==================== design 1
File: config.mk
export PLATFORM = sky130hd
export DESIGN_NAME = i2c_reg_arbiter_flat
export DESIGN_NICKNAME = d
export VERILOG_FILES = /design/src/rtl/i2c_reg_arbiter_if.sv /design/src/rtl/i2c_reg_arbiter.sv /design/src/flat_wrapper.sv
export SDC_FILE = /design/constraint.sdc
export NUM_CORES = 1
export LEC_CHECK = 0
export CAP_MARGIN = 40
export CORE_MARGIN = 3
export CORE_UTILIZATION = 45
export DETAILED_ROUTE_END_ITERATION = 8
export GPL_TIMING_DRIVEN = 0
export PLACE_DENSITY = 0.84
export SETUP_SLACK_MARGIN = 0.05
export SLEW_MARGIN = 20
export SYNTH_ARGS = -nofsm -noshare
export SYNTH_HDL_FRONTEND = slang
export SYNTH_SLANG_ARGS = --single-unit
File: constraint.sdc
create_clock -name clk -period 2.11 [get_ports clk]
set_clock_uncertainty 0.1 [all_clocks]
set_input_delay 0.3165 -clock clk [delete_from_list [all_inputs] [get_ports clk]]
set_output_delay 0.3165 -clock clk [all_outputs]
set_load 0.005 [all_outputs]
File: src/rtl/i2c_reg_arbiter_if.sv
// Host-side request/grant port onto the shared register bank; held request, one-cycle grant.
// Read data returns RD_LAT cycles after the grant, qualified by a one-cycle rvalid.
interface i2c_reg_arbiter_if;
    logic       req;
    logic       we;
    logic [7:0] addr;
    logic [7:0] wdata;
    logic       gnt;
    logic [7:0] rdata;
    logic       rvalid;

    modport master (
        output req, we, addr, wdata,
        input  gnt, rdata, rvalid
    );

    modport slave (
        input  req, we, addr, wdata,
        output gnt, rdata, rvalid
    );
endinterface

File: src/rtl/i2c_reg_arbiter.sv
// Shares the register bank between I2C strobes (async, resynchronised) and a host port; I2C has priority.
// Write 2 clk/access, read 2+RD_LAT; host waits by holding req until gnt, starved at most MAX_I2C_RUN grants.
module i2c_reg_arbiter #(
    parameter int RD_LAT      = 1,
    parameter int MAX_I2C_RUN = 4
) (
    input  logic                 clk,
    input  logic                 rstz,
    input  logic                 i2c_read,
    input  logic                 i2c_write,
    input  logic [7:0]           i2c_addr,
    input  logic [7:0]           i2c_wdata,
    output logic [7:0]           i2c_rdata,
    output logic                 i2c_ovr,
    input  logic                 ovr_clr,
    i2c_reg_arbiter_if.slave     hst,
    output logic [7:0]           rb_addr,
    output logic [7:0]           rb_wdata,
    output logic                 rb_we,
    output logic                 rb_re,
    input  logic [7:0]           rb_rdata
);

    typedef enum logic [1:0] {IDLE, I2C_ACC, HST_ACC, RD_WAIT} state_t;

    localparam logic [2:0] RD_LAST = 3'(RD_LAT - 1);
    localparam logic [3:0] RUN_MAX = 4'(MAX_I2C_RUN);

    state_t     state, nxt;
    logic [2:0] rd_sync, wr_sync;
    logic [7:0] addr_s1, addr_s2, wdata_s1, wdata_s2;
    logic [7:0] cap_addr, cap_wdata;
    logic       i2c_pend, pend_wr;
    logic [3:0] run;
    logic [2:0] rd_cnt;
    logic       rd_is_hst;
    logic [7:0] rb_addr_q, rb_wdata_q, hst_rdata_q;
    logic       det_rd, det_wr, det, ovr_set, rd_last;
    logic       gnt, rvalid, i2c_done;

    // Bits [1:0] are the synchroniser, bit [2] is the edge register.
    assign det_rd  = rd_sync[1] & ~rd_sync[2];
    assign det_wr  = wr_sync[1] & ~wr_sync[2];
    assign det     = det_rd | det_wr;
    assign ovr_set = det & ((det_rd & det_wr) | (i2c_pend & (state != I2C_ACC)));
    assign rd_last = (rd_cnt == RD_LAST);

    always_ff @(posedge clk) begin
        if (!rstz) state <= IDLE;
        else       state <= nxt;
    end

    always_comb begin
        nxt = state;
        case (state)
            IDLE: begin
                if (i2c_pend && !(hst.req && run == RUN_MAX)) nxt = I2C_ACC;
                else if (hst.req)                             nxt = HST_ACC;
            end
            I2C_ACC: nxt = pend_wr ? IDLE : RD_WAIT;
            HST_ACC: nxt = hst.we  ? IDLE : RD_WAIT;
            RD_WAIT: if (rd_last) nxt = IDLE;
            default: nxt = IDLE;
        endcase
    end

    always_comb begin
        rb_we    = 1'b0;
        rb_re    = 1'b0;
        rb_addr  = rb_addr_q;
        rb_wdata = rb_wdata_q;
        gnt      = 1'b0;
        rvalid   = 1'b0;
        i2c_done = 1'b0;
        case (state)
            I2C_ACC: begin
                rb_addr  = cap_addr;
                rb_wdata = cap_wdata;
                rb_we    = pend_wr;
                rb_re    = ~pend_wr;
            end
            HST_ACC: begin
                rb_addr  = hst.addr;
                rb_wdata = hst.wdata;
                rb_we    = hst.we;
                rb_re    = ~hst.we;
                gnt      = 1'b1;
            end
            RD_WAIT: begin
                if (rd_last) begin
                    rvalid   = rd_is_hst;
                    i2c_done = ~rd_is_hst;
                end
            end
            default: ;
        endcase
    end

    assign hst.gnt    = gnt;
    assign hst.rvalid = rvalid;
    assign hst.rdata  = rvalid ? rb_rdata : hst_rdata_q;

    always_ff @(posedge clk) begin
        if (!rstz) begin
            rd_sync     <= '0;
            wr_sync     <= '0;
            addr_s1     <= '0;
            addr_s2     <= '0;
            wdata_s1    <= '0;
            wdata_s2    <= '0;
            cap_addr    <= '0;
            cap_wdata   <= '0;
            i2c_pend    <= 1'b0;
            pend_wr     <= 1'b0;
            i2c_ovr     <= 1'b0;
            run         <= '0;
            rd_cnt      <= '0;
            rd_is_hst   <= 1'b0;
            rb_addr_q   <= '0;
            rb_wdata_q  <= '0;
            hst_rdata_q <= '0;
            i2c_rdata   <= '0;
        end else begin
            rd_sync  <= {rd_sync[1:0], i2c_read};
            wr_sync  <= {wr_sync[1:0], i2c_write};
            addr_s1  <= i2c_addr;
            addr_s2  <= addr_s1;
            wdata_s1 <= i2c_wdata;
            wdata_s2 <= wdata_s1;

            // A fresh detect beats the clear from the access being issued this cycle.
            if (det) begin
                i2c_pend  <= 1'b1;
                pend_wr   <= det_wr;
                cap_addr  <= addr_s2;
                cap_wdata <= wdata_s2;
            end else if (state == I2C_ACC) begin
                i2c_pend <= 1'b0;
            end

            if (ovr_set)      i2c_ovr <= 1'b1;
            else if (ovr_clr) i2c_ovr <= 1'b0;

            if (!hst.req || state == HST_ACC)          run <= '0;
            else if (state == I2C_ACC && run != RUN_MAX) run <= run + 4'd1;

            if (state != RD_WAIT) rd_cnt <= '0;
            else if (!rd_last)    rd_cnt <= rd_cnt + 3'd1;

            if (state == HST_ACC)      rd_is_hst <= 1'b1;
            else if (state == I2C_ACC) rd_is_hst <= 1'b0;

            rb_addr_q  <= rb_addr;
            rb_wdata_q <= rb_wdata;
            if (rvalid)   hst_rdata_q <= rb_rdata;
            if (i2c_done) i2c_rdata   <= rb_rdata;
        end
    end

endmodule
File: src/flat_wrapper.sv
// flat-port wrapper written by rule: the top's interface ports become plain ports
module i2c_reg_arbiter_flat 
#(
    parameter int RD_LAT      = 1,
    parameter int MAX_I2C_RUN = 4
)
  (clk, rstz, i2c_read, i2c_write, i2c_addr, i2c_wdata, i2c_rdata, i2c_ovr, ovr_clr, rb_addr, rb_wdata, rb_we, rb_re, rb_rdata, hst_req, hst_we, hst_addr, hst_wdata, hst_gnt, hst_rdata, hst_rvalid);
  i2c_reg_arbiter_if hst_i ();
  input  logic clk;
  input  logic rstz;
  input  logic i2c_read;
  input  logic i2c_write;
  input  logic [7:0] i2c_addr;
  input  logic [7:0] i2c_wdata;
  output logic [7:0] i2c_rdata;
  output logic i2c_ovr;
  input  logic ovr_clr;
  output logic [7:0] rb_addr;
  output logic [7:0] rb_wdata;
  output logic rb_we;
  output logic rb_re;
  input  logic [7:0] rb_rdata;
  input wire logic [$bits(hst_i.req)-1:0] hst_req;
  input wire logic [$bits(hst_i.we)-1:0] hst_we;
  input wire logic [$bits(hst_i.addr)-1:0] hst_addr;
  input wire logic [$bits(hst_i.wdata)-1:0] hst_wdata;
  output wire logic [$bits(hst_i.gnt)-1:0] hst_gnt;
  output wire logic [$bits(hst_i.rdata)-1:0] hst_rdata;
  output wire logic [$bits(hst_i.rvalid)-1:0] hst_rvalid;
  assign hst_i.req = hst_req;
  assign hst_i.we = hst_we;
  assign hst_i.addr = hst_addr;
  assign hst_i.wdata = hst_wdata;
  assign hst_gnt = hst_i.gnt;
  assign hst_rdata = hst_i.rdata;
  assign hst_rvalid = hst_i.rvalid;
  i2c_reg_arbiter #(.RD_LAT(RD_LAT), .MAX_I2C_RUN(MAX_I2C_RUN)) u_core (.clk(clk), .rstz(rstz), .i2c_read(i2c_read), .i2c_write(i2c_write), .i2c_addr(i2c_addr), .i2c_wdata(i2c_wdata), .i2c_rdata(i2c_rdata), .i2c_ovr(i2c_ovr), .ovr_clr(ovr_clr), .hst(hst_i), .rb_addr(rb_addr), .rb_wdata(rb_wdata), .rb_we(rb_we), .rb_re(rb_re), .rb_rdata(rb_rdata));
endmodule
Design 1, I/O nets highlighted:
(4 px per um)
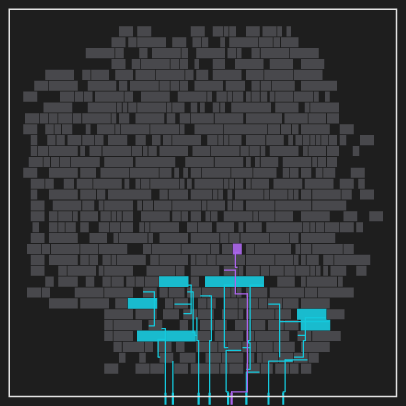
`i2c_rdata`: in cyan, bits 8, direction output, edge south, end cells 8, buffers 8, wire 268 um. `ovr_clr`: in purple, bits 1, direction input, edge south, end cells 1, buffers 1, wire 45.9 um.

==> results.txt <==
Clock Tree Buf Depth: 2
Vias in the first global route: 3234
FF-to-FF setup slack: 0 ps
Synthesis-to-layout area growth: 51.2%
Ao+oa area frac: 11.1%
Mean Syn Cell Area: 9.82 um^2
Post-route DRC violation count: 0
Synth Seq Share: 53.8%
P_clk: 1390 uW
Switch share: 33.6%
DRT iter0 DRCs: 217
Met3 WL: 631 um
Final setup violation count: 18
Placer congestion estimate: 0.748
Min-delay worst type: in -> reg
Top area contributor share: 53.8%
Final Core Density: 70.9%
Metal-1 WL: 4.20 mm
Failing checks: setup timing
Mapped Cells: 375
Most common logic cells in the final layout: dfxtp_1, and2_1, clkdlybuf4s50_1
Status: finished, violations left
Adder share: 3.06%
Largest family of logic cells by area: simple AND/OR/NAND/NOR gates
Simple Share, Synth: 21.7%
Die Span X: 96.5 um
Clk Latency, worst-skew pair: 380 ps
Flop pwr share: 33.8%
Hold path startpoint: rstz
WS Path Type: reg -> out
DP Area: 4630 um^2
Met2 Track Usage GR: 40.6%
Psw: 2200 uW
CTS Buf Count: 9
Biggest area cells: dfxtp_1, and2_1, nand2_1
Critical path endpoint category: output pin
Diode count: 0
Tool warnings: 34
Max-Cap Viols: 0
Reg2Reg Capture Point: u_core.rb_addr_q[0]
Yosys cell types: 31
Proportion of layout cells with a drive suffix above 1: 29.4%
Overflow after GRT: 0
Total setup buffers inserted after CTS: 23
FMAX: 457 MHz
Core box area: 7850 um^2
R2R Path Start: u_core.state[1]
Non-filler instance count after layout: 606
Final worst slack: -80.5 ps
Critical-path cell list: ha_4, buf_12, nand4b_4, buf_6, mux2_4, buf_6
Post-route antenna net violation count: 0
Design 1, signal wires by layer:
(6 px per um) Two of the layers only.
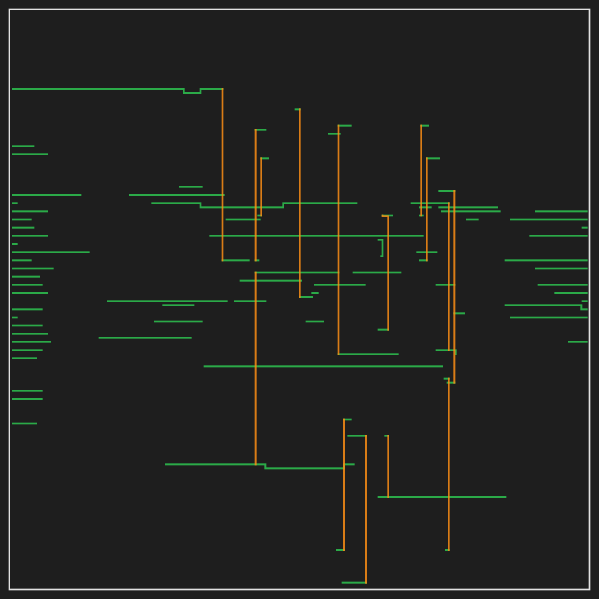
metal 3: in green, wire length 632 um. metal 4: in orange, wire length 355 um.

[stage by stage]
stage	total power, uW	setup slack, ps	hold WS [ps]
4_1_cts	6060	-110	232
5_1_grt	6810	-132	288
3_3_place_gp	3930	-341	317
2_1_floorplan	3050	424	312
6_report	6540	-80.5	246
3_5_place_dp	3990	-363	318
[area by class of cell]
class / count / area [um^2]
timing repair buffer: 114 / 1110
buffer: 20 / 170
sequential: 99 / 1990
clock inverter: 7 / 105
fill: 513 / 2280
multi-input combinational: 244 / 1890
tap: 102 / 128
inverter: 11 / 43.8
clock buffer: 9 / 124

==================== design 2
`src/rtl/dh_modexp_ctrl.sv`:
```
// Diffie-Hellman modular exponentiation controller: left-to-right square-and-multiply over
// all 32 exponent bits, with every mod-p step delegated to a shared external reducer.
module dh_modexp_ctrl (
  input  logic        clk,
  input  logic        rst,
  input  logic        start,
  input  logic        abort,
  input  logic [31:0] base,
  input  logic [31:0] exp_key,
  input  logic [31:0] p,
  output logic        busy,
  output logic        done,
  output logic        err,
  output logic [31:0] result,
  output logic        red_st,
  output logic [63:0] red_op,
  output logic [31:0] red_p,
  input  logic        red_done,
  input  logic [31:0] red_r
);

  typedef enum logic [3:0] {
    IDLE, CHK, RB_REQ, RB_WAIT, SQ_REQ, SQ_WAIT, MUL_REQ, MUL_WAIT, NEXT, FIN
  } state_t;

  state_t      state_reg, state_next;
  logic [31:0] base_reg, exp_reg, p_reg;
  logic [31:0] acc_reg, gb_reg, result_reg;
  logic [4:0]  idx_reg;
  logic        err_reg;
  logic        p_small;
  logic [31:0] mul_b;
  logic [63:0] prod;

  assign p_small = (p_reg < 32'd2);

  // One multiplier serves both the square and the multiply-by-gb steps.
  assign mul_b = ((state_reg == MUL_REQ) || (state_reg == MUL_WAIT)) ? gb_reg : acc_reg;
  assign prod  = {32'd0, acc_reg} * {32'd0, mul_b};

  always_ff @(posedge clk or negedge rst) begin
    if (!rst) state_reg <= IDLE;
    else      state_reg <= state_next;
  end

  always_comb begin
    state_next = state_reg;
    if (abort) begin
      state_next = IDLE;
    end else begin
      case (state_reg)
        IDLE:     if (start) state_next = CHK;
        CHK:      state_next = p_small ? FIN : RB_REQ;
        RB_REQ:   state_next = RB_WAIT;
        RB_WAIT:  if (red_done) state_next = SQ_REQ;
        SQ_REQ:   state_next = SQ_WAIT;
        SQ_WAIT:  if (red_done) state_next = exp_reg[idx_reg] ? MUL_REQ : NEXT;
        MUL_REQ:  state_next = MUL_WAIT;
        MUL_WAIT: if (red_done) state_next = NEXT;
        NEXT:     state_next = (idx_reg == 5'd0) ? FIN : SQ_REQ;
        FIN:      state_next = IDLE;
        default:  state_next = IDLE;
      endcase
    end
  end

  // Operand is derived from registers that only change on leaving a wait state,
  // so it stays stable for the whole request.
  always_comb begin
    busy   = 1'b0;
    done   = 1'b0;
    red_st = 1'b0;
    red_op = 64'd0;
    case (state_reg)
      CHK, NEXT: busy = 1'b1;
      RB_REQ, RB_WAIT: begin
        busy   = 1'b1;
        red_st = 1'b1;
        red_op = {32'd0, base_reg};
      end
      SQ_REQ, SQ_WAIT, MUL_REQ, MUL_WAIT: begin
        busy   = 1'b1;
        red_st = 1'b1;
        red_op = prod;
      end
      FIN:     done = 1'b1;
      default: ;
    endcase
  end

  always_ff @(posedge clk or negedge rst) begin
    if (!rst) begin
      base_reg   <= 32'd0;
      exp_reg    <= 32'd0;
      p_reg      <= 32'd0;
      acc_reg    <= 32'd0;
      gb_reg     <= 32'd0;
      result_reg <= 32'd0;
      idx_reg    <= 5'd0;
      err_reg    <= 1'b0;
    end else if (!abort) begin
      case (state_reg)
        IDLE: if (start) begin
          base_reg <= base;
          exp_reg  <= exp_key;
          p_reg    <= p;
          acc_reg  <= 32'd1;
          idx_reg  <= 5'd31;
          err_reg  <= 1'b0;
        end
        CHK: if (p_small) begin
          err_reg    <= 1'b1;
          result_reg <= 32'd0;
        end
        RB_WAIT:           if (red_done) gb_reg <= red_r;
        SQ_WAIT, MUL_WAIT: if (red_done) acc_reg <= red_r;
        // Result is loaded on the way into FIN so it is valid while done is high.
        NEXT: begin
          if (idx_reg == 5'd0) result_reg <= acc_reg;
          else                 idx_reg    <= idx_reg - 5'd1;
        end
        default: ;
      endcase
    end
  end

  assign err    = err_reg;
  assign result = result_reg;
  assign red_p  = p_reg;

endmodule

```
`config.mk`:
```
export PLATFORM = sky130hd
export DESIGN_NAME = dh_modexp_ctrl
export DESIGN_NICKNAME = d
export VERILOG_FILES = /design/src/rtl/dh_modexp_ctrl.sv
export SDC_FILE = /design/constraint.sdc
export NUM_CORES = 2
export LEC_CHECK = 0
export CORE_ASPECT_RATIO = 1.1
export CORE_MARGIN = 2
export CORE_UTILIZATION = 64
export CTS_BUF_LIST = sky130_fd_sc_hd__clkbuf_8
export DETAILED_ROUTE_END_ITERATION = 10
export MAX_ROUTING_LAYER = met4
export PLACE_DENSITY_LB_ADDON = 0.08
export SLEW_MARGIN = 5
export SYNTH_ARGS = -nofsm -noshare
export SYNTH_HDL_FRONTEND = slang
export SYNTH_SLANG_ARGS = --single-unit
```
`constraint.sdc`:
```
create_clock -name clk -period 12.8 [get_ports clk]
set_input_delay 1.92 -clock clk [delete_from_list [all_inputs] [get_ports clk]]
set_output_delay 1.92 -clock clk [all_outputs]
set_load 0.03 [all_outputs]
```
Design 2, close-up of the layout:
Window x 178 to 198, y 196 to 216 um. Cells in grey, sequential cells in the stronger grey; small squares are vias.
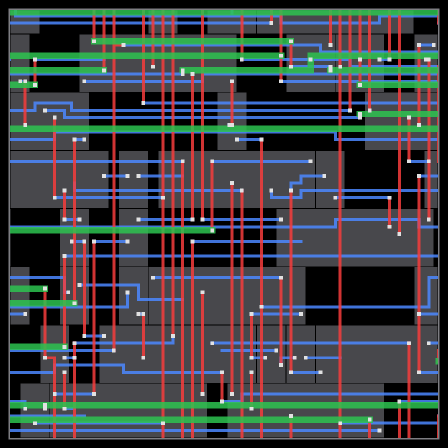
metal 1: in blue. metal 3: in green. metal 2: in red.
Most frequent: inv_1 (11), fa_1 (10). 25 logic cells have their middle in the window. Sequential cells in the window: 0.

==> results.txt <==
Status: finished, final reports clean
Main synth FF type: dfrtp_1
Critical path endpoint category: output pin
Overall power after layout: 2020 uW
Cells in synth_stat.txt: 4533
CTS sink count: 202
Placed Instances: 5430
Flop+latch power: 865 uW
Slew HR: 14.6%
FMAX: 80.7 MHz
Count of library flops with an enable pin: 0
RSZ-0062 raised after global routing: false
Multi-In Gates: 3181
Flop pwr share: 42.8%
Yosys cell types: 79
Root Buffer: clkbuf_8
Diode count: 3
Top area contributor share: 41.9%
Final worst slack: 410 ps
TritonCTS clock tree: done
Die H: 275 um
Post_cts resized: 0
Storage element area: 5060 um^2
Mapped cell area: 42800 um^2
WS Path Type: reg -> out
1st-pass router iterations: 5
Comb pwr: 505 uW
Hold worst-path end: result[13]
Proportion of layout cells with a drive suffix above 1: 6.97%
CLK BUF: 43
Mapped Cells: 4533
Post-route antenna net violation count: 0
Leading power group: registers
LEAKAGE: 0.0235 uW
Mux cell area share after synthesis: 4.80%
Comb pwr share: 25.0%
Pre-CTS setup slack: 739 ps
Min Hold Slack: 479 ps
## worst max-delay path by stage
| stage | start | to | slack, ps | cells past startpoint |
|---|---|---|---|---|
| 2_1_floorplan | state_reg[3] | red_op[53] | 2320 | 31 |
| 3_3_place_gp | state_reg[3] | red_op[58] | 840 | 27 |
| 3_5_place_dp | state_reg[3] | red_op[58] | 740 | 27 |
| 4_1_cts | state_reg[3] | red_op[58] | 70 | 27 |
| 5_1_grt | state_reg[2] | red_op[60] | 120 | 28 |
| 6_report | state_reg[3] | red_op[60] | 410 | 25 |

==================== design 3
Design 3, signal wires by layer:
(4 px per um) Two of the layers only.
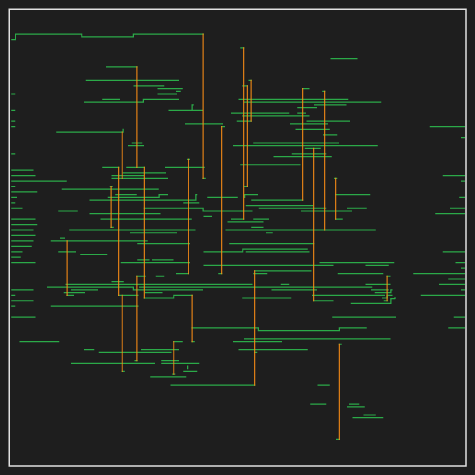
Design 3, close-up of the layout:
Window x 75 to 95, y 75 to 95 um. Cells in grey, sequential cells in the stronger grey; small squares are vias.
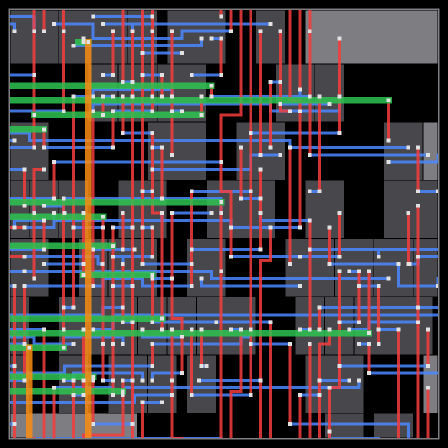
--- config.mk ---
export PLATFORM = sky130hd
export DESIGN_NAME = timer_counter_ctrl
export DESIGN_NICKNAME = d
export VERILOG_FILES = /design/src/rtl/timer_counter_ctrl.sv
export SDC_FILE = /design/constraint.sdc
export NUM_CORES = 1
export LEC_CHECK = 0
export CAP_MARGIN = 20
export CORE_MARGIN = 2
export CORE_UTILIZATION = 45
export CTS_CLUSTER_SIZE = 24
export DETAILED_ROUTE_END_ITERATION = 8
export MAX_ROUTING_LAYER = met4
export PLACE_DENSITY = 0.74
export SLEW_MARGIN = 20
export SYNTH_ARGS = -nofsm -noshare
export SYNTH_HDL_FRONTEND = slang
export SYNTH_SLANG_ARGS = --single-unit
--- constraint.sdc ---
create_clock -name sys_clk -period 3.64 [get_ports sys_clk]
set_input_delay 0.91 -clock sys_clk [delete_from_list [all_inputs] [get_ports sys_clk]]
set_output_delay 0.91 -clock sys_clk [all_outputs]
set_load 0.02 [all_outputs]
--- src/rtl/timer_counter_ctrl.sv ---
// timer_counter_ctrl
// Sequencing controller for the timer's 64-bit count datapath. It owns the
// count register and the 8-bit prescaler, decides on which cycles the count
// advances, is cleared or is loaded, and runs the debug-halt handshake.
//
// Build option: define TIMER_DBG_HALT_EN to include the HALTED state and the
// halt_req/dbg_mode handshake. Without it the FSM is IDLE/RUN only,
// halt_req and dbg_mode are ignored, and halt_ack_status is tied to 0.
//
// Ports
//   sys_clk            in   clock, rising edge
//   sys_rst_n          in   asynchronous active-low reset
//   timer_en           in   count enable (level)
//   div_en             in   prescaler enable (level)
//   div_val[3:0]       in   prescale exponent, period 2^div_val (saturates at 8)
//   halt_req           in   debug halt request (level)
//   dbg_mode           in   debugger attached; qualifies halt_req
//   counter_clear      in   one-cycle pulse, clears count and prescaler
//   counter_write_sel  in   bit0 loads cnt_val[31:0], bit1 loads cnt_val[63:32]
//   counter_write_data in   load data
//   cnt_val[63:0]      out  registered count
//   cnt_tick           out  registered, one cycle after each increment
//   halt_ack_status    out  registered, high while HALTED
module timer_counter_ctrl (
  input  logic        sys_clk,
  input  logic        sys_rst_n,
  input  logic        timer_en,
  input  logic        div_en,
  input  logic [3:0]  div_val,
  input  logic        halt_req,
  input  logic        dbg_mode,
  input  logic        counter_clear,
  input  logic [1:0]  counter_write_sel,
  input  logic [31:0] counter_write_data,
  output logic [63:0] cnt_val,
  output logic        cnt_tick,
  output logic        halt_ack_status
);

`ifdef TIMER_DBG_HALT_EN
  typedef enum logic [1:0] {IDLE = 2'd0, RUN = 2'd1, HALTED = 2'd2} state_e;
`else
  typedef enum logic {IDLE = 1'b0, RUN = 1'b1} state_e;
`endif

  state_e      state_q, state_d;
  logic [7:0]  presc_q, presc_d;
  logic [63:0] cnt_q, cnt_d;
  logic        tick_q, tick_d;
  logic        div_en_q;
  logic [3:0]  div_val_q;

  logic [3:0]  div_sat;
  logic [8:0]  period;
  logic        use_presc;
  logic        presc_last;
  logic        cfg_chg;
  logic        inc;

  // Increment qualification; div_val of 0 degenerates to "every cycle".
  always_comb begin
    div_sat    = (div_val > 4'd8) ? 4'd8 : div_val;
    period     = 9'd1 << div_sat;
    use_presc  = div_en && (div_sat != 4'd0);
    presc_last = ({1'b0, presc_q} == (period - 9'd1));
    cfg_chg    = (div_en != div_en_q) || (div_val != div_val_q);
    inc        = (state_q == RUN) && (!use_presc || presc_last);
  end

  // Next state: every state follows timer_en unless a qualified halt is
  // present, which overrides all other transitions.
  always_comb begin
    state_d = timer_en ? RUN : IDLE;
`ifdef TIMER_DBG_HALT_EN
    if (halt_req && dbg_mode) begin
      state_d = HALTED;
    end
`endif
  end

  // Prescaler: cleared in IDLE, on clear or on a divider change; outside
  // RUN and IDLE (i.e. HALTED) it holds so the phase survives a halt.
  always_comb begin
    presc_d = presc_q;
    if ((state_q == IDLE) || counter_clear || cfg_chg) begin
      presc_d = '0;
    end else if (state_q == RUN) begin
      presc_d = inc ? '0 : presc_q + 8'd1;
    end
  end

  // Count update: clear > load > increment. A load swallows the increment.
  always_comb begin
    cnt_d  = cnt_q;
    tick_d = 1'b0;
    if (counter_clear) begin
      cnt_d = '0;
    end else if (counter_write_sel != 2'b00) begin
      if (counter_write_sel[0]) cnt_d[31:0]  = counter_write_data;
      if (counter_write_sel[1]) cnt_d[63:32] = counter_write_data;
    end else if (inc) begin
      cnt_d  = cnt_q + 64'd1;
      tick_d = 1'b1;
    end
  end

  always_ff @(posedge sys_clk or negedge sys_rst_n) begin
    if (!sys_rst_n) begin
      state_q   <= IDLE;
      presc_q   <= '0;
      cnt_q     <= '0;
      tick_q    <= 1'b0;
      div_en_q  <= 1'b0;
      div_val_q <= '0;
    end else begin
      state_q   <= state_d;
      presc_q   <= presc_d;
      cnt_q     <= cnt_d;
      tick_q    <= tick_d;
      div_en_q  <= div_en;
      div_val_q <= div_val;
    end
  end

`ifdef TIMER_DBG_HALT_EN
  logic ack_q;

  always_ff @(posedge sys_clk or negedge sys_rst_n) begin
    if (!sys_rst_n) begin
      ack_q <= 1'b0;
    end else begin
      ack_q <= (state_d == HALTED);
    end
  end

  assign halt_ack_status = ack_q;
`else
  logic unused_dbg;
  assign unused_dbg      = halt_req ^ dbg_mode;
  assign halt_ack_status = 1'b0;
`endif

  assign cnt_val  = cnt_q;
  assign cnt_tick = tick_q;

endmodule

==> results.txt <==
Final worst slack: 226 ps
Post_cts resized: 4
Mapped cell area: 5430 um^2
Psw: 805 uW
Reg2Reg Depth: 7
RSZ-0062 raised after global routing: false
Internal Power: 1870 uW
Mean Syn Cell Area: 8.19 um^2
Storage element area: 1980 um^2
Multi-In Gates: 526
First-pass GRT wire length: 31.4 mm
Slew @ Worst Pin: 799 ps
Status: finished, final reports clean
P_clk: 1060 uW
Async SR Flop Fraction: 100%
Final worst path period share: 93.8%
Buffers on Ports: 107
Synthesis-to-layout area growth: 36.7%
Simple Share, Synth: 26.7%
XORs/XNORs by Area: 4.68%
DRT iter0 DRCs: 555
Overflow after GRT: 0
Flops & latches, synth: 79
Crit path to: cnt_val[1]
DR vias/cell: 6.41
Reg2Reg Capture Point: cnt_val[57]
TritonCTS clock tree: done
Die Span X: 114 um
Cells in synth_stat.txt: 663
Mux cell area share after synthesis: 0%
Comb pwr share: 21.6%
Worst hold path depth: 1
CTS Buf Count: 9
About 'signal wires by layer' of design 3:
metal 3: in green, wire length 1750 um. metal 4: in orange, wire length 534 um.

About 'close-up of the layout' of design 3:
metal 4: in orange. metal 1: in blue. metal 2: in red. metal 3: in green.
Netlist names of flops here include `cnt_val` (1). 42 logic cells have their middle in the window. Sequential cells in the window: 1. Most frequent: nand2_1 (7), nor2_1 (7), nand4_1 (4).

[sequential cells by signal, summed over array words and instances, names as in the netlist]
name       count
cnt_tick       1
cnt_val       64
div_en_q       1
div_val_q      4
presc_q        8
state_q        1
[routing by layer]
layer / up-vias / global-route usage [%] / share of wire, % / wire length [um]
met5: - / - / 0 / 0
met4: 0 / 11.1 / 2.7 / 533
met3: 51 / 4.99 / 8.7 / 1750
met2: 329 / 48.8 / 47 / 9400
met1: 2965 / 43.7 / 42 / 8370
li1: 2749 / - / - / -

==================== design 4
Design 4, the clock network:
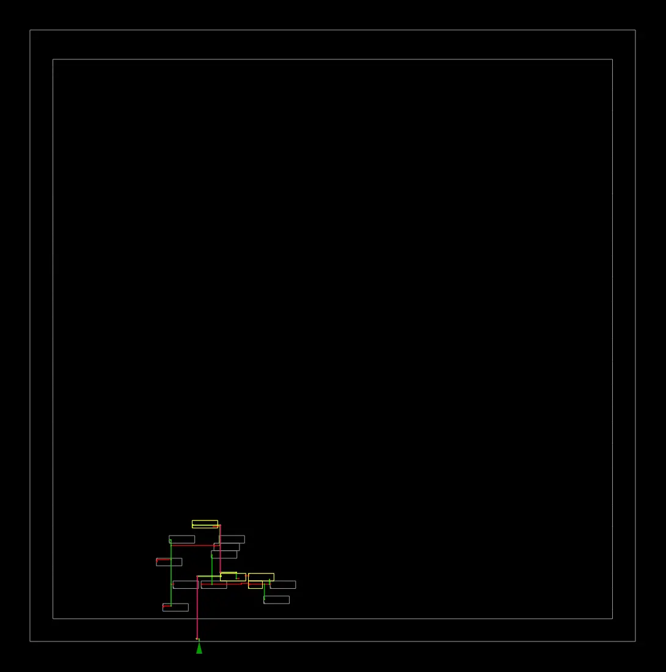
Design 4, I/O nets highlighted:
(1.5 px per um)
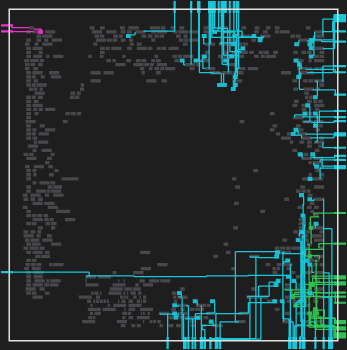
**src/rtl/sram_arb_pkg.sv**
```systemverilog
// Shared types for the SRAM port arbiter.
// Request bundle fields are sized for the widest supported port.
package sram_arb_pkg;

    localparam int unsigned NumPortsDef = 2;
    localparam int unsigned PortIdxW    = $clog2(NumPortsDef);

    localparam int unsigned SramAddrW = 64;
    localparam int unsigned SramDataW = 64;
    localparam int unsigned SramBeW   = SramDataW / 8;

    typedef struct packed {
        logic                 we;
        logic [SramAddrW-1:0] addr;
        logic [SramBeW-1:0]   be;
        logic [SramDataW-1:0] wdata;
    } sram_req_t;

    typedef enum logic {
        IDLE,
        LOCKED
    } lock_state_e;

    function automatic int unsigned port_idx_w(int unsigned n);
        return (n > 1) ? $clog2(n) : 1;
    endfunction

endpackage

```
**src/rtl/sram_port_arbiter_rr_sel.sv**
```systemverilog
// Cyclic priority select: first requester at or after ptr wins.
module rr_prio_sel
    import sram_arb_pkg::*;
#(
    parameter int unsigned NumPorts = 2
) (
    input  logic [NumPorts-1:0]               req,
    input  logic [port_idx_w(NumPorts)-1:0]   ptr,
    output logic [NumPorts-1:0]               onehot,
    output logic [port_idx_w(NumPorts)-1:0]   idx,
    output logic                              valid
);

    localparam int unsigned IdxW = port_idx_w(NumPorts);

    int unsigned j;

    always_comb begin
        onehot = '0;
        idx    = '0;
        valid  = 1'b0;
        j      = 0;
        for (int i = 0; i < int'(NumPorts); i++) begin
            j = (int'(ptr) + i) % NumPorts;
            if (!valid && req[j]) begin
                valid     = 1'b1;
                idx       = IdxW'(j);
                onehot[j] = 1'b1;
            end
        end
    end

endmodule

```
**src/rtl/sram_port_arbiter.sv**
```systemverilog
// Round-robin SRAM port arbiter with bounded burst lock.
// Read-return valid is routed to the port granted one cycle earlier.
module sram_port_arbiter
    import sram_arb_pkg::*;
#(
    parameter int unsigned NumPorts  = 2,
    parameter int unsigned AddrWidth = 64,
    parameter int unsigned DataWidth = 64,
    parameter int unsigned MaxLock   = 16
) (
    input  logic                                 clk_i,
    input  logic                                 rst_i,
    input  logic [NumPorts-1:0]                  m_req_i,
    input  logic [NumPorts-1:0]                  m_we_i,
    input  logic [NumPorts-1:0]                  m_lock_i,
    input  logic [NumPorts-1:0][AddrWidth-1:0]   m_addr_i,
    input  logic [NumPorts-1:0][DataWidth/8-1:0] m_be_i,
    input  logic [NumPorts-1:0][DataWidth-1:0]   m_wdata_i,
    output logic [NumPorts-1:0]                  m_gnt_o,
    output logic [NumPorts-1:0]                  m_rvalid_o,
    output logic [DataWidth-1:0]                 m_rdata_o,
    output logic                                 req_o,
    output logic                                 we_o,
    output logic [AddrWidth-1:0]                 addr_o,
    output logic [DataWidth/8-1:0]               be_o,
    output logic [DataWidth-1:0]                 wdata_o,
    input  logic [DataWidth-1:0]                 rdata_i
);

    localparam int unsigned IdxW = port_idx_w(NumPorts);
    localparam int unsigned CntW = $clog2(MaxLock + 1);

    lock_state_e         state, state_n;
    logic [IdxW-1:0]     rr_ptr, rr_ptr_n;
    logic [IdxW-1:0]     lock_owner, lock_owner_n;
    logic [CntW-1:0]     lock_cnt, lock_cnt_n;
    logic                resp_vld;
    logic [IdxW-1:0]     resp_port;

    logic [NumPorts-1:0] rr_onehot;
    logic [IdxW-1:0]     rr_idx;
    logic                rr_valid;
    logic                owner_req;
    logic                gnt_any;
    logic [IdxW-1:0]     win;
    logic [IdxW-1:0]     win_next;
    sram_req_t           sel;

    rr_prio_sel #(
        .NumPorts(NumPorts)
    ) u_rr_sel (
        .req   (m_req_i),
        .ptr   (rr_ptr),
        .onehot(rr_onehot),
        .idx   (rr_idx),
        .valid (rr_valid)
    );

    assign owner_req = (state == LOCKED) && m_req_i[lock_owner];
    assign gnt_any   = !rst_i && (owner_req || rr_valid);
    assign win       = owner_req ? lock_owner : rr_idx;
    assign win_next  = (win == IdxW'(NumPorts - 1)) ? '0 : win + 1'b1;

    always_comb begin
        m_gnt_o = '0;
        if (!rst_i) begin
            if (owner_req) m_gnt_o[lock_owner] = 1'b1;
            else           m_gnt_o = rr_onehot;
        end
    end

    // Fields wider than the port are zero-filled, then cut back below.
    always_comb begin
        sel = '0;
        if (gnt_any) begin
            sel.we    = m_we_i[win];
            sel.addr  = SramAddrW'(m_addr_i[win]);
            sel.be    = SramBeW'(m_be_i[win]);
            sel.wdata = SramDataW'(m_wdata_i[win]);
        end
    end

    assign req_o   = gnt_any;
    assign we_o    = sel.we;
    assign addr_o  = sel.addr[AddrWidth-1:0];
    assign be_o    = sel.be[DataWidth/8-1:0];
    assign wdata_o = sel.wdata[DataWidth-1:0];

    always_comb begin
        state_n      = state;
        rr_ptr_n     = rr_ptr;
        lock_owner_n = lock_owner;
        lock_cnt_n   = lock_cnt;
        if (gnt_any) rr_ptr_n = win_next;
        if (owner_req) begin
            if (!m_lock_i[win]) begin
                state_n    = IDLE;
                lock_cnt_n = '0;
            end else if (int'(lock_cnt) + 1 >= int'(MaxLock)) begin
                state_n    = IDLE;
                lock_cnt_n = '0;
            end else begin
                lock_cnt_n = lock_cnt + 1'b1;
            end
        end else begin
            // Owner absent: this cycle is arbitrated as if unlocked.
            state_n    = IDLE;
            lock_cnt_n = '0;
            if (gnt_any && m_lock_i[win] && MaxLock > 1) begin
                state_n      = LOCKED;
                lock_owner_n = win;
                lock_cnt_n   = CntW'(1);
            end
        end
    end

    always_ff @(posedge clk_i or posedge rst_i) begin
        if (rst_i) begin
            state      <= IDLE;
            rr_ptr     <= '0;
            lock_owner <= '0;
            lock_cnt   <= '0;
            resp_vld   <= 1'b0;
            resp_port  <= '0;
        end else begin
            state      <= state_n;
            rr_ptr     <= rr_ptr_n;
            lock_owner <= lock_owner_n;
            lock_cnt   <= lock_cnt_n;
            resp_vld   <= gnt_any;
            if (gnt_any) resp_port <= win;
        end
    end

    always_comb begin
        m_rvalid_o = '0;
        if (resp_vld) m_rvalid_o[resp_port] = 1'b1;
    end

    assign m_rdata_o = rdata_i;

endmodule

```
**config.mk**
```make
export PLATFORM = sky130hd
export DESIGN_NAME = sram_port_arbiter
export DESIGN_NICKNAME = d
export VERILOG_FILES = /design/src/rtl/sram_arb_pkg.sv /design/src/rtl/sram_port_arbiter_rr_sel.sv /design/src/rtl/sram_port_arbiter.sv
export SDC_FILE = /design/constraint.sdc
export NUM_CORES = 1
export LEC_CHECK = 0
export CORE_AREA = 8 8 210 212
export CTS_CLUSTER_DIAMETER = 50
export DETAILED_ROUTE_END_ITERATION = 16
export DIE_AREA = 0 0 218 220
export MAX_ROUTING_LAYER = met4
export PLACE_DENSITY_LB_ADDON = 0.25
export SYNTH_ARGS = -nofsm -noshare
export SYNTH_HDL_FRONTEND = slang
export SYNTH_SLANG_ARGS = --single-unit
export TNS_END_PERCENT = 100
```
**constraint.sdc**
```tcl
create_clock -name clk_i -period 2.8 [get_ports clk_i]
set_input_delay 0.56 -clock clk_i [delete_from_list [all_inputs] [get_ports clk_i]]
set_output_delay 0.56 -clock clk_i [all_outputs]
set_load 0.1 [all_outputs]
```
==> results.txt <==
Worst hold path depth: 2
# rows: 74
Post-route antenna net violation count: 0
R2R Path Start: state
Leading area contributor after synthesis: a22o_1
Largest cell class: buffers
Status: finished, final reports clean
Wirelength per Cell: 19.7 um
Clock transition at the registers of the reported paths: 40 ps
Synth Net Count: 628
Placer congestion estimate: 0.713
Syn. warnings: 0
Synthesis-to-layout area growth: 262%
Most repeated library cell on the critical path: buf_12
Flop pwr share: 4.8%
Placed Instances: 1201
Core box area: 40600 um^2
Mux cell area share after synthesis: 1.88%
Met3 WL: 2.67 mm
Final worst slack: 54.1 ps
Delay-heaviest family, CP: buffers and inverters
CP required: 2240 ps
Layout Nets: 1024
Logic area: 1580 um^2
Critical Path Start Type: flop
Total setup buffers inserted after CTS: 2
FMAX: 364 MHz
Reg with most FFs: lock_cnt
Diode count: 2
Critical-path cell list: mux2_4, o21ai_4, nor2_4, buf_12, bufbuf_16, buf_6, a22o_4, buf_12
Met3 usage: 3.84%
Grt met1 use: 9.46%
Switch share: 53.0%
Cells in synth_stat.txt: 283
TNS Setup: 0 ps
Highest metal used: met4
Inverters: 3
Clk Latency, worst-skew pair: 240 ps
Largest register FFs: 5
Adder share: 0.509%
Crit path to: addr_o[53]
Most numerous logic cell after layout: clkdlybuf4s50_1
Flops & latches, synth: 10
Metal-1 WL: 8.77 mm
CP max FO: 6
Max-Cap Viols: 0
Reg2Reg Depth: 5
Multi-In Gates: 176
Final Core Density: 21.9%
Die H: 220 um
Most common logic cells in the final layout: clkdlybuf4s50_1, buf_12, a22o_1
Overall power after layout: 3520 uW
Post_cts resized: 16
Top area contributor share: 48.8%
Crit. path cell count: 8
Simple Share, Synth: 3.72%
1st-pass router iterations: 4
Mapped Cells: 283
Leading power group: combinational cells
DR vias/cell: 3.32
Ports: 550
DRT iter0 DRCs: 85
Internal Power: 1660 uW
Mean Syn Cell Area: 8.69 um^2
Mapped cell area: 2460 um^2
About 'the clock network' of design 4:
P_clk: 280 uW
CTS sink count: 10

About 'I/O nets highlighted' of design 4:
`m_be_i`: in green, bits 16, direction input, edge east, end cells 8, buffers 16, wire 633 um. `m_we_i`: in magenta, bits 2, direction input, edge west, end cells 1, buffers 2, wire 36.7 um. `wdata_o`: in cyan, bits 64, direction output, edge 26 south, 19 east, 18 north, 1 west, end cells 64, buffers 64, wire 3030 um.

[Yosys cell counts (all sizes together)]
master / n
o31a: 1
nand2: 2
mux2: 2
or3: 1
nor2b: 1
a211oi: 1
a22o: 137
a21boi: 1
xnor2: 1
inv: 3
a41oi: 1
and4: 1
and2: 1
or2: 1
nor3b: 1
xor2: 1
clkbuf: 1
conb: 1
dfrtp: 10
a31oi: 2
a21oi: 2
ha: 1
o21ai: 5
nor3: 2
nor2: 6
buf: 93
nand3: 2
mux2i: 2

==================== design 5
Design 5, signal wires by layer:
(8 px per um) Two of the layers only.
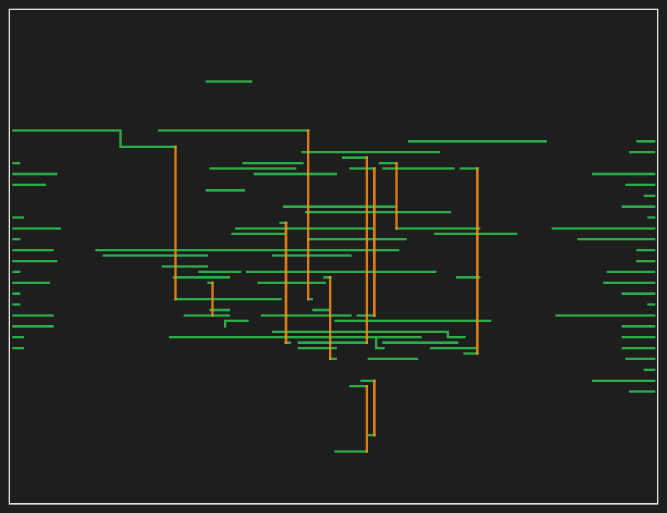
[src/rtl/if_fetch_stage_pkg.sv]
// Shared CPU definitions used by the instruction-fetch stage.
// Holds the opcode/bubble encodings, the PC step and the fetch FSM state type.
package if_fetch_stage_pkg;

    localparam logic [3:0]  HALT_OPC  = 4'hF;
    localparam logic [15:0] NOP_INSTR = 16'h0000;
    localparam logic [15:0] PC_STEP   = 16'd2;

    typedef enum logic [1:0] {
        StFetch,
        StWait,
        StHalted
    } fetch_state_e;

    function automatic logic is_halt(input logic [15:0] word);
        return word[15:12] == HALT_OPC;
    endfunction

endpackage

[src/rtl/if_pc_reg.sv]
// 16-bit program counter register with synchronous reset and load enable.
module if_pc_reg #(
    parameter logic [15:0] RESET_PC = 16'h0000
) (
    input  logic        clk,
    input  logic        rst,
    input  logic        load_en,
    input  logic [15:0] pc_d,
    output logic [15:0] pc_q
);

    always_ff @(posedge clk) begin
        if (rst) begin
            pc_q <= RESET_PC;
        end else if (load_en) begin
            pc_q <= pc_d;
        end
    end

endmodule

[src/rtl/if_fetch_stage.sv]
// Instruction-fetch stage: PC ownership, imem request, HALT detection, redirect/stall/wait.
// All outputs are combinational from PC, state and inputs and feed the IF/ID register d-side.
module if_fetch_stage
    import if_fetch_stage_pkg::*;
#(
    parameter logic [15:0] RESET_PC = 16'h0000
) (
    input  logic        clk,
    input  logic        rst,
    input  logic        stall,
    input  logic        redirect,
    input  logic [15:0] redirect_pc,
    output logic [15:0] imem_addr,
    output logic        imem_req,
    input  logic [15:0] imem_data,
    input  logic        imem_ready,
    output logic [15:0] pc_out,
    output logic [15:0] pc_inc,
    output logic [15:0] instr,
    output logic        halt,
    output logic        ifid_wen
);

    fetch_state_e state_q, state_d;
    logic [15:0]  pc_q;
    logic [15:0]  pc_d;
    logic         pc_load;

    // Branch targets are halfword aligned; the low bit is dropped on purpose.
    logic         unused_redirect_lsb;
    assign unused_redirect_lsb = redirect_pc[0];

    if_pc_reg #(
        .RESET_PC (RESET_PC)
    ) u_pc_reg (
        .clk     (clk),
        .rst     (rst),
        .load_en (pc_load),
        .pc_d    (pc_d),
        .pc_q    (pc_q)
    );

    always_ff @(posedge clk) begin
        if (rst) begin
            state_q <= StFetch;
        end else begin
            state_q <= state_d;
        end
    end

    assign imem_addr = pc_q;
    assign pc_out    = pc_q;
    assign pc_inc    = pc_q + PC_STEP;

    always_comb begin
        state_d  = state_q;
        pc_d     = pc_q;
        pc_load  = 1'b0;
        instr    = NOP_INSTR;
        halt     = 1'b0;
        ifid_wen = 1'b0;
        imem_req = 1'b0;

        if (!rst) begin
            case (state_q)
                StHalted: begin
                    halt = 1'b1;
                end
                StFetch, StWait: begin
                    imem_req = 1'b1;
                    if (redirect) begin
                        // The in-flight fetch is squashed and a bubble goes to IF/ID.
                        pc_d     = {redirect_pc[15:1], 1'b0};
                        pc_load  = 1'b1;
                        ifid_wen = 1'b1;
                        state_d  = StFetch;
                    end else if (stall) begin
                        state_d = state_q;
                    end else if (imem_ready) begin
                        instr    = imem_data;
                        ifid_wen = 1'b1;
                        if (is_halt(imem_data)) begin
                            halt    = 1'b1;
                            state_d = StHalted;
                        end else begin
                            pc_d    = pc_inc;
                            pc_load = 1'b1;
                            state_d = StFetch;
                        end
                    end else begin
                        ifid_wen = 1'b1;
                        state_d  = StWait;
                    end
                end
                default: begin
                    state_d = StFetch;
                end
            endcase
        end
    end

endmodule

[config.mk]
export PLATFORM = sky130hd
export DESIGN_NAME = if_fetch_stage
export DESIGN_NICKNAME = d
export VERILOG_FILES = /design/src/rtl/if_fetch_stage_pkg.sv /design/src/rtl/if_pc_reg.sv /design/src/rtl/if_fetch_stage.sv
export SDC_FILE = /design/constraint.sdc
export NUM_CORES = 1
export LEC_CHECK = 0
export CAP_MARGIN = 20
export CORE_ASPECT_RATIO = 0.75
export CORE_MARGIN = 2
export CORE_UTILIZATION = 42
export DETAILED_ROUTE_END_ITERATION = 8
export MAX_ROUTING_LAYER = met4
export PLACE_DENSITY = 0.94
export SETUP_SLACK_MARGIN = 0.3
export SYNTH_ARGS = -nofsm -noshare
export SYNTH_HDL_FRONTEND = slang
export SYNTH_HIERARCHICAL = 1
export SYNTH_SLANG_ARGS = --single-unit
[constraint.sdc]
create_clock -name clk -period 3.19 [get_ports clk]
set_input_delay 0.7975 -clock clk [delete_from_list [all_inputs] [get_ports clk]]
set_output_delay 0.7975 -clock clk [all_outputs]
set_load 0.03 [all_outputs]
==> results.txt <==
Status: finished, final reports clean
TNS Setup: 0 ps
Critical path endpoint category: output pin
Die Span X: 80.9 um
Overall power after layout: 732 uW
Placed Instances: 386
Slew HR: 74.4%
Adder share: 0.672%
Cells in synth_stat.txt: 238
Placer congestion estimate: 0.858
GR Util All Layers: 28.7%
FF-to-FF setup slack: 1190 ps
Met2 Track Usage GR: 49.0%
Internal Power: 475 uW
Final setup violation count: 0
Most common cell in the synthesized netlist: nor2_1
Chip area: 4980 um^2
Largest net degree at the start of global routing: 24
Async SR Flop Fraction: 0%
Slowest stage cell, crit path: or3_4
Proportion of layout cells with a drive suffix above 1: 23.1%
Grt met1 use: 33.5%
Tool warnings: 29
Clk Latency, worst-skew pair: 270 ps
Ao+oa area frac: 14.5%
Top area contributor share: 19.4%
First-pass GRT wire length: 10.5 mm
Clk_skew: 7.60 ps
CP max FO: 3
Yosys cell types: 50
Peak VDD IR: 0.234 mV
Most repeated library cell on the critical path: buf_4
Critical Path Start Type: input port
FMAX: 348 MHz
Count of library flops with an enable pin: 0
CP required: 2390 ps
Slew Limit Fails: 0
Total setup buffers inserted after CTS: 1
Slew @ Worst Pin: 379 ps
Leading area contributor after synthesis: dfxtp_1
Post-route DRC violation count: 0
Clock Tree Buf Depth: 2
DP HPWL: 4.85 mm
Notes on 'signal wires by layer' of design 5 above:
metal 4: in orange, wire length 157 um. metal 3: in green, wire length 645 um.

## final cells by class
class                   instances  area, um^2  share of cell area (%)
repair buffers                127        1160                    39.3
inverters                       8        30.0                    1.02
well taps                      55        68.8                    2.34
flip-flops and latches         18         367                    12.5
clock buffers                   4        55.1                    1.87
multi-input cells             180        1260                    43.0
## registers in the layout, summed over array words and instances (netlist names)
register and flops:
state_q 2, u_pc_reg/pc_q 16
## worst paths after layout
check,from,to,cells past startpoint
setup / recovery,rst,halt,7
hold / removal,state_q[1],state_q[1],2
setup reg to reg,state_q[1],u_pc_reg/pc_q[10],7
hold reg to reg,state_q[1],state_q[1],2

==================== design 6
Design 6, metal 2:
(4 px per um)
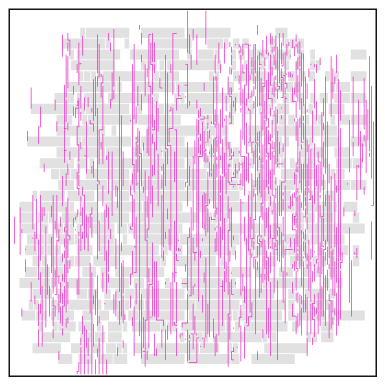
Design 6, signal wires by layer:
(6 px per um) Two of the layers only.
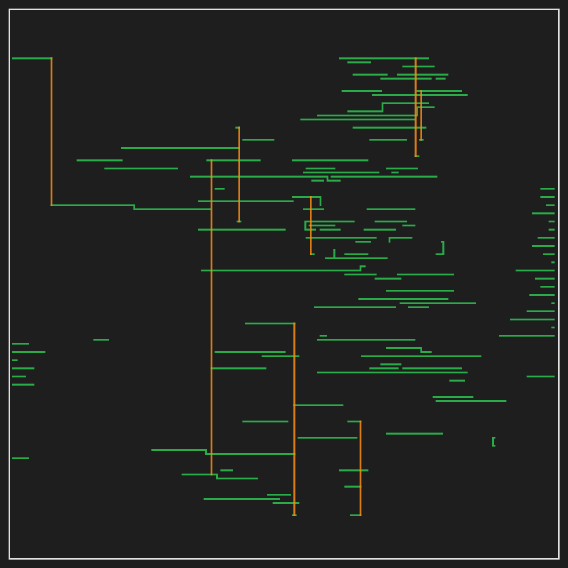
Design 6, I/O nets highlighted:
(4 px per um)
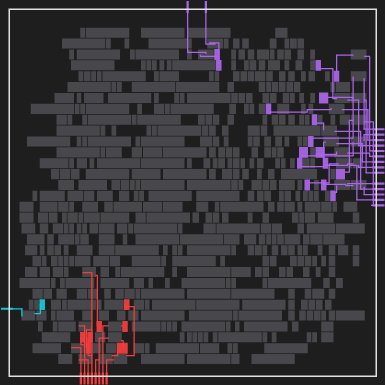
===== src/rtl/reg_file_multiport_pkg.sv =====
// Shared definitions for the register-file family: clear-sweep state encoding
// and the entry-count derivation used by every memory block sized by address width.
package reg_file_multiport_pkg;

   typedef enum logic [0:0] {
      ST_IDLE  = 1'b0,
      ST_SWEEP = 1'b1
   } sweep_state_t;

   function automatic int depth_of(input int addr_w);
      return 1 << addr_w;
   endfunction

endpackage


===== src/rtl/reg_file_sweep_ctrl.sv =====
// Background clear sequencer: walks a pointer over every entry, one per cycle,
// and pulses DONE the cycle after the last entry has been cleared.
module reg_file_sweep_ctrl
   import reg_file_multiport_pkg::*;
#(
   parameter int ADDR_W = 3
) (
   input  logic              CLK,
   input  logic              RESET,
   input  logic              CLEAR,
   output sweep_state_t      STATE,
   output logic [ADDR_W-1:0] PTR,
   output logic              DONE
);

   localparam int DEPTH = depth_of(ADDR_W);
   localparam logic [ADDR_W-1:0] LAST_PTR = ADDR_W'(DEPTH - 1);

   sweep_state_t      state_q, state_d;
   logic [ADDR_W-1:0] ptr_q, ptr_d;
   logic              done_q, done_d;

   always_ff @(posedge CLK) begin
      if (RESET) begin
         state_q <= ST_IDLE;
         ptr_q   <= '0;
         done_q  <= 1'b0;
      end else begin
         state_q <= state_d;
         ptr_q   <= ptr_d;
         done_q  <= done_d;
      end
   end

   // CLEAR is only looked at in IDLE, so a request during a sweep never restarts it.
   always_comb begin
      state_d = state_q;
      ptr_d   = ptr_q;
      done_d  = 1'b0;
      case (state_q)
         ST_IDLE: begin
            if (CLEAR) begin
               state_d = ST_SWEEP;
               ptr_d   = '0;
            end
         end
         ST_SWEEP: begin
            ptr_d = ptr_q + 1'b1;
            if (ptr_q == LAST_PTR) begin
               state_d = ST_IDLE;
               done_d  = 1'b1;
            end
         end
         default: state_d = ST_IDLE;
      endcase
   end

   assign STATE = state_q;
   assign PTR   = ptr_q;
   assign DONE  = done_q;

endmodule


===== src/rtl/reg_file_multiport.sv =====
// Multi-read-port register file for the datapath: one synchronous write port,
// NUM_RD combinational read ports, optional zero register, bypass and clear sweep.
module reg_file_multiport
   import reg_file_multiport_pkg::*;
#(
   parameter int DATA_W   = 8,
   parameter int ADDR_W   = 3,
   parameter int NUM_RD   = 2,
   parameter int ZERO_REG = 0,
   parameter int BYPASS   = 0
) (
   input  logic                     CLK,
   input  logic                     RESET,
   input  logic [DATA_W-1:0]        IN,
   input  logic [ADDR_W-1:0]        INADDRESS,
   input  logic                     WRITE,
   input  logic [NUM_RD*ADDR_W-1:0] OUTADDRESS,
   output logic [NUM_RD*DATA_W-1:0] OUT,
   input  logic                     CLEAR,
   output logic                     BUSY,
   output logic                     DONE
);

   localparam int DEPTH = depth_of(ADDR_W);

   logic [DATA_W-1:0] mem [DEPTH];
   sweep_state_t      sweep_state;
   logic [ADDR_W-1:0] sweep_ptr;
   logic              write_acc;
   logic              write_ok;

   reg_file_sweep_ctrl #(
      .ADDR_W (ADDR_W)
   ) u_sweep (
      .CLK   (CLK),
      .RESET (RESET),
      .CLEAR (CLEAR),
      .STATE (sweep_state),
      .PTR   (sweep_ptr),
      .DONE  (DONE)
   );

   assign BUSY      = (sweep_state == ST_SWEEP);
   assign write_acc = WRITE & ~RESET & ~BUSY;
   // A write aimed at the hardwired zero entry is dropped here, so bypass never sees it either.
   assign write_ok  = write_acc & ~((ZERO_REG != 0) && (INADDRESS == '0));

   always_ff @(posedge CLK) begin
      if (RESET) begin
         for (int i = 0; i < DEPTH; i++) begin
            mem[i] <= '0;
         end
      end else if (BUSY) begin
         mem[sweep_ptr] <= '0;
      end else if (write_ok) begin
         mem[INADDRESS] <= IN;
      end
   end

   for (genvar k = 0; k < NUM_RD; k++) begin : g_rd
      logic [ADDR_W-1:0] raddr;
      logic [DATA_W-1:0] rdata;

      assign raddr = OUTADDRESS[k*ADDR_W +: ADDR_W];

      always_comb begin
         rdata = mem[raddr];
         if ((BYPASS != 0) && write_ok && (raddr == INADDRESS)) begin
            rdata = IN;
         end
         if ((ZERO_REG != 0) && (raddr == '0)) begin
            rdata = '0;
         end
      end

      assign OUT[k*DATA_W +: DATA_W] = rdata;
   end

endmodule


===== config.mk =====
export PLATFORM = sky130hd
export DESIGN_NAME = reg_file_multiport
export DESIGN_NICKNAME = d
export VERILOG_FILES = /design/src/rtl/reg_file_multiport_pkg.sv /design/src/rtl/reg_file_sweep_ctrl.sv /design/src/rtl/reg_file_multiport.sv
export SDC_FILE = /design/constraint.sdc
export NUM_CORES = 1
export LEC_CHECK = 0
export ABC_AREA = 1
export CORE_MARGIN = 2
export CORE_UTILIZATION = 50
export CTS_BUF_LIST = sky130_fd_sc_hd__clkbuf_8
export DETAILED_ROUTE_END_ITERATION = 16
export GPL_TIMING_DRIVEN = 1
export PLACE_DENSITY = 0.73
export SLEW_MARGIN = 20
export SYNTH_ARGS = -nofsm -noshare
export SYNTH_HDL_FRONTEND = slang
export SYNTH_SLANG_ARGS = --single-unit
export TNS_END_PERCENT = 1

===== constraint.sdc =====
create_clock -name CLK -period 1.6 [get_ports CLK]
set_input_delay 0.24 -clock CLK [delete_from_list [all_inputs] [get_ports CLK]]
set_output_delay 0.24 -clock CLK [all_outputs]
set_load 0.02 [all_outputs]

==> results.txt <==
Status: finished, final reports clean
Clock Power Share: 30.7%
Psw: 1180 uW
Crit-path max cell delay: 390 ps
Tool warnings: 28
Root Buffer: clkbuf_8
Internal Power: 3160 uW
CLK BUF: 9
Hold path startpoint: RESET
Placed Instances: 622
Vias in the first global route: 3317
R2R Path Start: u_sweep.STATE
Storage element area: 2020 um^2
Flops & latches, synth: 69
Flops: 69
Notes on 'metal 2' of design 6 above:
The layer holds 49% of the routed length. The longest straight run is 61.5 um. 446 nets have wire on it. The layer carries 5240 um of wire.

Notes on 'signal wires by layer' of design 6 above:
metal 4: in orange, wire length 174 um. metal 3: in green, wire length 862 um.

Notes on 'I/O nets highlighted' of design 6 above:
`OUT`: in purple, bits 16, direction output, edge 14 east, 2 north, end cells 16, buffers 16, wire 385 um. `IN`: in red, bits 8, direction input, edge south, end cells 8, buffers 8, wire 140 um. `CLEAR`: in cyan, bits 1, direction input, edge west, end cells 1, buffers 1, wire 8.20 um.

==> power groups by stage <==
stage / Combinational, uW / Sequential (uW) / Clock, uW
floorplan: 416 / 2120 / 0
global placement: 786 / 2140 / 0
detailed placement: 802 / 2140 / 0
CTS: 826 / 2110 / 1370
global route: 966 / 2120 / 1440
finish: 898 / 2110 / 1330
==> registers in the layout (all words and copies together), names as in the netlist <==
name,flops
u_sweep.DONE,1
mem,64
u_sweep.PTR,3
u_sweep.STATE,1
==> timing repair <==
item	CTS	global route
endpoints found under the setup margin	137	82
setup buffers	2	0
cloned	3	1
pin swaps	11	10
resized	136	75
hold buffers	0	0

==================== design 7
Design 7, I/O nets highlighted:
(1 px per um)
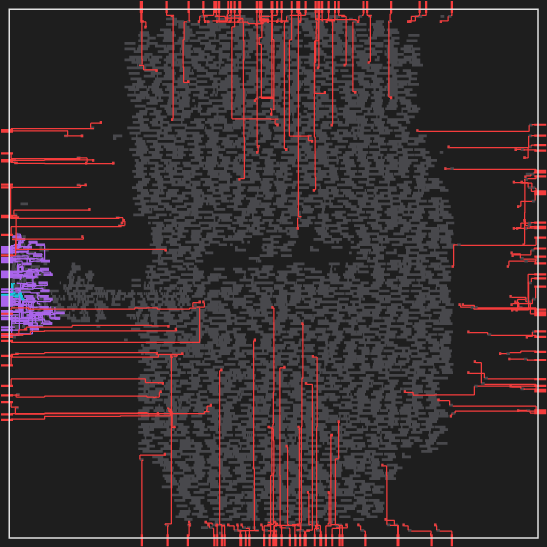
[config.mk]
export PLATFORM = sky130hd
export DESIGN_NAME = dma_rx_ctrl
export DESIGN_NICKNAME = d
export VERILOG_FILES = /design/src/rtl/dma_rx_ctrl_pkg.sv /design/src/rtl/sync_fifo128.sv /design/src/rtl/dma_rx_ctrl.sv
export SDC_FILE = /design/constraint.sdc
export NUM_CORES = 2
export LEC_CHECK = 0
export CAP_MARGIN = 20
export CORE_UTILIZATION = 31
export DETAILED_ROUTE_END_ITERATION = 8
export REMOVE_ABC_BUFFERS = 1
export SYNTH_ARGS = -nofsm -noshare
export SYNTH_HDL_FRONTEND = slang
export SYNTH_SLANG_ARGS = --single-unit
[constraint.sdc]
create_clock -name pl_clk -period 19.5 [get_ports pl_clk]
set_input_delay 5.85 -clock pl_clk [delete_from_list [all_inputs] [get_ports pl_clk]]
set_output_delay 5.85 -clock pl_clk [all_outputs]
set_load 0.05 [all_outputs]
[src/rtl/dma_rx_ctrl_pkg.sv]
// Shared definitions for the DMA receive path: FSM encodings and datapath widths.
package dma_rx_ctrl_pkg;

    localparam int LANE_WIDTH = 32;
    localparam int WORD_WIDTH = 128;
    localparam int LANES      = WORD_WIDTH / LANE_WIDTH;

    typedef enum logic [1:0] {
        IDLE = 2'd0,
        RECV = 2'd1,
        DONE = 2'd2
    } state_t;

endpackage

[src/rtl/sync_fifo128.sv]
// First-word-fall-through buffer of 128-bit words; empty reads present zero.
module sync_fifo128
    import dma_rx_ctrl_pkg::*;
#(
    parameter int DEPTH = 16
) (
    input  logic                  pl_clk,
    input  logic                  nreset,
    input  logic                  clear,
    input  logic                  push,
    input  logic                  pop,
    input  logic [WORD_WIDTH-1:0] din,
    output logic [WORD_WIDTH-1:0] dout,
    output logic                  full,
    output logic                  empty
);

    localparam int AW = (DEPTH > 1) ? $clog2(DEPTH) : 1;

    logic [WORD_WIDTH-1:0] mem [DEPTH];
    logic [AW-1:0]         wr_ptr;
    logic [AW-1:0]         rd_ptr;
    logic [AW:0]           count;
    logic                  do_push;
    logic                  do_pop;

    assign do_push = push && !full;
    assign do_pop  = pop && !empty;
    assign full    = (count == (AW+1)'(DEPTH));
    assign empty   = (count == '0);
    assign dout    = empty ? '0 : mem[rd_ptr];

    always_ff @(posedge pl_clk or negedge nreset) begin
        if (!nreset) begin
            wr_ptr <= '0;
            rd_ptr <= '0;
            count  <= '0;
        end else if (clear) begin
            wr_ptr <= '0;
            rd_ptr <= '0;
            count  <= '0;
        end else begin
            if (do_push) begin
                wr_ptr <= wr_ptr + AW'(1);
            end
            if (do_pop) begin
                rd_ptr <= rd_ptr + AW'(1);
            end
            case ({do_push, do_pop})
                2'b10:   count <= count + (AW+1)'(1);
                2'b01:   count <= count - (AW+1)'(1);
                default: count <= count;
            endcase
        end
    end

    // Storage carries no reset; the empty mask on dout hides stale contents.
    always_ff @(posedge pl_clk) begin
        if (do_push && !clear) begin
            mem[wr_ptr] <= din;
        end
    end

endmodule

[src/rtl/dma_rx_ctrl.sv]
// Receives a 32-bit AXI-Stream from the DMA, packs four beats per 128-bit word
// and buffers the words for the CPU.
module dma_rx_ctrl
    import dma_rx_ctrl_pkg::*;
#(
    parameter int FIFO_DEPTH = 16,
    parameter int MAX_BEATS  = 32768
) (
    input  logic         pl_clk,
    input  logic         nreset,
    input  logic         fifo_reset,
    input  logic         dma_start,
    input  logic [31:0]  s_tdata,
    input  logic [3:0]   s_tkeep,
    input  logic         s_tlast,
    input  logic         s_tvalid,
    output logic         s_tready,
    output logic [127:0] dma_out,
    output logic         dma_valid,
    input  logic         dma_re,
    output logic [31:0]  word_count,
    output logic         frame_err,
    output logic [11:0]  led
);

    localparam int BEAT_W = $clog2(MAX_BEATS + 1);
    localparam logic [BEAT_W-1:0] LAST_BEAT = BEAT_W'(MAX_BEATS - 1);

    state_t                state;
    state_t                state_next;
    logic [1:0]            lane;
    logic [LANE_WIDTH-1:0] held [LANES];
    logic [BEAT_W-1:0]     beat_cnt;
    logic [WORD_WIDTH-1:0] push_word;
    logic                  accept;
    logic                  at_max;
    logic                  last_beat;
    logic                  push;
    logic                  pop;
    logic                  fifo_full;
    logic                  fifo_empty;

    assign s_tready  = (state == RECV) && dma_start && !fifo_full;
    assign accept    = s_tvalid && s_tready;
    assign at_max    = (beat_cnt == LAST_BEAT);
    assign last_beat = s_tlast || at_max;
    assign push      = accept && !fifo_reset && ((lane == 2'd3) || last_beat);
    assign pop       = dma_re && dma_valid;
    assign dma_valid = !fifo_empty;

    assign led = {word_count[3:0], state, fifo_full, !dma_valid,
                  dma_start, s_tvalid, s_tready, frame_err};

    always_ff @(posedge pl_clk or negedge nreset) begin
        if (!nreset) begin
            state <= IDLE;
        end else begin
            state <= state_next;
        end
    end

    always_comb begin
        state_next = state;
        if (fifo_reset) begin
            state_next = IDLE;
        end else begin
            case (state)
                IDLE: if (dma_start) state_next = RECV;
                RECV: begin
                    if (accept && last_beat) begin
                        state_next = DONE;
                    end else if (!dma_start) begin
                        state_next = IDLE;
                    end
                end
                DONE: if (!dma_start) state_next = IDLE;
                default: state_next = IDLE;
            endcase
        end
    end

    // Earlier lanes come from the holding registers, the current beat goes
    // straight into its lane, and lanes not yet reached stay zero.
    always_comb begin
        push_word = '0;
        for (int i = 0; i < LANES; i++) begin
            if (i < int'(lane)) begin
                push_word[i*LANE_WIDTH +: LANE_WIDTH] = held[i];
            end else if (i == int'(lane)) begin
                push_word[i*LANE_WIDTH +: LANE_WIDTH] = s_tdata;
            end
        end
    end

    // Any exit from RECV (frame end, abort, clear) restarts packing at lane 0.
    always_ff @(posedge pl_clk or negedge nreset) begin
        if (!nreset) begin
            lane     <= 2'd0;
            beat_cnt <= '0;
        end else if (state_next != RECV) begin
            lane     <= 2'd0;
            beat_cnt <= '0;
        end else if (accept) begin
            lane     <= lane + 2'd1;
            beat_cnt <= beat_cnt + BEAT_W'(1);
        end
    end

    always_ff @(posedge pl_clk) begin
        if (accept) begin
            held[lane] <= s_tdata;
        end
    end

    always_ff @(posedge pl_clk or negedge nreset) begin
        if (!nreset) begin
            frame_err <= 1'b0;
        end else if (fifo_reset) begin
            frame_err <= 1'b0;
        end else if (accept && ((s_tkeep != 4'hF) || (at_max && !s_tlast))) begin
            frame_err <= 1'b1;
        end
    end

    always_ff @(posedge pl_clk or negedge nreset) begin
        if (!nreset) begin
            word_count <= '0;
        end else if (push) begin
            word_count <= word_count + 32'd1;
        end
    end

    sync_fifo128 #(
        .DEPTH(FIFO_DEPTH)
    ) u_fifo (
        .pl_clk(pl_clk),
        .nreset(nreset),
        .clear (fifo_reset),
        .push  (push),
        .pop   (pop),
        .din   (push_word),
        .dout  (dma_out),
        .full  (fifo_full),
        .empty (fifo_empty)
    );

endmodule

==> results.txt <==
Simple Share, Synth: 2.50%
Reg2Reg Depth: 7
Core box area: 274000 um^2
Most Crowded Layer GR: met2
Crit. path cell count: 3
Final worst path period share: 69.6%
Comb pwr: 3160 uW
Die Span X: 527 um
Async SR Flop Fraction: 2.99%
Met2 Track Usage GR: 25.3%
RSZ-0062 raised after global routing: false
Crit-path max cell delay: 890 ps
Largest register FFs: 2048
Status: finished, final reports clean
Crit path to: s_tready
Leading area contributor after synthesis: edfxtp_1
# rows: 192
Final Hold Vio Count: 0
Ao+oa area frac: 0.855%
DR vias/cell: 5.11
Clock transition at the registers of the reported paths: 60 ps
Peak VDD IR: 0.181 mV
Adder share: 0.243%
Slew @ Worst Pin: 1120 ps
About 'I/O nets highlighted' of design 7:
`dma_out`: in red, bits 128, direction output, edge 37 north, 35 east, 34 south, 22 west, end cells 128, buffers 128, wire 10600 um. `word_count`: in purple, bits 32, direction output, edge west, end cells 32, buffers 32, wire 1750 um. `dma_start`: in cyan, bits 1, direction input, edge west, end cells 4, buffers 2, wire 52.4 um.

## cell type report
class | instances | area [um^2] | area share [%]
flip-flops and latches | 2210 | 66000 | 66.5
multi-input cells | 1241 | 18400 | 18.6
clock buffers | 251 | 5470 | 5.51
well taps | 3589 | 4490 | 4.52
repair buffers | 329 | 3140 | 3.16
clock inverters | 140 | 1550 | 1.56
inverters | 27 | 101 | 0.102
diodes | 8 | 20.0 | 0.0202
## worst reg2reg max path: stages, from the launching register on
cell	delay (ps)
dfrtp_1	480
ha_2	230
buf_4	760
o21ai_1	410
nor4_2	260
buf_4	830
buf_4	950
buf_4	970

==================== design 8
==> src/rtl/cp0_regfile.sv <==
// CP0 status/cause/EPC register file: interrupt and exception arbitration,
// EPC capture on exception entry, mtc0 writes and mfc0 reads.
module cp0_regfile #(
    parameter logic [31:0] EXC_ENTRY = 32'h0000_4180
) (
    input  logic        clk,
    input  logic        reset,
    input  logic [4:0]  A1,
    input  logic [4:0]  A2,
    input  logic [31:0] DIn,
    input  logic        WE,
    input  logic [31:0] PC,
    input  logic        BDIn,
    input  logic [4:0]  ExcCodeIn,
    input  logic [5:0]  HWInt,
    input  logic        EXLClr,
    output logic        Req,
    output logic [31:0] ExcPC,
    output logic [31:0] EPCOut,
    output logic [31:0] DOut
);

    localparam logic [4:0] ADDR_SR    = 5'd12;
    localparam logic [4:0] ADDR_CAUSE = 5'd13;
    localparam logic [4:0] ADDR_EPC   = 5'd14;

    // Only the implemented fields are stored; everything else reads as 0.
    logic [5:0]  im;
    logic        exl;
    logic        ie;
    logic        bd;
    logic [5:0]  ip;
    logic [4:0]  exc_code;
    logic [31:0] epc;

    logic        int_req;
    logic        exc_req;
    logic [31:0] pc_sel;
    logic [31:0] sr_word;
    logic [31:0] cause_word;

    assign int_req = ie & ~exl & (|(HWInt & im));
    assign exc_req = ~exl & (ExcCodeIn != 5'd0);
    assign Req     = int_req | exc_req;
    assign ExcPC   = Req ? EXC_ENTRY : 32'h0;
    assign EPCOut  = epc;

    // A delay-slot victim restarts at the branch, one word earlier.
    assign pc_sel = BDIn ? (PC - 32'd4) : PC;

    assign sr_word    = {16'h0, im, 8'h0, exl, ie};
    assign cause_word = {bd, 15'h0, ip, 3'b000, exc_code, 2'b00};

    always_comb begin
        DOut = 32'h0;
        case (A1)
            ADDR_SR:    DOut = sr_word;
            ADDR_CAUSE: DOut = cause_word;
            ADDR_EPC:   DOut = epc;
            default:    DOut = 32'h0;
        endcase
    end

    always_ff @(posedge clk) begin
        if (reset) begin
            im       <= 6'h0;
            exl      <= 1'b0;
            ie       <= 1'b0;
            bd       <= 1'b0;
            ip       <= 6'h0;
            exc_code <= 5'h0;
            epc      <= 32'h0;
        end else begin
            ip <= HWInt;
            if (Req) begin
                // Exception entry wins over any mtc0 or eret in the same cycle.
                exl      <= 1'b1;
                bd       <= BDIn;
                exc_code <= int_req ? 5'd0 : ExcCodeIn;
                epc      <= {pc_sel[31:2], 2'b00};
            end else begin
                if (WE && A2 == ADDR_SR) begin
                    im  <= DIn[15:10];
                    exl <= DIn[1];
                    ie  <= DIn[0];
                end
                if (WE && A2 == ADDR_EPC) begin
                    epc <= DIn;
                end
                if (EXLClr) begin
                    exl <= 1'b0;
                end
            end
        end
    end

endmodule

==> config.mk <==
export PLATFORM = sky130hd
export DESIGN_NAME = cp0_regfile
export DESIGN_NICKNAME = d
export VERILOG_FILES = /design/src/rtl/cp0_regfile.sv
export SDC_FILE = /design/constraint.sdc
export NUM_CORES = 1
export LEC_CHECK = 0
export CAP_MARGIN = 20
export CORE_ASPECT_RATIO = 0.6
export CORE_MARGIN = 2
export CORE_UTILIZATION = 45
export DETAILED_ROUTE_END_ITERATION = 8
export PLACE_DENSITY = 0.89
export SLEW_MARGIN = 30
export SYNTH_ARGS = -nofsm -noshare
export SYNTH_HDL_FRONTEND = slang
export SYNTH_SLANG_ARGS = --single-unit
==> constraint.sdc <==
create_clock -name clk -period 5.8 [get_ports clk]
set_clock_uncertainty 0.2 [all_clocks]
set_input_delay 1.74 -clock clk [delete_from_list [all_inputs] [get_ports clk]]
set_output_delay 1.74 -clock clk [all_outputs]
set_load 0.005 [all_outputs]
==> results.txt <==
Highest metal used: met4
Critical Path Start Type: input port
Final Core Density: 64.9%
DR vias: 4146
Critical path data arrival time: 3690 ps
# rows: 26
Slowest stage cell, crit path: clkdlybuf4s50_1
Worst hold path depth: 2
Yosys cell types: 53
Met3 WL: 1.27 mm
Psw: 264 uW
Leading area contributor after synthesis: dfxtp_1
Ao+oa area frac: 22.0%
Flops: 52
Initial Util: 45.7%
Metal-1 WL: 5.89 mm
Syn. warnings: 0
Hold path startpoint: im[5]
Slew Limit Fails: 0
Min-delay worst type: reg -> reg
Placed Instances: 693
DR vias/cell: 5.93
Depth of the CTS H-tree: 2
Seq/total area: 19.1%
Cells in synth_stat.txt: 461
Storage element area: 1040 um^2
Largest family of logic cells by area: simple AND/OR/NAND/NOR gates
Diode count: 0
Critical-path cell list: clkdlybuf4s50_1, nand2_1, or3_1, nor2_1, buf_4, a22o_1, clkdlybuf4s50_1
Top post-synthesis cells by count: dfxtp_1, nor4_1, clkbuf_1
Mean Syn Cell Area: 8.32 um^2
Post-Layout Inst Area: 5450 um^2
Bufs and invs on worst path: 3
Hold worst-path end: im[5]
Ports: 187
Internal Power: 725 uW
Most repeated library cell on the critical path: clkdlybuf4s50_1
Clock Tree Buf Depth: 2
CP max FO: 8
Fraction of area in multi-input gates: 44.0%
Post-route antenna net violation count: 0
Clock Power Share: 32.8%
Status: finished, final reports clean
Main synth FF type: dfxtp_1
Final Hold Vio Count: 0
Vias in the first global route: 3576
XORs/XNORs by Area: 2.51%
Layout Nets: 679
Slew HR: 39.8%
Synthesis-to-layout area growth: 42.0%
Reg2Reg Depth: 5
Met2 WL: 5.46 mm
TritonCTS clock tree: done
Peak VDD IR: 0.126 mV
Overall power after layout: 989 uW
[how the worst max path moves through the flow]
stage,from,endpoint,cells past startpoint
after CTS,A1[3],DOut[3],7
after floorplan,A1[0],DOut[1],4
after global routing,A1[3],DOut[3],7
after global placement,A1[3],DOut[31],7
after detailed placement,A1[3],DOut[3],7
final,A1[3],DOut[3],7
[power by group through the flow]
stage	Sequential, uW	Combinational, uW	Clock (uW)
CTS	407	254	329
floorplan	407	127	0
finish	407	258	324
global route	410	278	341
global placement	413	245	0
detailed placement	415	253	0
Design 8, close-up of the layout:
Window x 82 to 102, y 47 to 67 um. Cells in grey, sequential cells in the stronger grey; small squares are vias.
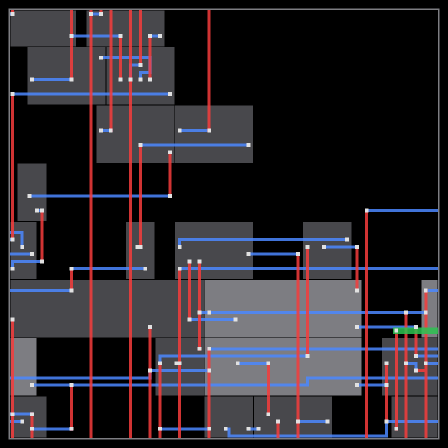
metal 2: in red. metal 3: in green. metal 1: in blue.
Most frequent: clkdlybuf4s50_1 (6), nand2b_1 (3). Sequential cells in the window: 2. Netlist names of flops here include `im` (2). 20 logic cells have their middle in the window.

Design 8, I/O nets highlighted:
(4 px per um)
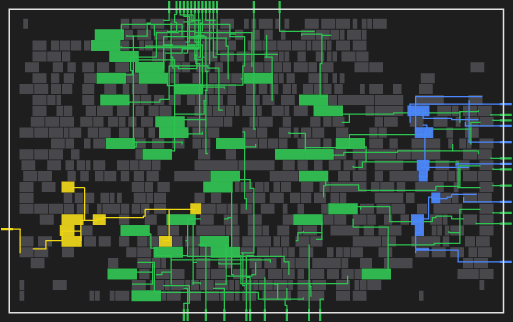
`EPCOut`: in green, bits 32, direction output, edge 15 north, 10 south, 7 east, end cells 32, buffers 32, wire 1500 um. `HWInt`: in blue, bits 6, direction input, edge east, end cells 9, buffers 6, wire 210 um. `BDIn`: in yellow, bits 1, direction input, edge west, end cells 9, buffers 1, wire 81.3 um.


==================== design 9
### src/rtl/bc_clr_skid_buf.sv
// bc_clr_skid_buf: two-entry valid/ready skid buffer with synchronous flush.
// Feeds the clear/enable data register stage: oDat/oVld/iClr become its
// iDat/iEn/iClr. Every output is a flop, so there is no combinational path
// from iRdy to oRdy.
//
// Ports:
//   clk   - clock, all state changes on the rising edge
//   rst   - synchronous active-low reset
//   iClr  - synchronous flush: drops buffered beats, reloads INI_DATA
//   iVld  - upstream valid        oRdy - upstream ready
//   iDat  - upstream data         oDat - downstream data (main register)
//   iRdy  - downstream ready      oVld - downstream valid
//   oCnt  - occupancy, 0..2
module bc_clr_skid_buf #(
  parameter int unsigned     WIDTH    = 32,
  parameter logic [WIDTH-1:0] INI_DATA = {WIDTH{1'b0}}
) (
  input  logic             clk,
  input  logic             rst,
  input  logic             iClr,
  input  logic             iVld,
  output logic             oRdy,
  input  logic [WIDTH-1:0] iDat,
  output logic             oVld,
  input  logic             iRdy,
  output logic [WIDTH-1:0] oDat,
  output logic [1:0]       oCnt
);

  typedef enum logic [1:0] {
    EMPTY = 2'd0,
    ONE   = 2'd1,
    FULL  = 2'd2
  } state_t;

  state_t           state;
  state_t           stateNext;
  logic [WIDTH-1:0] skid;
  logic [WIDTH-1:0] mainNext;
  logic [WIDTH-1:0] skidNext;
  logic             upXfer;
  logic             downXfer;

  // Handshakes use the registered flags, which are decodes of the current state.
  assign upXfer   = iVld & oRdy;
  assign downXfer = oVld & iRdy;

  // Next-state and data-path selection.
  always_comb begin
    stateNext = state;
    mainNext  = oDat;
    skidNext  = skid;
    if (iClr) begin
      // Flush voids any handshake in the same cycle.
      stateNext = EMPTY;
      mainNext  = INI_DATA;
      skidNext  = INI_DATA;
    end else begin
      unique case (state)
        EMPTY: begin
          if (iVld) begin
            mainNext  = iDat;
            stateNext = ONE;
          end
        end
        ONE: begin
          if (upXfer && downXfer) begin
            mainNext = iDat;
          end else if (upXfer) begin
            skidNext  = iDat;
            stateNext = FULL;
          end else if (downXfer) begin
            // main keeps its stale value so oDat never goes unknown.
            stateNext = EMPTY;
          end
        end
        FULL: begin
          if (iRdy) begin
            mainNext  = skid;
            stateNext = ONE;
          end
        end
        default: begin
          stateNext = EMPTY;
        end
      endcase
    end
  end

  // State, data and output flags; flags are loaded from the next state.
  always_ff @(posedge clk) begin
    if (!rst) begin
      state <= EMPTY;
      oDat  <= INI_DATA;
      skid  <= INI_DATA;
      oVld  <= 1'b0;
      oRdy  <= 1'b1;
      oCnt  <= 2'd0;
    end else begin
      state <= stateNext;
      oDat  <= mainNext;
      skid  <= skidNext;
      oVld  <= (stateNext != EMPTY);
      oRdy  <= (stateNext != FULL);
      oCnt  <= 2'(stateNext);
    end
  end

endmodule

### config.mk
export PLATFORM = sky130hd
export DESIGN_NAME = bc_clr_skid_buf
export DESIGN_NICKNAME = d
export VERILOG_FILES = /design/src/rtl/bc_clr_skid_buf.sv
export SDC_FILE = /design/constraint.sdc
export NUM_CORES = 1
export LEC_CHECK = 0
export CAP_MARGIN = 20
export CORE_MARGIN = 1
export CORE_UTILIZATION = 52
export DETAILED_ROUTE_END_ITERATION = 8
export GPL_TIMING_DRIVEN = 0
export PLACE_DENSITY = 0.86
export SYNTH_ARGS = -nofsm -noshare
export SYNTH_HDL_FRONTEND = slang
export SYNTH_SLANG_ARGS = --single-unit
### constraint.sdc
create_clock -name clk -period 3.57 [get_ports clk]
set_clock_uncertainty 0.15 [all_clocks]
set_input_delay 1.071 -clock clk [delete_from_list [all_inputs] [get_ports clk]]
set_output_delay 1.071 -clock clk [all_outputs]
set_load 0.01 [all_outputs]
Design 9, signal wires by layer:
(8 px per um) Two of the layers only.
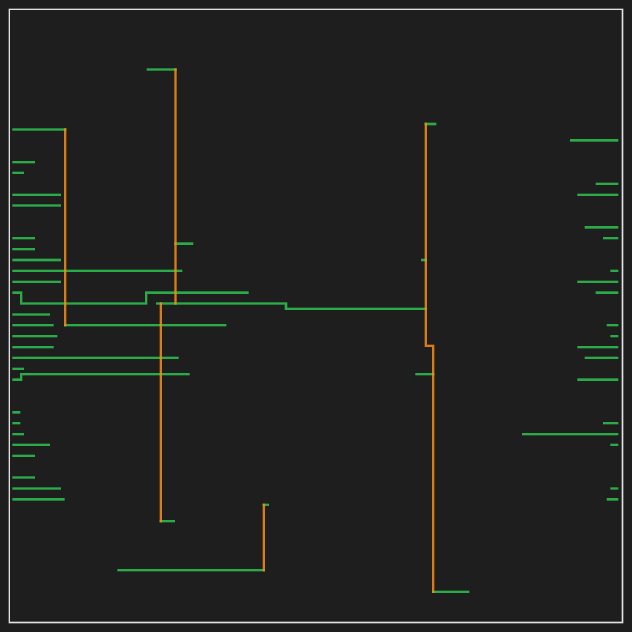
metal 4: in orange, wire length 149 um. metal 3: in green, wire length 324 um.

==> results.txt <==
RSZ-0062 raised after global routing: false
Status: finished, final reports clean
Core box area: 5240 um^2
Grt met1 use: 25.6%
TritonCTS clock tree: done
Yosys cell types: 20
Adder share: 0%
Mapped cell area: 2880 um^2
Met2 WL: 2.90 mm
Seq/total area: 35.0%
Flops & latches, synth: 68
Critical path data arrival time: 2730 ps
Placed Instances: 406
Critical-path cell list: clkdlybuf4s50_1, nand2_1, o32ai_4, buf_4, a211oi_2
Yosys stat chip area: 2880 um^2
LEAKAGE: 0.00182 uW
Logic area: 1380 um^2
Die H: 76.5 um
Min-delay worst type: reg -> reg
Most common logic cells in the final layout: clkdlybuf4s50_1, dfxtp_1, mux2i_1
Buffers on Ports: 72
Ports: 73
Synthesis-to-layout area growth: 35.1%
Critical path endpoint category: flop
Multi-In Gates: 174
Final Core Density: 74.4%
Delay-heaviest family, CP: buffers and inverters
Reg2Reg Depth: 5
Inverters: 1
FMAX: 373 MHz
Count of library flops with an enable pin: 0
Ao+oa area frac: 15.0%
DR vias: 2232
Drt total wl: 6.21 mm
Largest cell class: multi-input combinational cells
Crit-path max cell delay: 560 ps
Storage element area: 1360 um^2
Peak VDD IR: 0.353 mV
Clk Latency, worst-skew pair: 340 ps
Clock transition at the registers of the reported paths: 70 ps
TNS Setup: 0 ps
Total setup buffers inserted after CTS: 0
Clock Tree Buf Depth: 2
Die Span X: 76.5 um
Initial antenna violation count: 0
Overflow after GRT: 0
Top post-synthesis cells by count: dfxtp_1, mux2i_1, nor2_1
Mux cell area share after synthesis: 22.6%
Most common cell in the synthesized netlist: dfxtp_1
Leading area contributor after synthesis: dfxtp_1
Biggest area cells: dfxtp_1, mux2i_1, a211oi_2
CTS Buf Count: 9
DRT iter0 DRCs: 76
Layout Nets: 384
XORs/XNORs by Area: 0.304%
Non-filler instance count after layout: 422
Fin crit period: 2680 ps
Proportion of layout cells with a drive suffix above 1: 16.8%
Synth Seq Share: 47.2%
Async SR Flop Fraction: 0%
Initial Util: 55.1%
Highest metal used: met4
DR vias/cell: 5.29
CLK BUF: 12
CTS sink count: 68
Diode count: 0
Most Crowded Layer GR: met2
Largest family of logic cells by area: multiplexers
Design 9, metal 2:
(4 px per um)
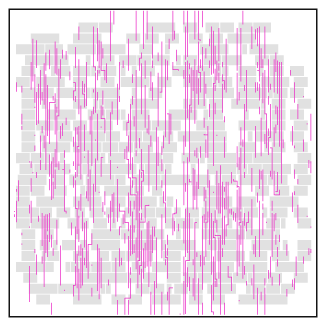
The layer carries 2900 um of wire. The layer holds 47% of the routed length. The longest straight run is 30.3 um. The wires run mostly vertical.

==> final timing paths <==
kind	slack [ps]	to	startpoint
worst min-delay path	350	skid[9]	skid[9]
worst max register to register	1790	oDat[18]	state[1]
worst max-delay path	890	oDat[17]	iRdy
worst min register to register	350	skid[9]	skid[9]
==> power by group <==
part / internal (uW) / leakage [uW] / switching [uW]
sequential: 782 / 0.000553 / 13.8
clock: 359 / 0.000102 / 286
combinational: 123 / 0.00116 / 114
total: 1260 / 0.00182 / 414
==> registers in the layout (all words and copies together) (netlist names) <==
signal,flops
oRdy,1
oVld,1
state,2
oDat,32
skid,32

==================== design 10
$ cat src/rtl/sprite_blit_if.sv
// Bundle between sprite_blit and its CPU, main-memory and VRAM neighbours.
// slave is the drawer's view; master is the surrounding system's view.
interface sprite_blit_if #(
   parameter int X_BITS     = 7,
   parameter int Y_BITS     = 6,
   parameter int ADDR_WIDTH = 12,
   parameter int VA_WIDTH   = X_BITS + Y_BITS
);
   logic                  start;
   logic                  cls_start;
   logic                  wide;
   logic                  clip;
   logic [ADDR_WIDTH-1:0] I;
   logic [7:0]            x_in;
   logic [7:0]            y_in;
   logic [3:0]            nibbles;
   logic [ADDR_WIDTH-1:0] mem_raddr;
   logic [7:0]            mem_d;
   logic                  scan_stall;
   logic [VA_WIDTH-1:0]   vram_raddr;
   logic                  vram_q;
   logic                  vram_we;
   logic [VA_WIDTH-1:0]   vram_waddr;
   logic                  vram_d;
   logic                  busy;
   logic                  done;
   logic                  col;

   modport master (
      output start, cls_start, wide, clip,
      output I, x_in, y_in, nibbles,
      output mem_d, scan_stall, vram_q,
      input  mem_raddr, vram_raddr,
      input  vram_we, vram_waddr, vram_d,
      input  busy, done, col
   );

   modport slave (
      input  start, cls_start, wide, clip,
      input  I, x_in, y_in, nibbles,
      input  mem_d, scan_stall, vram_q,
      output mem_raddr, vram_raddr,
      output vram_we, vram_waddr, vram_d,
      output busy, done, col
   );
endinterface

$ cat src/rtl/sprite_blit.sv
// XOR sprite drawer and full-screen clear for a 1bpp VRAM.
// Sprite rows come from main memory; pixels are read-modify-written.
module sprite_blit #(
   parameter int X_BITS     = 7,
   parameter int Y_BITS     = 6,
   parameter int ADDR_WIDTH = 12,
   parameter int VA_WIDTH   = X_BITS + Y_BITS
) (
   input  logic         clk,
   input  logic         rst_n,
   sprite_blit_if.slave bus
);

   localparam int XW = X_BITS + 1;
   localparam int YW = Y_BITS + 1;

   localparam logic [2:0] S_IDLE  = 3'd0;
   localparam logic [2:0] S_FETCH = 3'd1;
   localparam logic [2:0] S_PIX   = 3'd2;
   localparam logic [2:0] S_DRAIN = 3'd3;
   localparam logic [2:0] S_CLS   = 3'd4;

   logic [2:0]            r_state;
   logic                  r_busy;
   logic                  r_done;
   logic                  r_col;
   logic                  r_wide;
   logic                  r_clip;
   logic [ADDR_WIDTH-1:0] r_I;
   logic [X_BITS-1:0]     r_x0;
   logic [Y_BITS-1:0]     r_y0;
   logic [4:0]            r_nrows;
   logic [4:0]            r_row;
   logic [3:0]            r_k;
   logic [1:0]            r_fph;
   logic                  r_dph;
   logic [15:0]           r_sh;
   logic [ADDR_WIDTH-1:0] r_mraddr;
   logic                  r_wpend;
   logic                  r_wdraw;
   logic [VA_WIDTH-1:0]   r_waddr;
   logic [VA_WIDTH-1:0]   r_cls_cnt;

   logic [X_BITS:0]       w_xs;
   logic [Y_BITS:0]       w_ys;
   logic                  w_skip;
   logic [VA_WIDTH-1:0]   w_pa;
   logic                  w_last_k;
   logic [4:0]            w_row_nx;
   logic                  w_row_last;
   logic [5:0]            w_off;
   logic [ADDR_WIDTH-1:0] w_fnext;
   logic [4:0]            w_nrows_in;
   logic                  w_hit;
   logic                  w_unused;

   // Extra top bit of each sum marks a pixel past the screen edge.
   assign w_xs = {1'b0, r_x0} + XW'(r_k);
   assign w_ys = {1'b0, r_y0} + YW'(r_row);

   assign w_skip = r_clip & (w_xs[X_BITS] | w_ys[Y_BITS]);
   assign w_pa   = {w_ys[Y_BITS-1:0], w_xs[X_BITS-1:0]};

   assign w_last_k   = r_wide ? (r_k == 4'd15) : (r_k == 4'd7);
   assign w_row_nx   = r_row + 5'd1;
   assign w_row_last = (w_row_nx == r_nrows);

   assign w_off   = r_wide ? {w_row_nx, 1'b0}
                           : {1'b0, w_row_nx};
   assign w_fnext = r_I + ADDR_WIDTH'(w_off);

   assign w_nrows_in = bus.wide ? 5'd16
                                : {1'b0, bus.nibbles};

   assign w_hit    = r_wpend & r_wdraw & bus.vram_q;
   assign w_unused = ^{bus.x_in, bus.y_in};

   assign bus.mem_raddr  = r_mraddr;
   assign bus.vram_raddr = w_pa;
   assign bus.vram_we    = r_wpend;
   assign bus.vram_waddr = r_waddr;
   assign bus.vram_d     = r_wpend & r_wdraw & ~bus.vram_q;
   assign bus.busy       = r_busy;
   assign bus.done       = r_done;
   assign bus.col        = r_col;

   always_ff @(posedge clk or negedge rst_n) begin
      if (!rst_n) begin
         r_state   <= S_IDLE;
         r_busy    <= 1'b0;
         r_done    <= 1'b0;
         r_col     <= 1'b0;
         r_wide    <= 1'b0;
         r_clip    <= 1'b0;
         r_I       <= '0;
         r_x0      <= '0;
         r_y0      <= '0;
         r_nrows   <= '0;
         r_row     <= '0;
         r_k       <= '0;
         r_fph     <= '0;
         r_dph     <= 1'b0;
         r_sh      <= '0;
         r_mraddr  <= '0;
         r_wpend   <= 1'b0;
         r_wdraw   <= 1'b0;
         r_waddr   <= '0;
         r_cls_cnt <= '0;
      end else begin
         r_done  <= 1'b0;
         r_wpend <= 1'b0;
         r_wdraw <= 1'b0;
         if (w_hit)
            r_col <= 1'b1;

         case (r_state)
            S_IDLE: begin
               if (bus.cls_start | bus.start) begin
                  r_busy  <= 1'b1;
                  r_col   <= 1'b0;
                  r_wide  <= bus.wide;
                  r_clip  <= bus.clip;
                  r_I     <= bus.I;
                  r_x0    <= bus.x_in[X_BITS-1:0];
                  r_y0    <= bus.y_in[Y_BITS-1:0];
                  r_nrows <= w_nrows_in;
                  r_row   <= '0;
                  r_k     <= '0;
                  r_fph   <= '0;
                  r_dph   <= 1'b0;
               end
               if (bus.cls_start) begin
                  r_state   <= S_CLS;
                  r_cls_cnt <= '0;
               end else if (bus.start) begin
                  if (w_nrows_in == 5'd0) begin
                     r_state <= S_DRAIN;
                  end else begin
                     r_state  <= S_FETCH;
                     r_mraddr <= bus.I;
                  end
               end
            end

            // Memory data lags its address by one cycle.
            S_FETCH: begin
               r_fph <= r_fph + 2'd1;
               if (r_wide) begin
                  if (r_fph == 2'd0)
                     r_mraddr <= r_mraddr + ADDR_WIDTH'(1);
                  if (r_fph == 2'd1)
                     r_sh[15:8] <= bus.mem_d;
                  if (r_fph == 2'd2) begin
                     r_sh[7:0] <= bus.mem_d;
                     r_k       <= '0;
                     r_state   <= S_PIX;
                  end
               end else if (r_fph == 2'd1) begin
                  r_sh    <= {bus.mem_d, 8'h00};
                  r_k     <= '0;
                  r_state <= S_PIX;
               end
            end

            S_PIX: begin
               if (!bus.scan_stall) begin
                  if (r_sh[15] & ~w_skip) begin
                     r_wpend <= 1'b1;
                     r_wdraw <= 1'b1;
                     r_waddr <= w_pa;
                  end
                  r_sh <= {r_sh[14:0], 1'b0};
                  r_k  <= r_k + 4'd1;
                  if (w_last_k) begin
                     r_row <= w_row_nx;
                     if (w_row_last) begin
                        r_state <= S_DRAIN;
                        r_dph   <= 1'b0;
                     end else begin
                        r_state  <= S_FETCH;
                        r_fph    <= '0;
                        r_mraddr <= w_fnext;
                     end
                  end
               end
            end

            S_CLS: begin
               if (!bus.scan_stall) begin
                  r_wpend   <= 1'b1;
                  r_waddr   <= r_cls_cnt;
                  r_cls_cnt <= r_cls_cnt + VA_WIDTH'(1);
                  if (&r_cls_cnt) begin
                     r_state <= S_DRAIN;
                     r_dph   <= 1'b0;
                  end
               end
            end

            // First cycle lets the last write land; second signals done.
            S_DRAIN: begin
               r_dph <= 1'b1;
               if (r_dph) begin
                  r_state <= S_IDLE;
                  r_busy  <= 1'b0;
                  r_done  <= 1'b1;
               end
            end

            default: r_state <= S_IDLE;
         endcase
      end
   end

endmodule

$ cat src/flat_wrapper.sv
// flat-port wrapper written by rule: the top's interface ports become plain ports
module sprite_blit_flat 
#(
   parameter int X_BITS     = 7,
   parameter int Y_BITS     = 6,
   parameter int ADDR_WIDTH = 12,
   parameter int VA_WIDTH   = X_BITS + Y_BITS
)
  (clk, rst_n, bus_start, bus_cls_start, bus_wide, bus_clip, bus_I, bus_x_in, bus_y_in, bus_nibbles, bus_mem_d, bus_scan_stall, bus_vram_q, bus_mem_raddr, bus_vram_raddr, bus_vram_we, bus_vram_waddr, bus_vram_d, bus_busy, bus_done, bus_col);
  sprite_blit_if #(.X_BITS(X_BITS), .Y_BITS(Y_BITS), .ADDR_WIDTH(ADDR_WIDTH), .VA_WIDTH(VA_WIDTH)) bus_i ();
  input  logic clk;
  input  logic rst_n;
  input wire logic [$bits(bus_i.start)-1:0] bus_start;
  input wire logic [$bits(bus_i.cls_start)-1:0] bus_cls_start;
  input wire logic [$bits(bus_i.wide)-1:0] bus_wide;
  input wire logic [$bits(bus_i.clip)-1:0] bus_clip;
  input wire logic [$bits(bus_i.I)-1:0] bus_I;
  input wire logic [$bits(bus_i.x_in)-1:0] bus_x_in;
  input wire logic [$bits(bus_i.y_in)-1:0] bus_y_in;
  input wire logic [$bits(bus_i.nibbles)-1:0] bus_nibbles;
  input wire logic [$bits(bus_i.mem_d)-1:0] bus_mem_d;
  input wire logic [$bits(bus_i.scan_stall)-1:0] bus_scan_stall;
  input wire logic [$bits(bus_i.vram_q)-1:0] bus_vram_q;
  output wire logic [$bits(bus_i.mem_raddr)-1:0] bus_mem_raddr;
  output wire logic [$bits(bus_i.vram_raddr)-1:0] bus_vram_raddr;
  output wire logic [$bits(bus_i.vram_we)-1:0] bus_vram_we;
  output wire logic [$bits(bus_i.vram_waddr)-1:0] bus_vram_waddr;
  output wire logic [$bits(bus_i.vram_d)-1:0] bus_vram_d;
  output wire logic [$bits(bus_i.busy)-1:0] bus_busy;
  output wire logic [$bits(bus_i.done)-1:0] bus_done;
  output wire logic [$bits(bus_i.col)-1:0] bus_col;
  assign bus_i.start = bus_start;
  assign bus_i.cls_start = bus_cls_start;
  assign bus_i.wide = bus_wide;
  assign bus_i.clip = bus_clip;
  assign bus_i.I = bus_I;
  assign bus_i.x_in = bus_x_in;
  assign bus_i.y_in = bus_y_in;
  assign bus_i.nibbles = bus_nibbles;
  assign bus_i.mem_d = bus_mem_d;
  assign bus_i.scan_stall = bus_scan_stall;
  assign bus_i.vram_q = bus_vram_q;
  assign bus_mem_raddr = bus_i.mem_raddr;
  assign bus_vram_raddr = bus_i.vram_raddr;
  assign bus_vram_we = bus_i.vram_we;
  assign bus_vram_waddr = bus_i.vram_waddr;
  assign bus_vram_d = bus_i.vram_d;
  assign bus_busy = bus_i.busy;
  assign bus_done = bus_i.done;
  assign bus_col = bus_i.col;
  sprite_blit #(.X_BITS(X_BITS), .Y_BITS(Y_BITS), .ADDR_WIDTH(ADDR_WIDTH), .VA_WIDTH(VA_WIDTH)) u_core (.clk(clk), .rst_n(rst_n), .bus(bus_i));
endmodule
$ cat config.mk
export PLATFORM = sky130hd
export DESIGN_NAME = sprite_blit_flat
export DESIGN_NICKNAME = d
export VERILOG_FILES = /design/src/rtl/sprite_blit_if.sv /design/src/rtl/sprite_blit.sv /design/src/flat_wrapper.sv
export SDC_FILE = /design/constraint.sdc
export NUM_CORES = 1
export LEC_CHECK = 0
export ABC_AREA = 1
export CAP_MARGIN = 25
export CORE_UTILIZATION = 40
export DETAILED_ROUTE_END_ITERATION = 16
export GPL_TIMING_DRIVEN = 0
export PLACE_DENSITY_LB_ADDON = 0.12
export SYNTH_ARGS = -nofsm -noshare
export SYNTH_HDL_FRONTEND = slang
export SYNTH_SLANG_ARGS = --single-unit
$ cat constraint.sdc
create_clock -name clk -period 3.6 [get_ports clk]
set_input_delay 0.54 -clock clk [delete_from_list [all_inputs] [get_ports clk]]
set_output_delay 0.54 -clock clk [all_outputs]
set_load 0.01 [all_outputs]
Design 10, I/O nets highlighted:
(3 px per um)
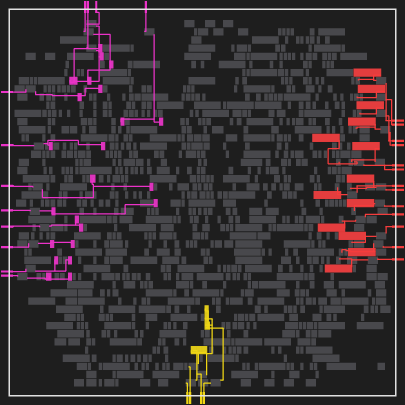
`bus_nibbles`: in yellow, bits 4, direction input, edge south, end cells 6, buffers 4, wire 105 um. `bus_I`: in magenta, bits 12, direction input, edge 8 west, 4 north, end cells 24, buffers 12, wire 408 um. `bus_vram_waddr`: in red, bits 13, direction output, edge east, end cells 13, buffers 13, wire 254 um.

Design 10, the clock network:
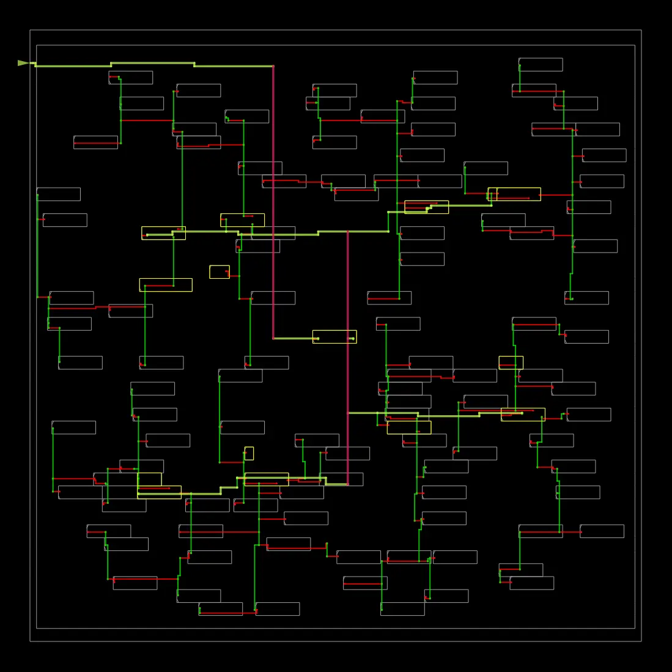
P_clk: 1030 uW
CTS Buf Count: 9
CLK BUF: 11
clk_skew: 9.54 ps
Flops: 105

==> results.txt <==
DR vias: 5931
CP required: 3060 ps
Reg2Reg Depth: 16
Yosys cell types: 41
Slew HR: 53.4%
Final Core Density: 51.0%
Total setup buffers inserted after CTS: 0
Ports: 91
Psw: 2990 uW
Min-delay worst type: in -> async
Drt total wl: 17.5 mm
Async SR Flop Fraction: 100%
Highest metal used: met4
DR vias/cell: 4.95
FF-to-FF setup slack: 680 ps
Most common logic cells in the final layout: nand2_1, dfrtp_1, inv_1
DP HPWL: 13.5 mm
Slew @ Worst Pin: 700 ps
Crit path to: bus_vram_raddr[11]
XORs/XNORs by Area: 1.37%
Post-Layout Inst Area: 7850 um^2
Clock Tree Buf Depth: 2
Pre-CTS setup slack: 724 ps
Critical path endpoint category: output pin
Synthesis-to-layout area growth: 22.9%
Critical Path Start Type: flop
Post-route DRC violation count: 0
Pwr Density: 843 nW/um^2
Main synth FF type: dfrtp_1
Status: finished, final reports clean
CP max FO: 9
Cells in synth_stat.txt: 884
Initial antenna violation count: 0
Reg with most FFs: u_core.r_sh
Mean Syn Cell Area: 7.22 um^2
Tool warnings: 32
Met3 WL: 843 um
Most common cell in the synthesized netlist: nand2_1
Most numerous logic cell after layout: nand2_1
Biggest area cells: dfrtp_1, nand2_1, nand3_1
Non-filler instance count after layout: 1198
Max-Cap Viols: 0
Mapped Cells: 884
Met2 Track Usage GR: 39.7%
Most Crowded Layer GR: met2
Internal Power: 3630 uW
FMAX: 307 MHz
Depth of the CTS H-tree: 3
Wirelength per Cell: 14.6 um
Min Hold Slack: 199 ps
Design 10, signal wires by layer:
(4 px per um) Two of the layers only.
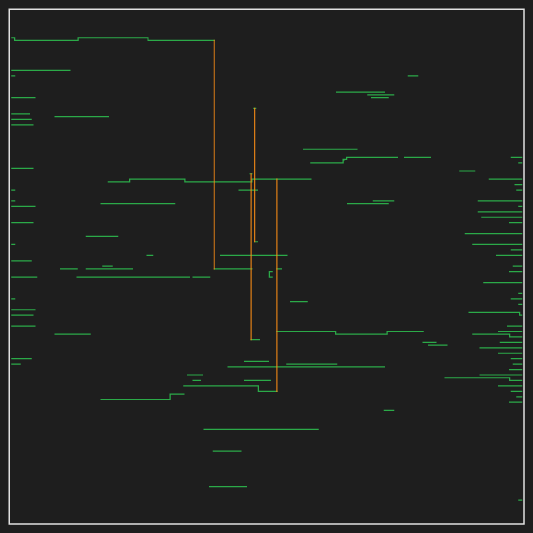
metal 4: in orange, wire length 185 um. metal 3: in green, wire length 844 um.

-- cell type report --
cell class                 instances  area [um^2]
buffer                            24          123
clock buffer                      11          253
clock inverter                     4         51.3
fill                            1549         7520
inverter                          98          368
multi-input combinational        657         3260
sequential                       105         2630
tap                              211          264
timing repair buffer              88          896
-- worst max-delay path: stages (launching register included) --
cell             delay [ps]
dfrtp_1                 550
ha_1                    260
inv_1                    60
fa_1                    390
inv_1                    90
nand3_1                  70
nand3_1                  90
xor2_1                  260
clkdlybuf4s50_1         600

==================== design 11
Design 11, metal 2:
(4 px per um)
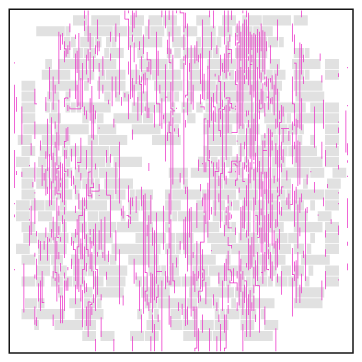
Design 11, the clock network:
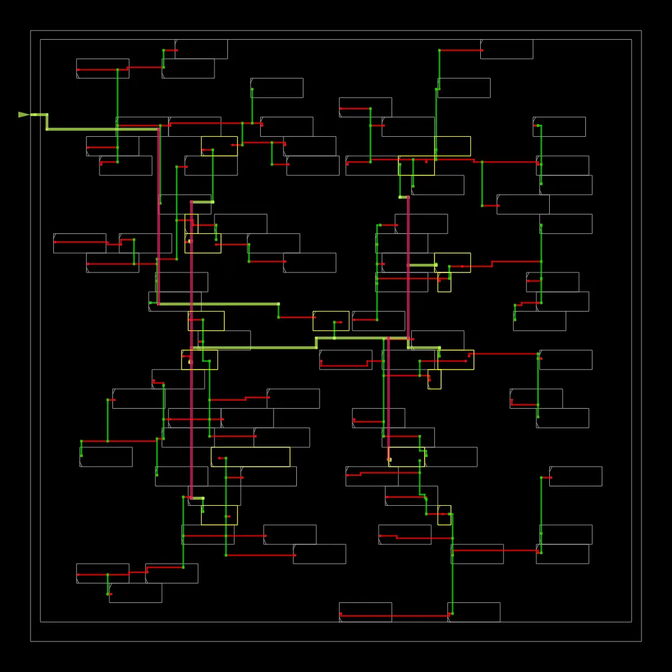
**config.mk**
```make
export PLATFORM = sky130hd
export DESIGN_NAME = cordic_fixedpoint_anglenormalize_pipe_flat
export DESIGN_NICKNAME = d
export VERILOG_FILES = /design/src/rtl/cordic_fixedpoint_anglenormalize_pipe_if.sv /design/src/rtl/cordic_fixedpoint_anglenormalize_pipe.sv /design/src/flat_wrapper.sv
export SDC_FILE = /design/constraint.sdc
export NUM_CORES = 1
export LEC_CHECK = 0
export ABC_AREA = 0
export CORE_MARGIN = 1
export CORE_UTILIZATION = 46
export CTS_BUF_LIST = sky130_fd_sc_hd__clkbuf_8
export CTS_CLUSTER_DIAMETER = 200
export CTS_CLUSTER_SIZE = 10
export DETAILED_ROUTE_END_ITERATION = 8
export HOLD_SLACK_MARGIN = 0.15
export PLACE_DENSITY = 0.79
export REMOVE_ABC_BUFFERS = 1
export SYNTH_ARGS = -nofsm -noshare
export SYNTH_HDL_FRONTEND = slang
export SYNTH_SLANG_ARGS = --single-unit
```
**constraint.sdc**
```tcl
create_clock -name iClk -period 1.8 [get_ports iClk]
set_input_delay 0.27 -clock iClk [delete_from_list [all_inputs] [get_ports iClk]]
set_output_delay 0.27 -clock iClk [all_outputs]
set_load 0.01 [all_outputs]
```
**src/rtl/cordic_fixedpoint_anglenormalize_pipe_if.sv**
```systemverilog
// Handshake bundle for the CORDIC angle-normalise pipe: input phase stream,
// folded output stream and the accepted-sample counter.
interface cordic_fixedpoint_anglenormalize_pipe_if #(
  parameter int PHASE_W = 24,
  parameter int TAG_W   = 4,
  parameter int CNT_W   = 16
);
  logic               iPhase_valid;
  logic               oPhase_ready;
  logic [PHASE_W-1:0] iPhase_data;
  logic               iMode;
  logic [TAG_W-1:0]   iTag;
  logic               oPhase_valid;
  logic               iPhase_ready;
  logic [PHASE_W-3:0] oPhase_normalize;
  logic [2:0]         oPhase_normalize_info;
  logic [TAG_W-1:0]   oTag;
  logic [CNT_W-1:0]   oSample_count;

  modport slave (
    input  iPhase_valid, iPhase_data, iMode, iTag, iPhase_ready,
    output oPhase_ready, oPhase_valid, oPhase_normalize, oPhase_normalize_info,
           oTag, oSample_count
  );

  modport master (
    output iPhase_valid, iPhase_data, iMode, iTag, iPhase_ready,
    input  oPhase_ready, oPhase_valid, oPhase_normalize, oPhase_normalize_info,
           oTag, oSample_count
  );
endinterface

```
**src/rtl/cordic_fixedpoint_anglenormalize_pipe.sv**
```systemverilog
// Two-stage valid/ready pipe that folds a binary angle into the first octant
// (mode 0) or quadrant (mode 1) and reports the sign/swap fix-up bits.
module cordic_fixedpoint_anglenormalize_pipe #(
  parameter int PHASE_W = 24,
  parameter int TAG_W   = 4,
  parameter int CNT_W   = 16
) (
  input logic iClk,
  input logic iReset,
  cordic_fixedpoint_anglenormalize_pipe_if.slave phase_if
);

  localparam logic [PHASE_W-3:0] PI4 = {1'b1, {(PHASE_W-3){1'b0}}};

  function automatic logic [PHASE_W-3:0] fold_residual(
    input logic               mode,
    input logic               o,
    input logic [PHASE_W-4:0] r
  );
    logic [PHASE_W-3:0] r_ext;
    r_ext = {1'b0, r};
    if (mode) begin
      fold_residual = {o, r};
    end else if (o) begin
      // Residual width keeps one extra bit so exactly pi/4 survives the mirror.
      fold_residual = PI4 - r_ext;
    end else begin
      fold_residual = r_ext;
    end
  endfunction

  function automatic logic [2:0] fold_info(
    input logic       mode,
    input logic [1:0] q,
    input logic       o
  );
    logic swap;
    swap      = mode ? q[0] : (q[0] ^ o);
    fold_info = {swap, q[1], q[1] ^ q[0]};
  endfunction

  logic               s1_valid_r;
  logic [1:0]         s1_q_r;
  logic               s1_o_r;
  logic [PHASE_W-4:0] s1_r_r;
  logic               s1_mode_r;
  logic [TAG_W-1:0]   s1_tag_r;

  logic               s2_valid_r;
  logic [PHASE_W-3:0] s2_res_r;
  logic [2:0]         s2_info_r;
  logic [TAG_W-1:0]   s2_tag_r;
  logic [CNT_W-1:0]   cnt_r;

  logic s1_load_s;
  logic s2_load_s;
  logic in_xfer_s;

  // Stage-advance and input-transfer decode.
  always_comb begin
    s2_load_s = ~s2_valid_r | phase_if.iPhase_ready;
    s1_load_s = ~s1_valid_r | s2_load_s;
    in_xfer_s = phase_if.iPhase_valid & s1_load_s;
  end

  assign phase_if.oPhase_ready          = s1_load_s;
  assign phase_if.oPhase_valid          = s2_valid_r;
  assign phase_if.oPhase_normalize      = s2_res_r;
  assign phase_if.oPhase_normalize_info = s2_info_r;
  assign phase_if.oTag                  = s2_tag_r;
  assign phase_if.oSample_count         = cnt_r;

  // Stage 1: capture quadrant, octant half, raw residual, mode and tag.
  always_ff @(posedge iClk) begin
    if (iReset) begin
      s1_valid_r <= 1'b0;
      s1_q_r     <= 2'b00;
      s1_o_r     <= 1'b0;
      s1_r_r     <= '0;
      s1_mode_r  <= 1'b0;
      s1_tag_r   <= '0;
    end else if (s1_load_s) begin
      s1_valid_r <= in_xfer_s;
      if (in_xfer_s) begin
        s1_q_r    <= phase_if.iPhase_data[PHASE_W-1:PHASE_W-2];
        s1_o_r    <= phase_if.iPhase_data[PHASE_W-3];
        s1_r_r    <= phase_if.iPhase_data[PHASE_W-4:0];
        s1_mode_r <= phase_if.iMode;
        s1_tag_r  <= phase_if.iTag;
      end
    end
  end

  // Stage 2: fold and register the outputs; they hold while stalled.
  always_ff @(posedge iClk) begin
    if (iReset) begin
      s2_valid_r <= 1'b0;
      s2_res_r   <= '0;
      s2_info_r  <= 3'b000;
      s2_tag_r   <= '0;
    end else if (s2_load_s) begin
      s2_valid_r <= s1_valid_r;
      if (s1_valid_r) begin
        s2_res_r  <= fold_residual(s1_mode_r, s1_o_r, s1_r_r);
        s2_info_r <= fold_info(s1_mode_r, s1_q_r, s1_o_r);
        s2_tag_r  <= s1_tag_r;
      end
    end
  end

  // Accepted-sample counter, wraps naturally.
  always_ff @(posedge iClk) begin
    if (iReset) begin
      cnt_r <= '0;
    end else if (in_xfer_s) begin
      cnt_r <= cnt_r + {{(CNT_W-1){1'b0}}, 1'b1};
    end
  end

endmodule

```
**src/flat_wrapper.sv**
```systemverilog
// flat-port wrapper written by rule: the top's interface ports become plain ports
module cordic_fixedpoint_anglenormalize_pipe_flat 
#(
  parameter int PHASE_W = 24,
  parameter int TAG_W   = 4,
  parameter int CNT_W   = 16
)
  (iClk, iReset, phase_if_iPhase_valid, phase_if_iPhase_data, phase_if_iMode, phase_if_iTag, phase_if_iPhase_ready, phase_if_oPhase_ready, phase_if_oPhase_valid, phase_if_oPhase_normalize, phase_if_oPhase_normalize_info, phase_if_oTag, phase_if_oSample_count);
  cordic_fixedpoint_anglenormalize_pipe_if #(.PHASE_W(PHASE_W), .TAG_W(TAG_W), .CNT_W(CNT_W)) phase_if_i ();
  input logic iClk;
  input logic iReset;
  input wire logic [$bits(phase_if_i.iPhase_valid)-1:0] phase_if_iPhase_valid;
  input wire logic [$bits(phase_if_i.iPhase_data)-1:0] phase_if_iPhase_data;
  input wire logic [$bits(phase_if_i.iMode)-1:0] phase_if_iMode;
  input wire logic [$bits(phase_if_i.iTag)-1:0] phase_if_iTag;
  input wire logic [$bits(phase_if_i.iPhase_ready)-1:0] phase_if_iPhase_ready;
  output wire logic [$bits(phase_if_i.oPhase_ready)-1:0] phase_if_oPhase_ready;
  output wire logic [$bits(phase_if_i.oPhase_valid)-1:0] phase_if_oPhase_valid;
  output wire logic [$bits(phase_if_i.oPhase_normalize)-1:0] phase_if_oPhase_normalize;
  output wire logic [$bits(phase_if_i.oPhase_normalize_info)-1:0] phase_if_oPhase_normalize_info;
  output wire logic [$bits(phase_if_i.oTag)-1:0] phase_if_oTag;
  output wire logic [$bits(phase_if_i.oSample_count)-1:0] phase_if_oSample_count;
  assign phase_if_i.iPhase_valid = phase_if_iPhase_valid;
  assign phase_if_i.iPhase_data = phase_if_iPhase_data;
  assign phase_if_i.iMode = phase_if_iMode;
  assign phase_if_i.iTag = phase_if_iTag;
  assign phase_if_i.iPhase_ready = phase_if_iPhase_ready;
  assign phase_if_oPhase_ready = phase_if_i.oPhase_ready;
  assign phase_if_oPhase_valid = phase_if_i.oPhase_valid;
  assign phase_if_oPhase_normalize = phase_if_i.oPhase_normalize;
  assign phase_if_oPhase_normalize_info = phase_if_i.oPhase_normalize_info;
  assign phase_if_oTag = phase_if_i.oTag;
  assign phase_if_oSample_count = phase_if_i.oSample_count;
  cordic_fixedpoint_anglenormalize_pipe #(.PHASE_W(PHASE_W), .TAG_W(TAG_W), .CNT_W(CNT_W)) u_core (.iClk(iClk), .iReset(iReset), .phase_if(phase_if_i));
endmodule
```
==> results.txt <==
Crit path to: u_core.phase_if.oPhase_normalize[17]
Slew HR: 64.3%
Flop pwr share: 48.5%
Failing checks: setup timing
FMAX: 543 MHz
Crit-path max cell delay: 590 ps
Clock network area share: 4.42%
Buffers on Ports: 79
Biggest area cells: dfxtp_1, nand2_1, a21oi_1
Critical path data arrival time: 2100 ps
First-pass GRT wire length: 12.3 mm
Root Buffer: clkbuf_8
Leading power group: registers
Status: finished, violations left
Syn. warnings: 0
Switch share: 25.3%
DR vias/cell: 5.30
1st-pass router iterations: 4
Final Hold Vio Count: 0
CP max FO: 5
WS Path Type: reg -> reg
Clock Tree Buf Depth: 2
Vias in the first global route: 2758
Largest net degree at the start of global routing: 29
R2R Path Start: u_core.s1_r_r[0]
Reg2Reg Capture Point: u_core.phase_if.oPhase_normalize[17]
Min-delay worst type: in -> reg
Met3 WL: 328 um
Mux cell area share after synthesis: 0%
Tapcell count: 80
Highest metal used: met4
Final worst slack: -41.8 ps
Inverters: 6
Fillers: 551
GR Util All Layers: 21.3%
Mean Syn Cell Area: 8.15 um^2
DRT iter0 DRCs: 129
Count of library flops with an enable pin: 0
LEAKAGE: 0.00167 uW
TritonCTS clock tree: done
Yosys stat chip area: 3210 um^2
Grt met1 use: 27.3%
Chip area: 7320 um^2
Met2 Track Usage GR: 35.6%
Flop+latch power: 1820 uW
Most common logic cells in the final layout: nand2_1, clkdlybuf4s50_1, dfxtp_1
Reg2Reg Depth: 5
Simple Share, Synth: 24.1%
Cells in synth_stat.txt: 394
Final setup violation count: 2
Clock Power Share: 34.6%
Mapped Cells: 394
Worst setup path start: u_core.s1_r_r[0]
Metal-1 WL: 3.52 mm
Ports: 80
Worst hold path depth: 2
Slew Limit Fails: 0
XORs/XNORs by Area: 8.73%
Clock transition at the registers of the reported paths: 70 ps
Delay-heaviest family, CP: simple AND/OR/NAND/NOR gates
FF-to-FF setup slack: -40 ps
Final worst path period share: 102%
Critical Path Start Type: flop
Wirelength per Cell: 13.3 um
Fin crit period: 1840 ps
DP HPWL: 5.32 mm
Storage element area: 1520 um^2
Comb pwr share: 16.9%
Pwr Density: 825 nW/um^2
About 'metal 2' of design 11:
The longest straight run is 29.6 um. The wires run mostly vertical.

About 'the clock network' of design 11:
P_clk: 1300 uW
CTS Buf Count: 9
Flops: 76
clk_skew: 6.18 ps
CTS sink count: 76

## stage by stage
step / cells / total power (uW) / instance area (um^2) / setup WS [ps] / util, %
after detailed placement: 561 / 2460 / 4290 / -203 / 63.5
after global routing: 578 / 3930 / 4550 / -87.5 / 67.4
after floorplan: 369 / 2130 / 3120 / -46.6 / -
final: 578 / 3750 / 4550 / -41.8 / 67.4
after CTS: 577 / 3750 / 4490 / 0.0673 / 66.5
after global placement: 561 / 2450 / 4290 / -152 / 63.5
## repair_timing
action,4_1_cts,5_1_grt
pin swaps,1,4
hold buffers,0,0
gates resized,3,12
endpoints found under the setup margin,5,9
buffers inserted,0,1

==================== design 12
## src/rtl/m68k_slave_regs.sv

```systemverilog
// 68000 bus target: three read/write registers plus a read-only status word in a 64 KB window,
// paced by a programmable wait-state counter and a DTACK handshake.
module m68k_slave_regs #(
    parameter logic [7:0] BASE_ADDR   = 8'hE9,
    parameter int         WAIT_STATES = 2
) (
    input  logic        M68K_CLK,
    input  logic        _rst_in,
    input  logic [23:1] M68K_A,
    input  logic [15:0] M68K_D_IN,
    output logic [15:0] M68K_D_OUT,
    output logic        M68K_D_OE,
    input  logic        M68K_AS_n,
    input  logic        M68K_UDS_n,
    input  logic        M68K_LDS_n,
    input  logic        M68K_RW,
    output logic        DTACK_PULL,
    input  logic [15:0] STATUS_IN,
    output logic [47:0] CTRL_OUT,
    output logic        WR_PULSE,
    output logic [1:0]  WR_IDX,
    output logic [1:0]  fsm_state
);

    // Bus handshake: a cycle is taken only from IDLE when AS_n is low and the
    // address hits; DTACK_PULL stays high until AS_n is sampled high again.
    typedef enum logic [1:0] {
        S_IDLE = 2'd0,
        S_WAIT = 2'd1,
        S_ACK  = 2'd2
    } state_t;

    localparam logic [2:0] WS_LOAD = 3'(WAIT_STATES);

    state_t           state;
    state_t           state_nxt;
    logic [2:0]       cnt;
    logic [1:0]       idx_q;
    logic             rw_q;
    logic [2:0][15:0] regs;
    logic [15:0]      d_out_q;
    logic             dtack_q;
    logic             wr_pulse_q;
    logic [1:0]       wr_idx_q;

    logic             hit;
    logic             start;
    logic             enter_ack;
    logic [1:0]       sel_idx;
    logic [15:0]      sel_data;

    assign hit       = (M68K_A[23:16] == BASE_ADDR);
    assign start     = (state == S_IDLE) && !M68K_AS_n && hit;
    assign enter_ack = (state == S_WAIT) && !M68K_AS_n && (cnt == 3'd0) &&
                       (rw_q || !M68K_UDS_n || !M68K_LDS_n);

    // In IDLE the read mux follows the live address so D_OUT is valid right after decode.
    assign sel_idx = (state == S_IDLE) ? M68K_A[2:1] : idx_q;

    always_comb begin
        sel_data = STATUS_IN;
        case (sel_idx)
            2'd0:    sel_data = regs[0];
            2'd1:    sel_data = regs[1];
            2'd2:    sel_data = regs[2];
            default: sel_data = STATUS_IN;
        endcase
    end

    always_ff @(posedge M68K_CLK or posedge _rst_in) begin
        if (_rst_in) begin
            state <= S_IDLE;
        end else begin
            state <= state_nxt;
        end
    end

    always_comb begin
        state_nxt = state;
        case (state)
            S_IDLE: if (start) state_nxt = S_WAIT;
            S_WAIT: begin
                if (M68K_AS_n) begin
                    state_nxt = S_IDLE;
                end else if (enter_ack) begin
                    state_nxt = S_ACK;
                end
            end
            S_ACK:   if (M68K_AS_n) state_nxt = S_IDLE;
            default: state_nxt = S_IDLE;
        endcase
    end

    always_comb begin
        DTACK_PULL = dtack_q;
        M68K_D_OE  = (state != S_IDLE) && rw_q && !M68K_AS_n;
        M68K_D_OUT = d_out_q;
        WR_PULSE   = wr_pulse_q;
        WR_IDX     = wr_idx_q;
        CTRL_OUT   = {regs[2], regs[1], regs[0]};
        fsm_state  = state;
    end

    always_ff @(posedge M68K_CLK or posedge _rst_in) begin
        if (_rst_in) begin
            cnt        <= 3'd0;
            idx_q      <= 2'd0;
            rw_q       <= 1'b0;
            regs       <= '0;
            d_out_q    <= 16'h0000;
            dtack_q    <= 1'b0;
            wr_pulse_q <= 1'b0;
            wr_idx_q   <= 2'd0;
        end else begin
            wr_pulse_q <= 1'b0;
            dtack_q    <= (state_nxt == S_ACK);

            if (start) begin
                idx_q <= M68K_A[2:1];
                rw_q  <= M68K_RW;
                cnt   <= WS_LOAD;
            end else if ((state == S_WAIT) && !M68K_AS_n && (cnt != 3'd0)) begin
                cnt <= cnt - 3'd1;
            end

            // Refreshed every active clock so status reads stay current until DTACK.
            if (start || (state != S_IDLE)) begin
                d_out_q <= sel_data;
            end

            // Writes to the status slot are acknowledged but dropped.
            if (enter_ack && !rw_q && (idx_q != 2'd3)) begin
                for (int i = 0; i < 3; i++) begin
                    if (idx_q == 2'(i)) begin
                        if (!M68K_UDS_n) regs[i][15:8] <= M68K_D_IN[15:8];
                        if (!M68K_LDS_n) regs[i][7:0]  <= M68K_D_IN[7:0];
                    end
                end
                wr_pulse_q <= 1'b1;
                wr_idx_q   <= idx_q;
            end
        end
    end

endmodule

```

## config.mk

```make
export PLATFORM = sky130hd
export DESIGN_NAME = m68k_slave_regs
export DESIGN_NICKNAME = d
export VERILOG_FILES = /design/src/rtl/m68k_slave_regs.sv
export SDC_FILE = /design/constraint.sdc
export NUM_CORES = 1
export LEC_CHECK = 0
export CAP_MARGIN = 0
export CORE_MARGIN = 2
export CORE_UTILIZATION = 43
export DETAILED_ROUTE_END_ITERATION = 10
export PLACE_DENSITY_LB_ADDON = 0.08
export SKIP_CTS_REPAIR_TIMING = 1
export SLEW_MARGIN = 20
export SYNTH_ARGS = -nofsm -noshare
export SYNTH_HDL_FRONTEND = slang
export SYNTH_SLANG_ARGS = --single-unit
```

## constraint.sdc

```tcl
create_clock -name M68K_CLK -period 6.8 [get_ports M68K_CLK]
set_input_delay 1.36 -clock M68K_CLK [delete_from_list [all_inputs] [get_ports M68K_CLK]]
set_output_delay 1.36 -clock M68K_CLK [all_outputs]
set_load 0.02 [all_outputs]
```

Design 12, the clock network:
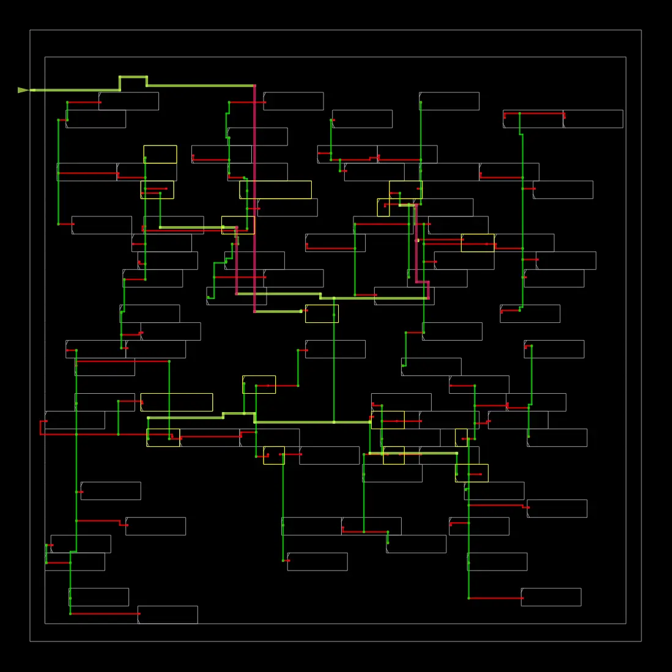
CTS sink count: 76
Clk Latency, worst-skew pair: 340 ps

==> results.txt <==
Multi-In Gates: 177
# rows: 32
Initial antenna violation count: 0
CP max FO: 5
R2R Path Start: fsm_state[0]
Main synth FF type: dfrtp_1
Critical Path Start Type: input port
Mapped cell area: 3480 um^2
Tool warnings: 39
Drt total wl: 9.18 mm
Status: finished, final reports clean
Depth of the CTS H-tree: 3
Critical-path cell list: clkdlybuf4s50_1, nor3b_1, clkdlybuf4s50_1
Flops: 76
Adder share: 0.720%
Internal Power: 761 uW
Slew Limit Fails: 0
Clock transition at the registers of the reported paths: 70 ps
Worst hold path depth: 2
Die Span X: 93.9 um
GR Util All Layers: 21.7%
Grt met1 use: 27.7%
Top post-synthesis cells by count: dfrtp_1, mux2_2, nand2_1
Largest cell class: sequential cells
Post-route antenna net violation count: 0
Non-filler instance count after layout: 498
Buffers on Ports: 118
Mapped Cells: 274
Max-Cap Viols: 0
Min-delay worst type: reg -> reg
Slew HR: 25.8%
Most Crowded Layer GR: met2
FF-to-FF setup slack: 4130 ps
DR vias/cell: 5.39
Clock Tree Buf Depth: 2
Most common logic cells in the final layout: clkdlybuf4s50_1, dfrtp_1, mux2_2
Diode count: 0
Tapcell count: 102
Most repeated library cell on the critical path: clkdlybuf4s50_1
Reg2Reg Depth: 4
Cells in synth_stat.txt: 274
Proportion of layout cells with a drive suffix above 1: 20.7%
Slowest stage cell, crit path: clkdlybuf4s50_1
Comb pwr: 146 uW
Chip area: 8820 um^2
Hold worst-path end: M68K_D_OUT[0]
Most common cell in the synthesized netlist: dfrtp_1
Bufs and invs on worst path: 2
Ports: 132
Design 12, I/O nets highlighted:
(4 px per um)
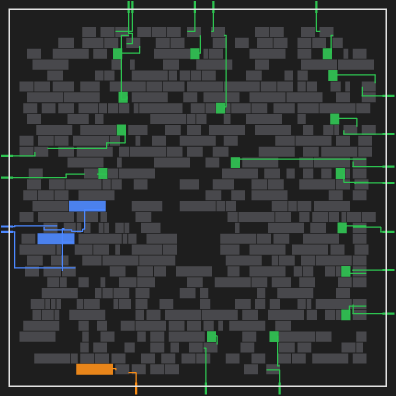
`STATUS_IN`: in green, bits 16, direction input, edge 7 east, 5 north, 2 south, 2 west, end cells 16, buffers 16, wire 307 um. `DTACK_PULL`: in orange, bits 1, direction output, edge south, end cells 1, buffers 1, wire 6.00 um. `WR_IDX`: in blue, bits 2, direction output, edge west, end cells 2, buffers 2, wire 71.7 um.

-- worst register-to-register path, cell delays in order (launching register included) --
cell	delay, ps
dfrtp_1	490
or3b_4	450
nand4bb_1	500
nor4_4	700
mux2_2	410
-- registers in the layout, indices dropped and copies added (netlist names) --
name and flops:
CTRL_OUT 48, DTACK_PULL 1, M68K_D_OUT 16, WR_IDX 2
WR_PULSE 1, cnt 3, fsm_state 2, idx_q 2
rw_q 1


==> gallery <==
Signal wires by layer.
Plate I
(2 px per um) Two of the layers only.
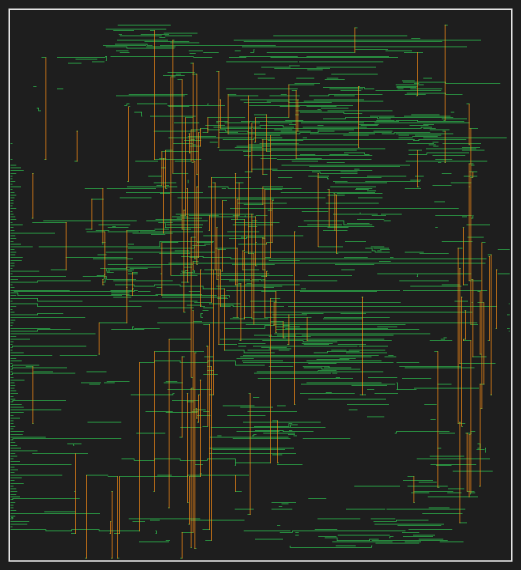
Plate II
(6 px per um) Two of the layers only.
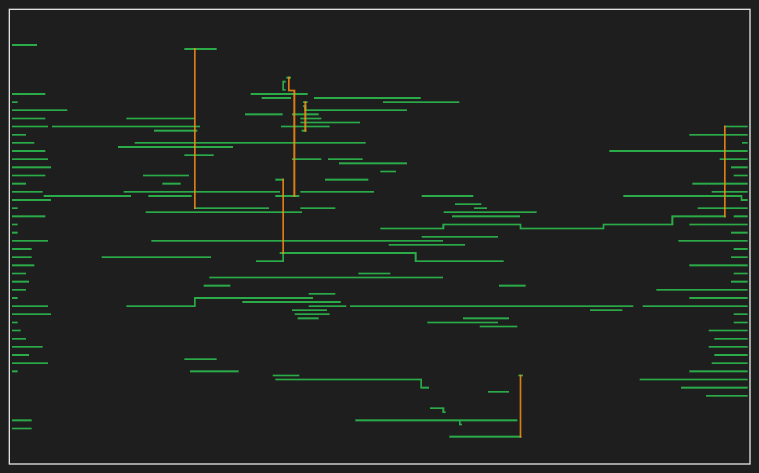
Plate III
(6 px per um) Two of the layers only.
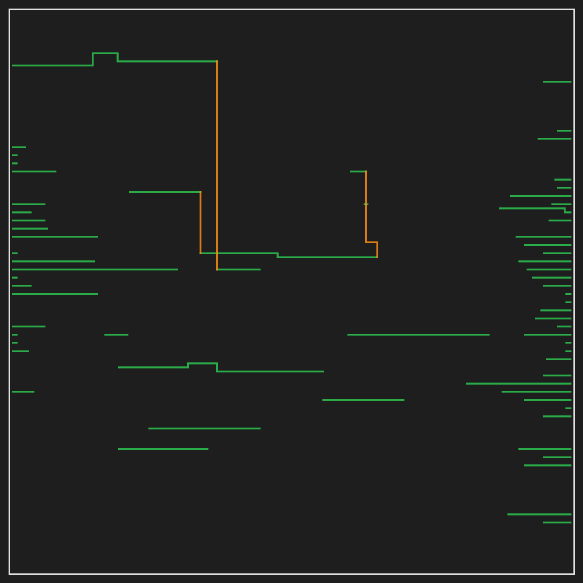
Plate IV
(6 px per um) Two of the layers only.
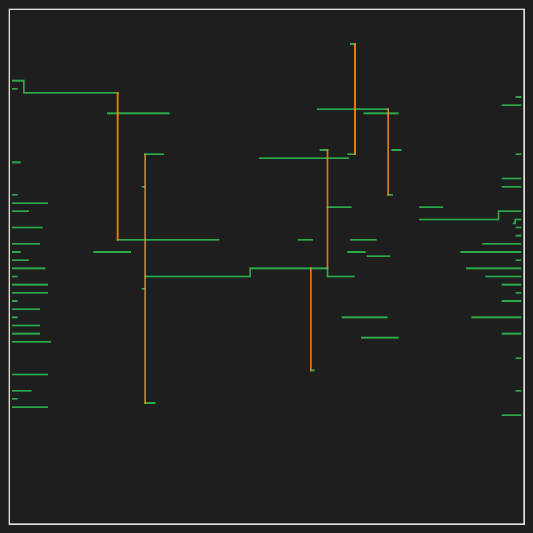
Plate V
(2 px per um) Two of the layers only.
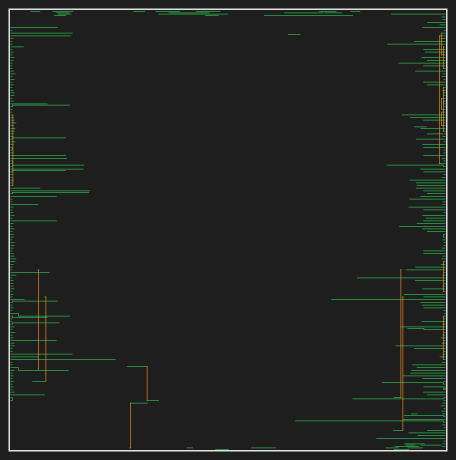
Plate VI
(1 px per um) Two of the layers only.
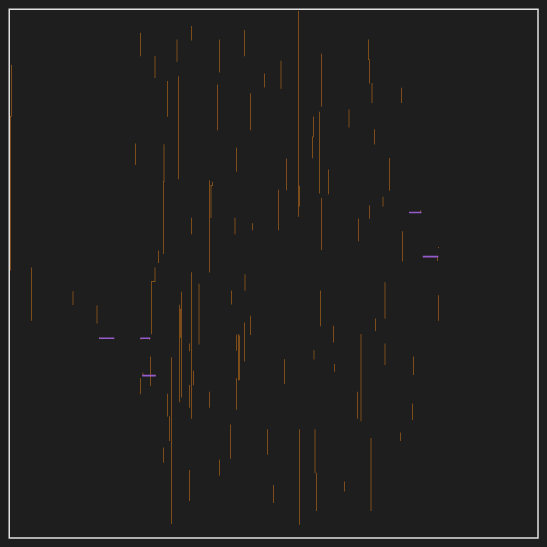
The one with the smallest die is Plate IV.
The one with the most wire is Plate VI.
| from | picture |
|---|---|
| design 12 | Plate III |
| design 8 | Plate II |
| design 7 | Plate VI |
| design 11 | Plate IV |
| design 4 | Plate V |
| design 2 | Plate I |

Key to Plate I:
metal 3: in green, wire length 14100 um. metal 4: in orange, wire length 5210 um.


==> gallery <==
I/O nets highlighted.
image #1
(3 px per um)
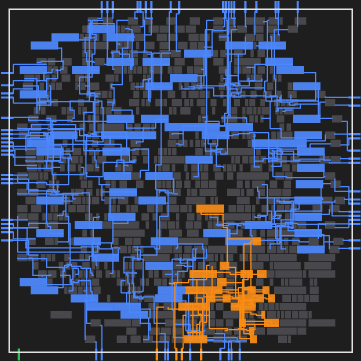
image #2
(4 px per um)
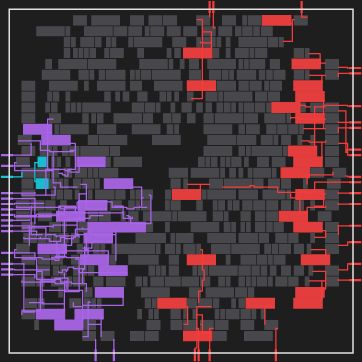
image #3
(4 px per um)
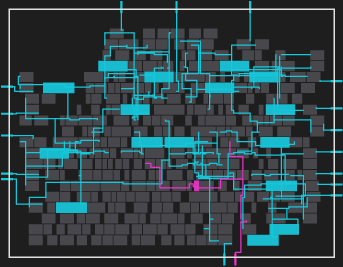
image #4
(1.5 px per um)
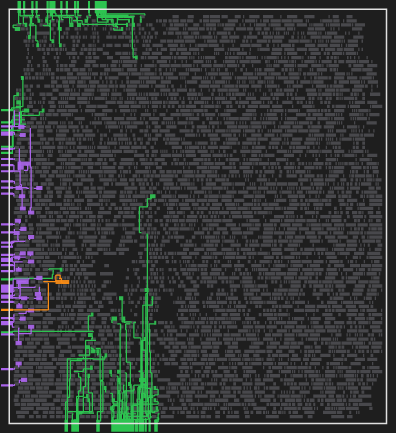
image #5
(4 px per um)
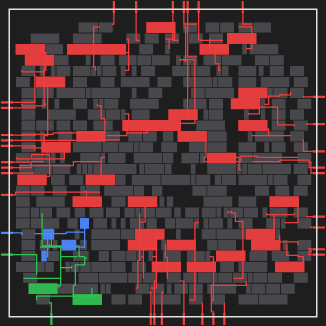
Of these, most cells: image #4
Of these, smallest die: image #3
Image #1 is design 3.
Image #4 is design 2.
Image #5 is design 9.
Image #3 is design 5.
Image #2 is design 11.

Key to image #2:
`phase_if_iPhase_ready`: in cyan, bits 1, direction input, edge west, end cells 2, buffers 1, wire 9.90 um. `phase_if_oPhase_normalize`: in red, bits 22, direction output, edge 15 east, 4 south, 3 north, end cells 22, buffers 22, wire 360 um. `phase_if_oSample_count`: in purple, bits 16, direction output, edge 14 west, 2 south, end cells 16, buffers 19, wire 721 um.

Power and IR drop assume default switching activity.
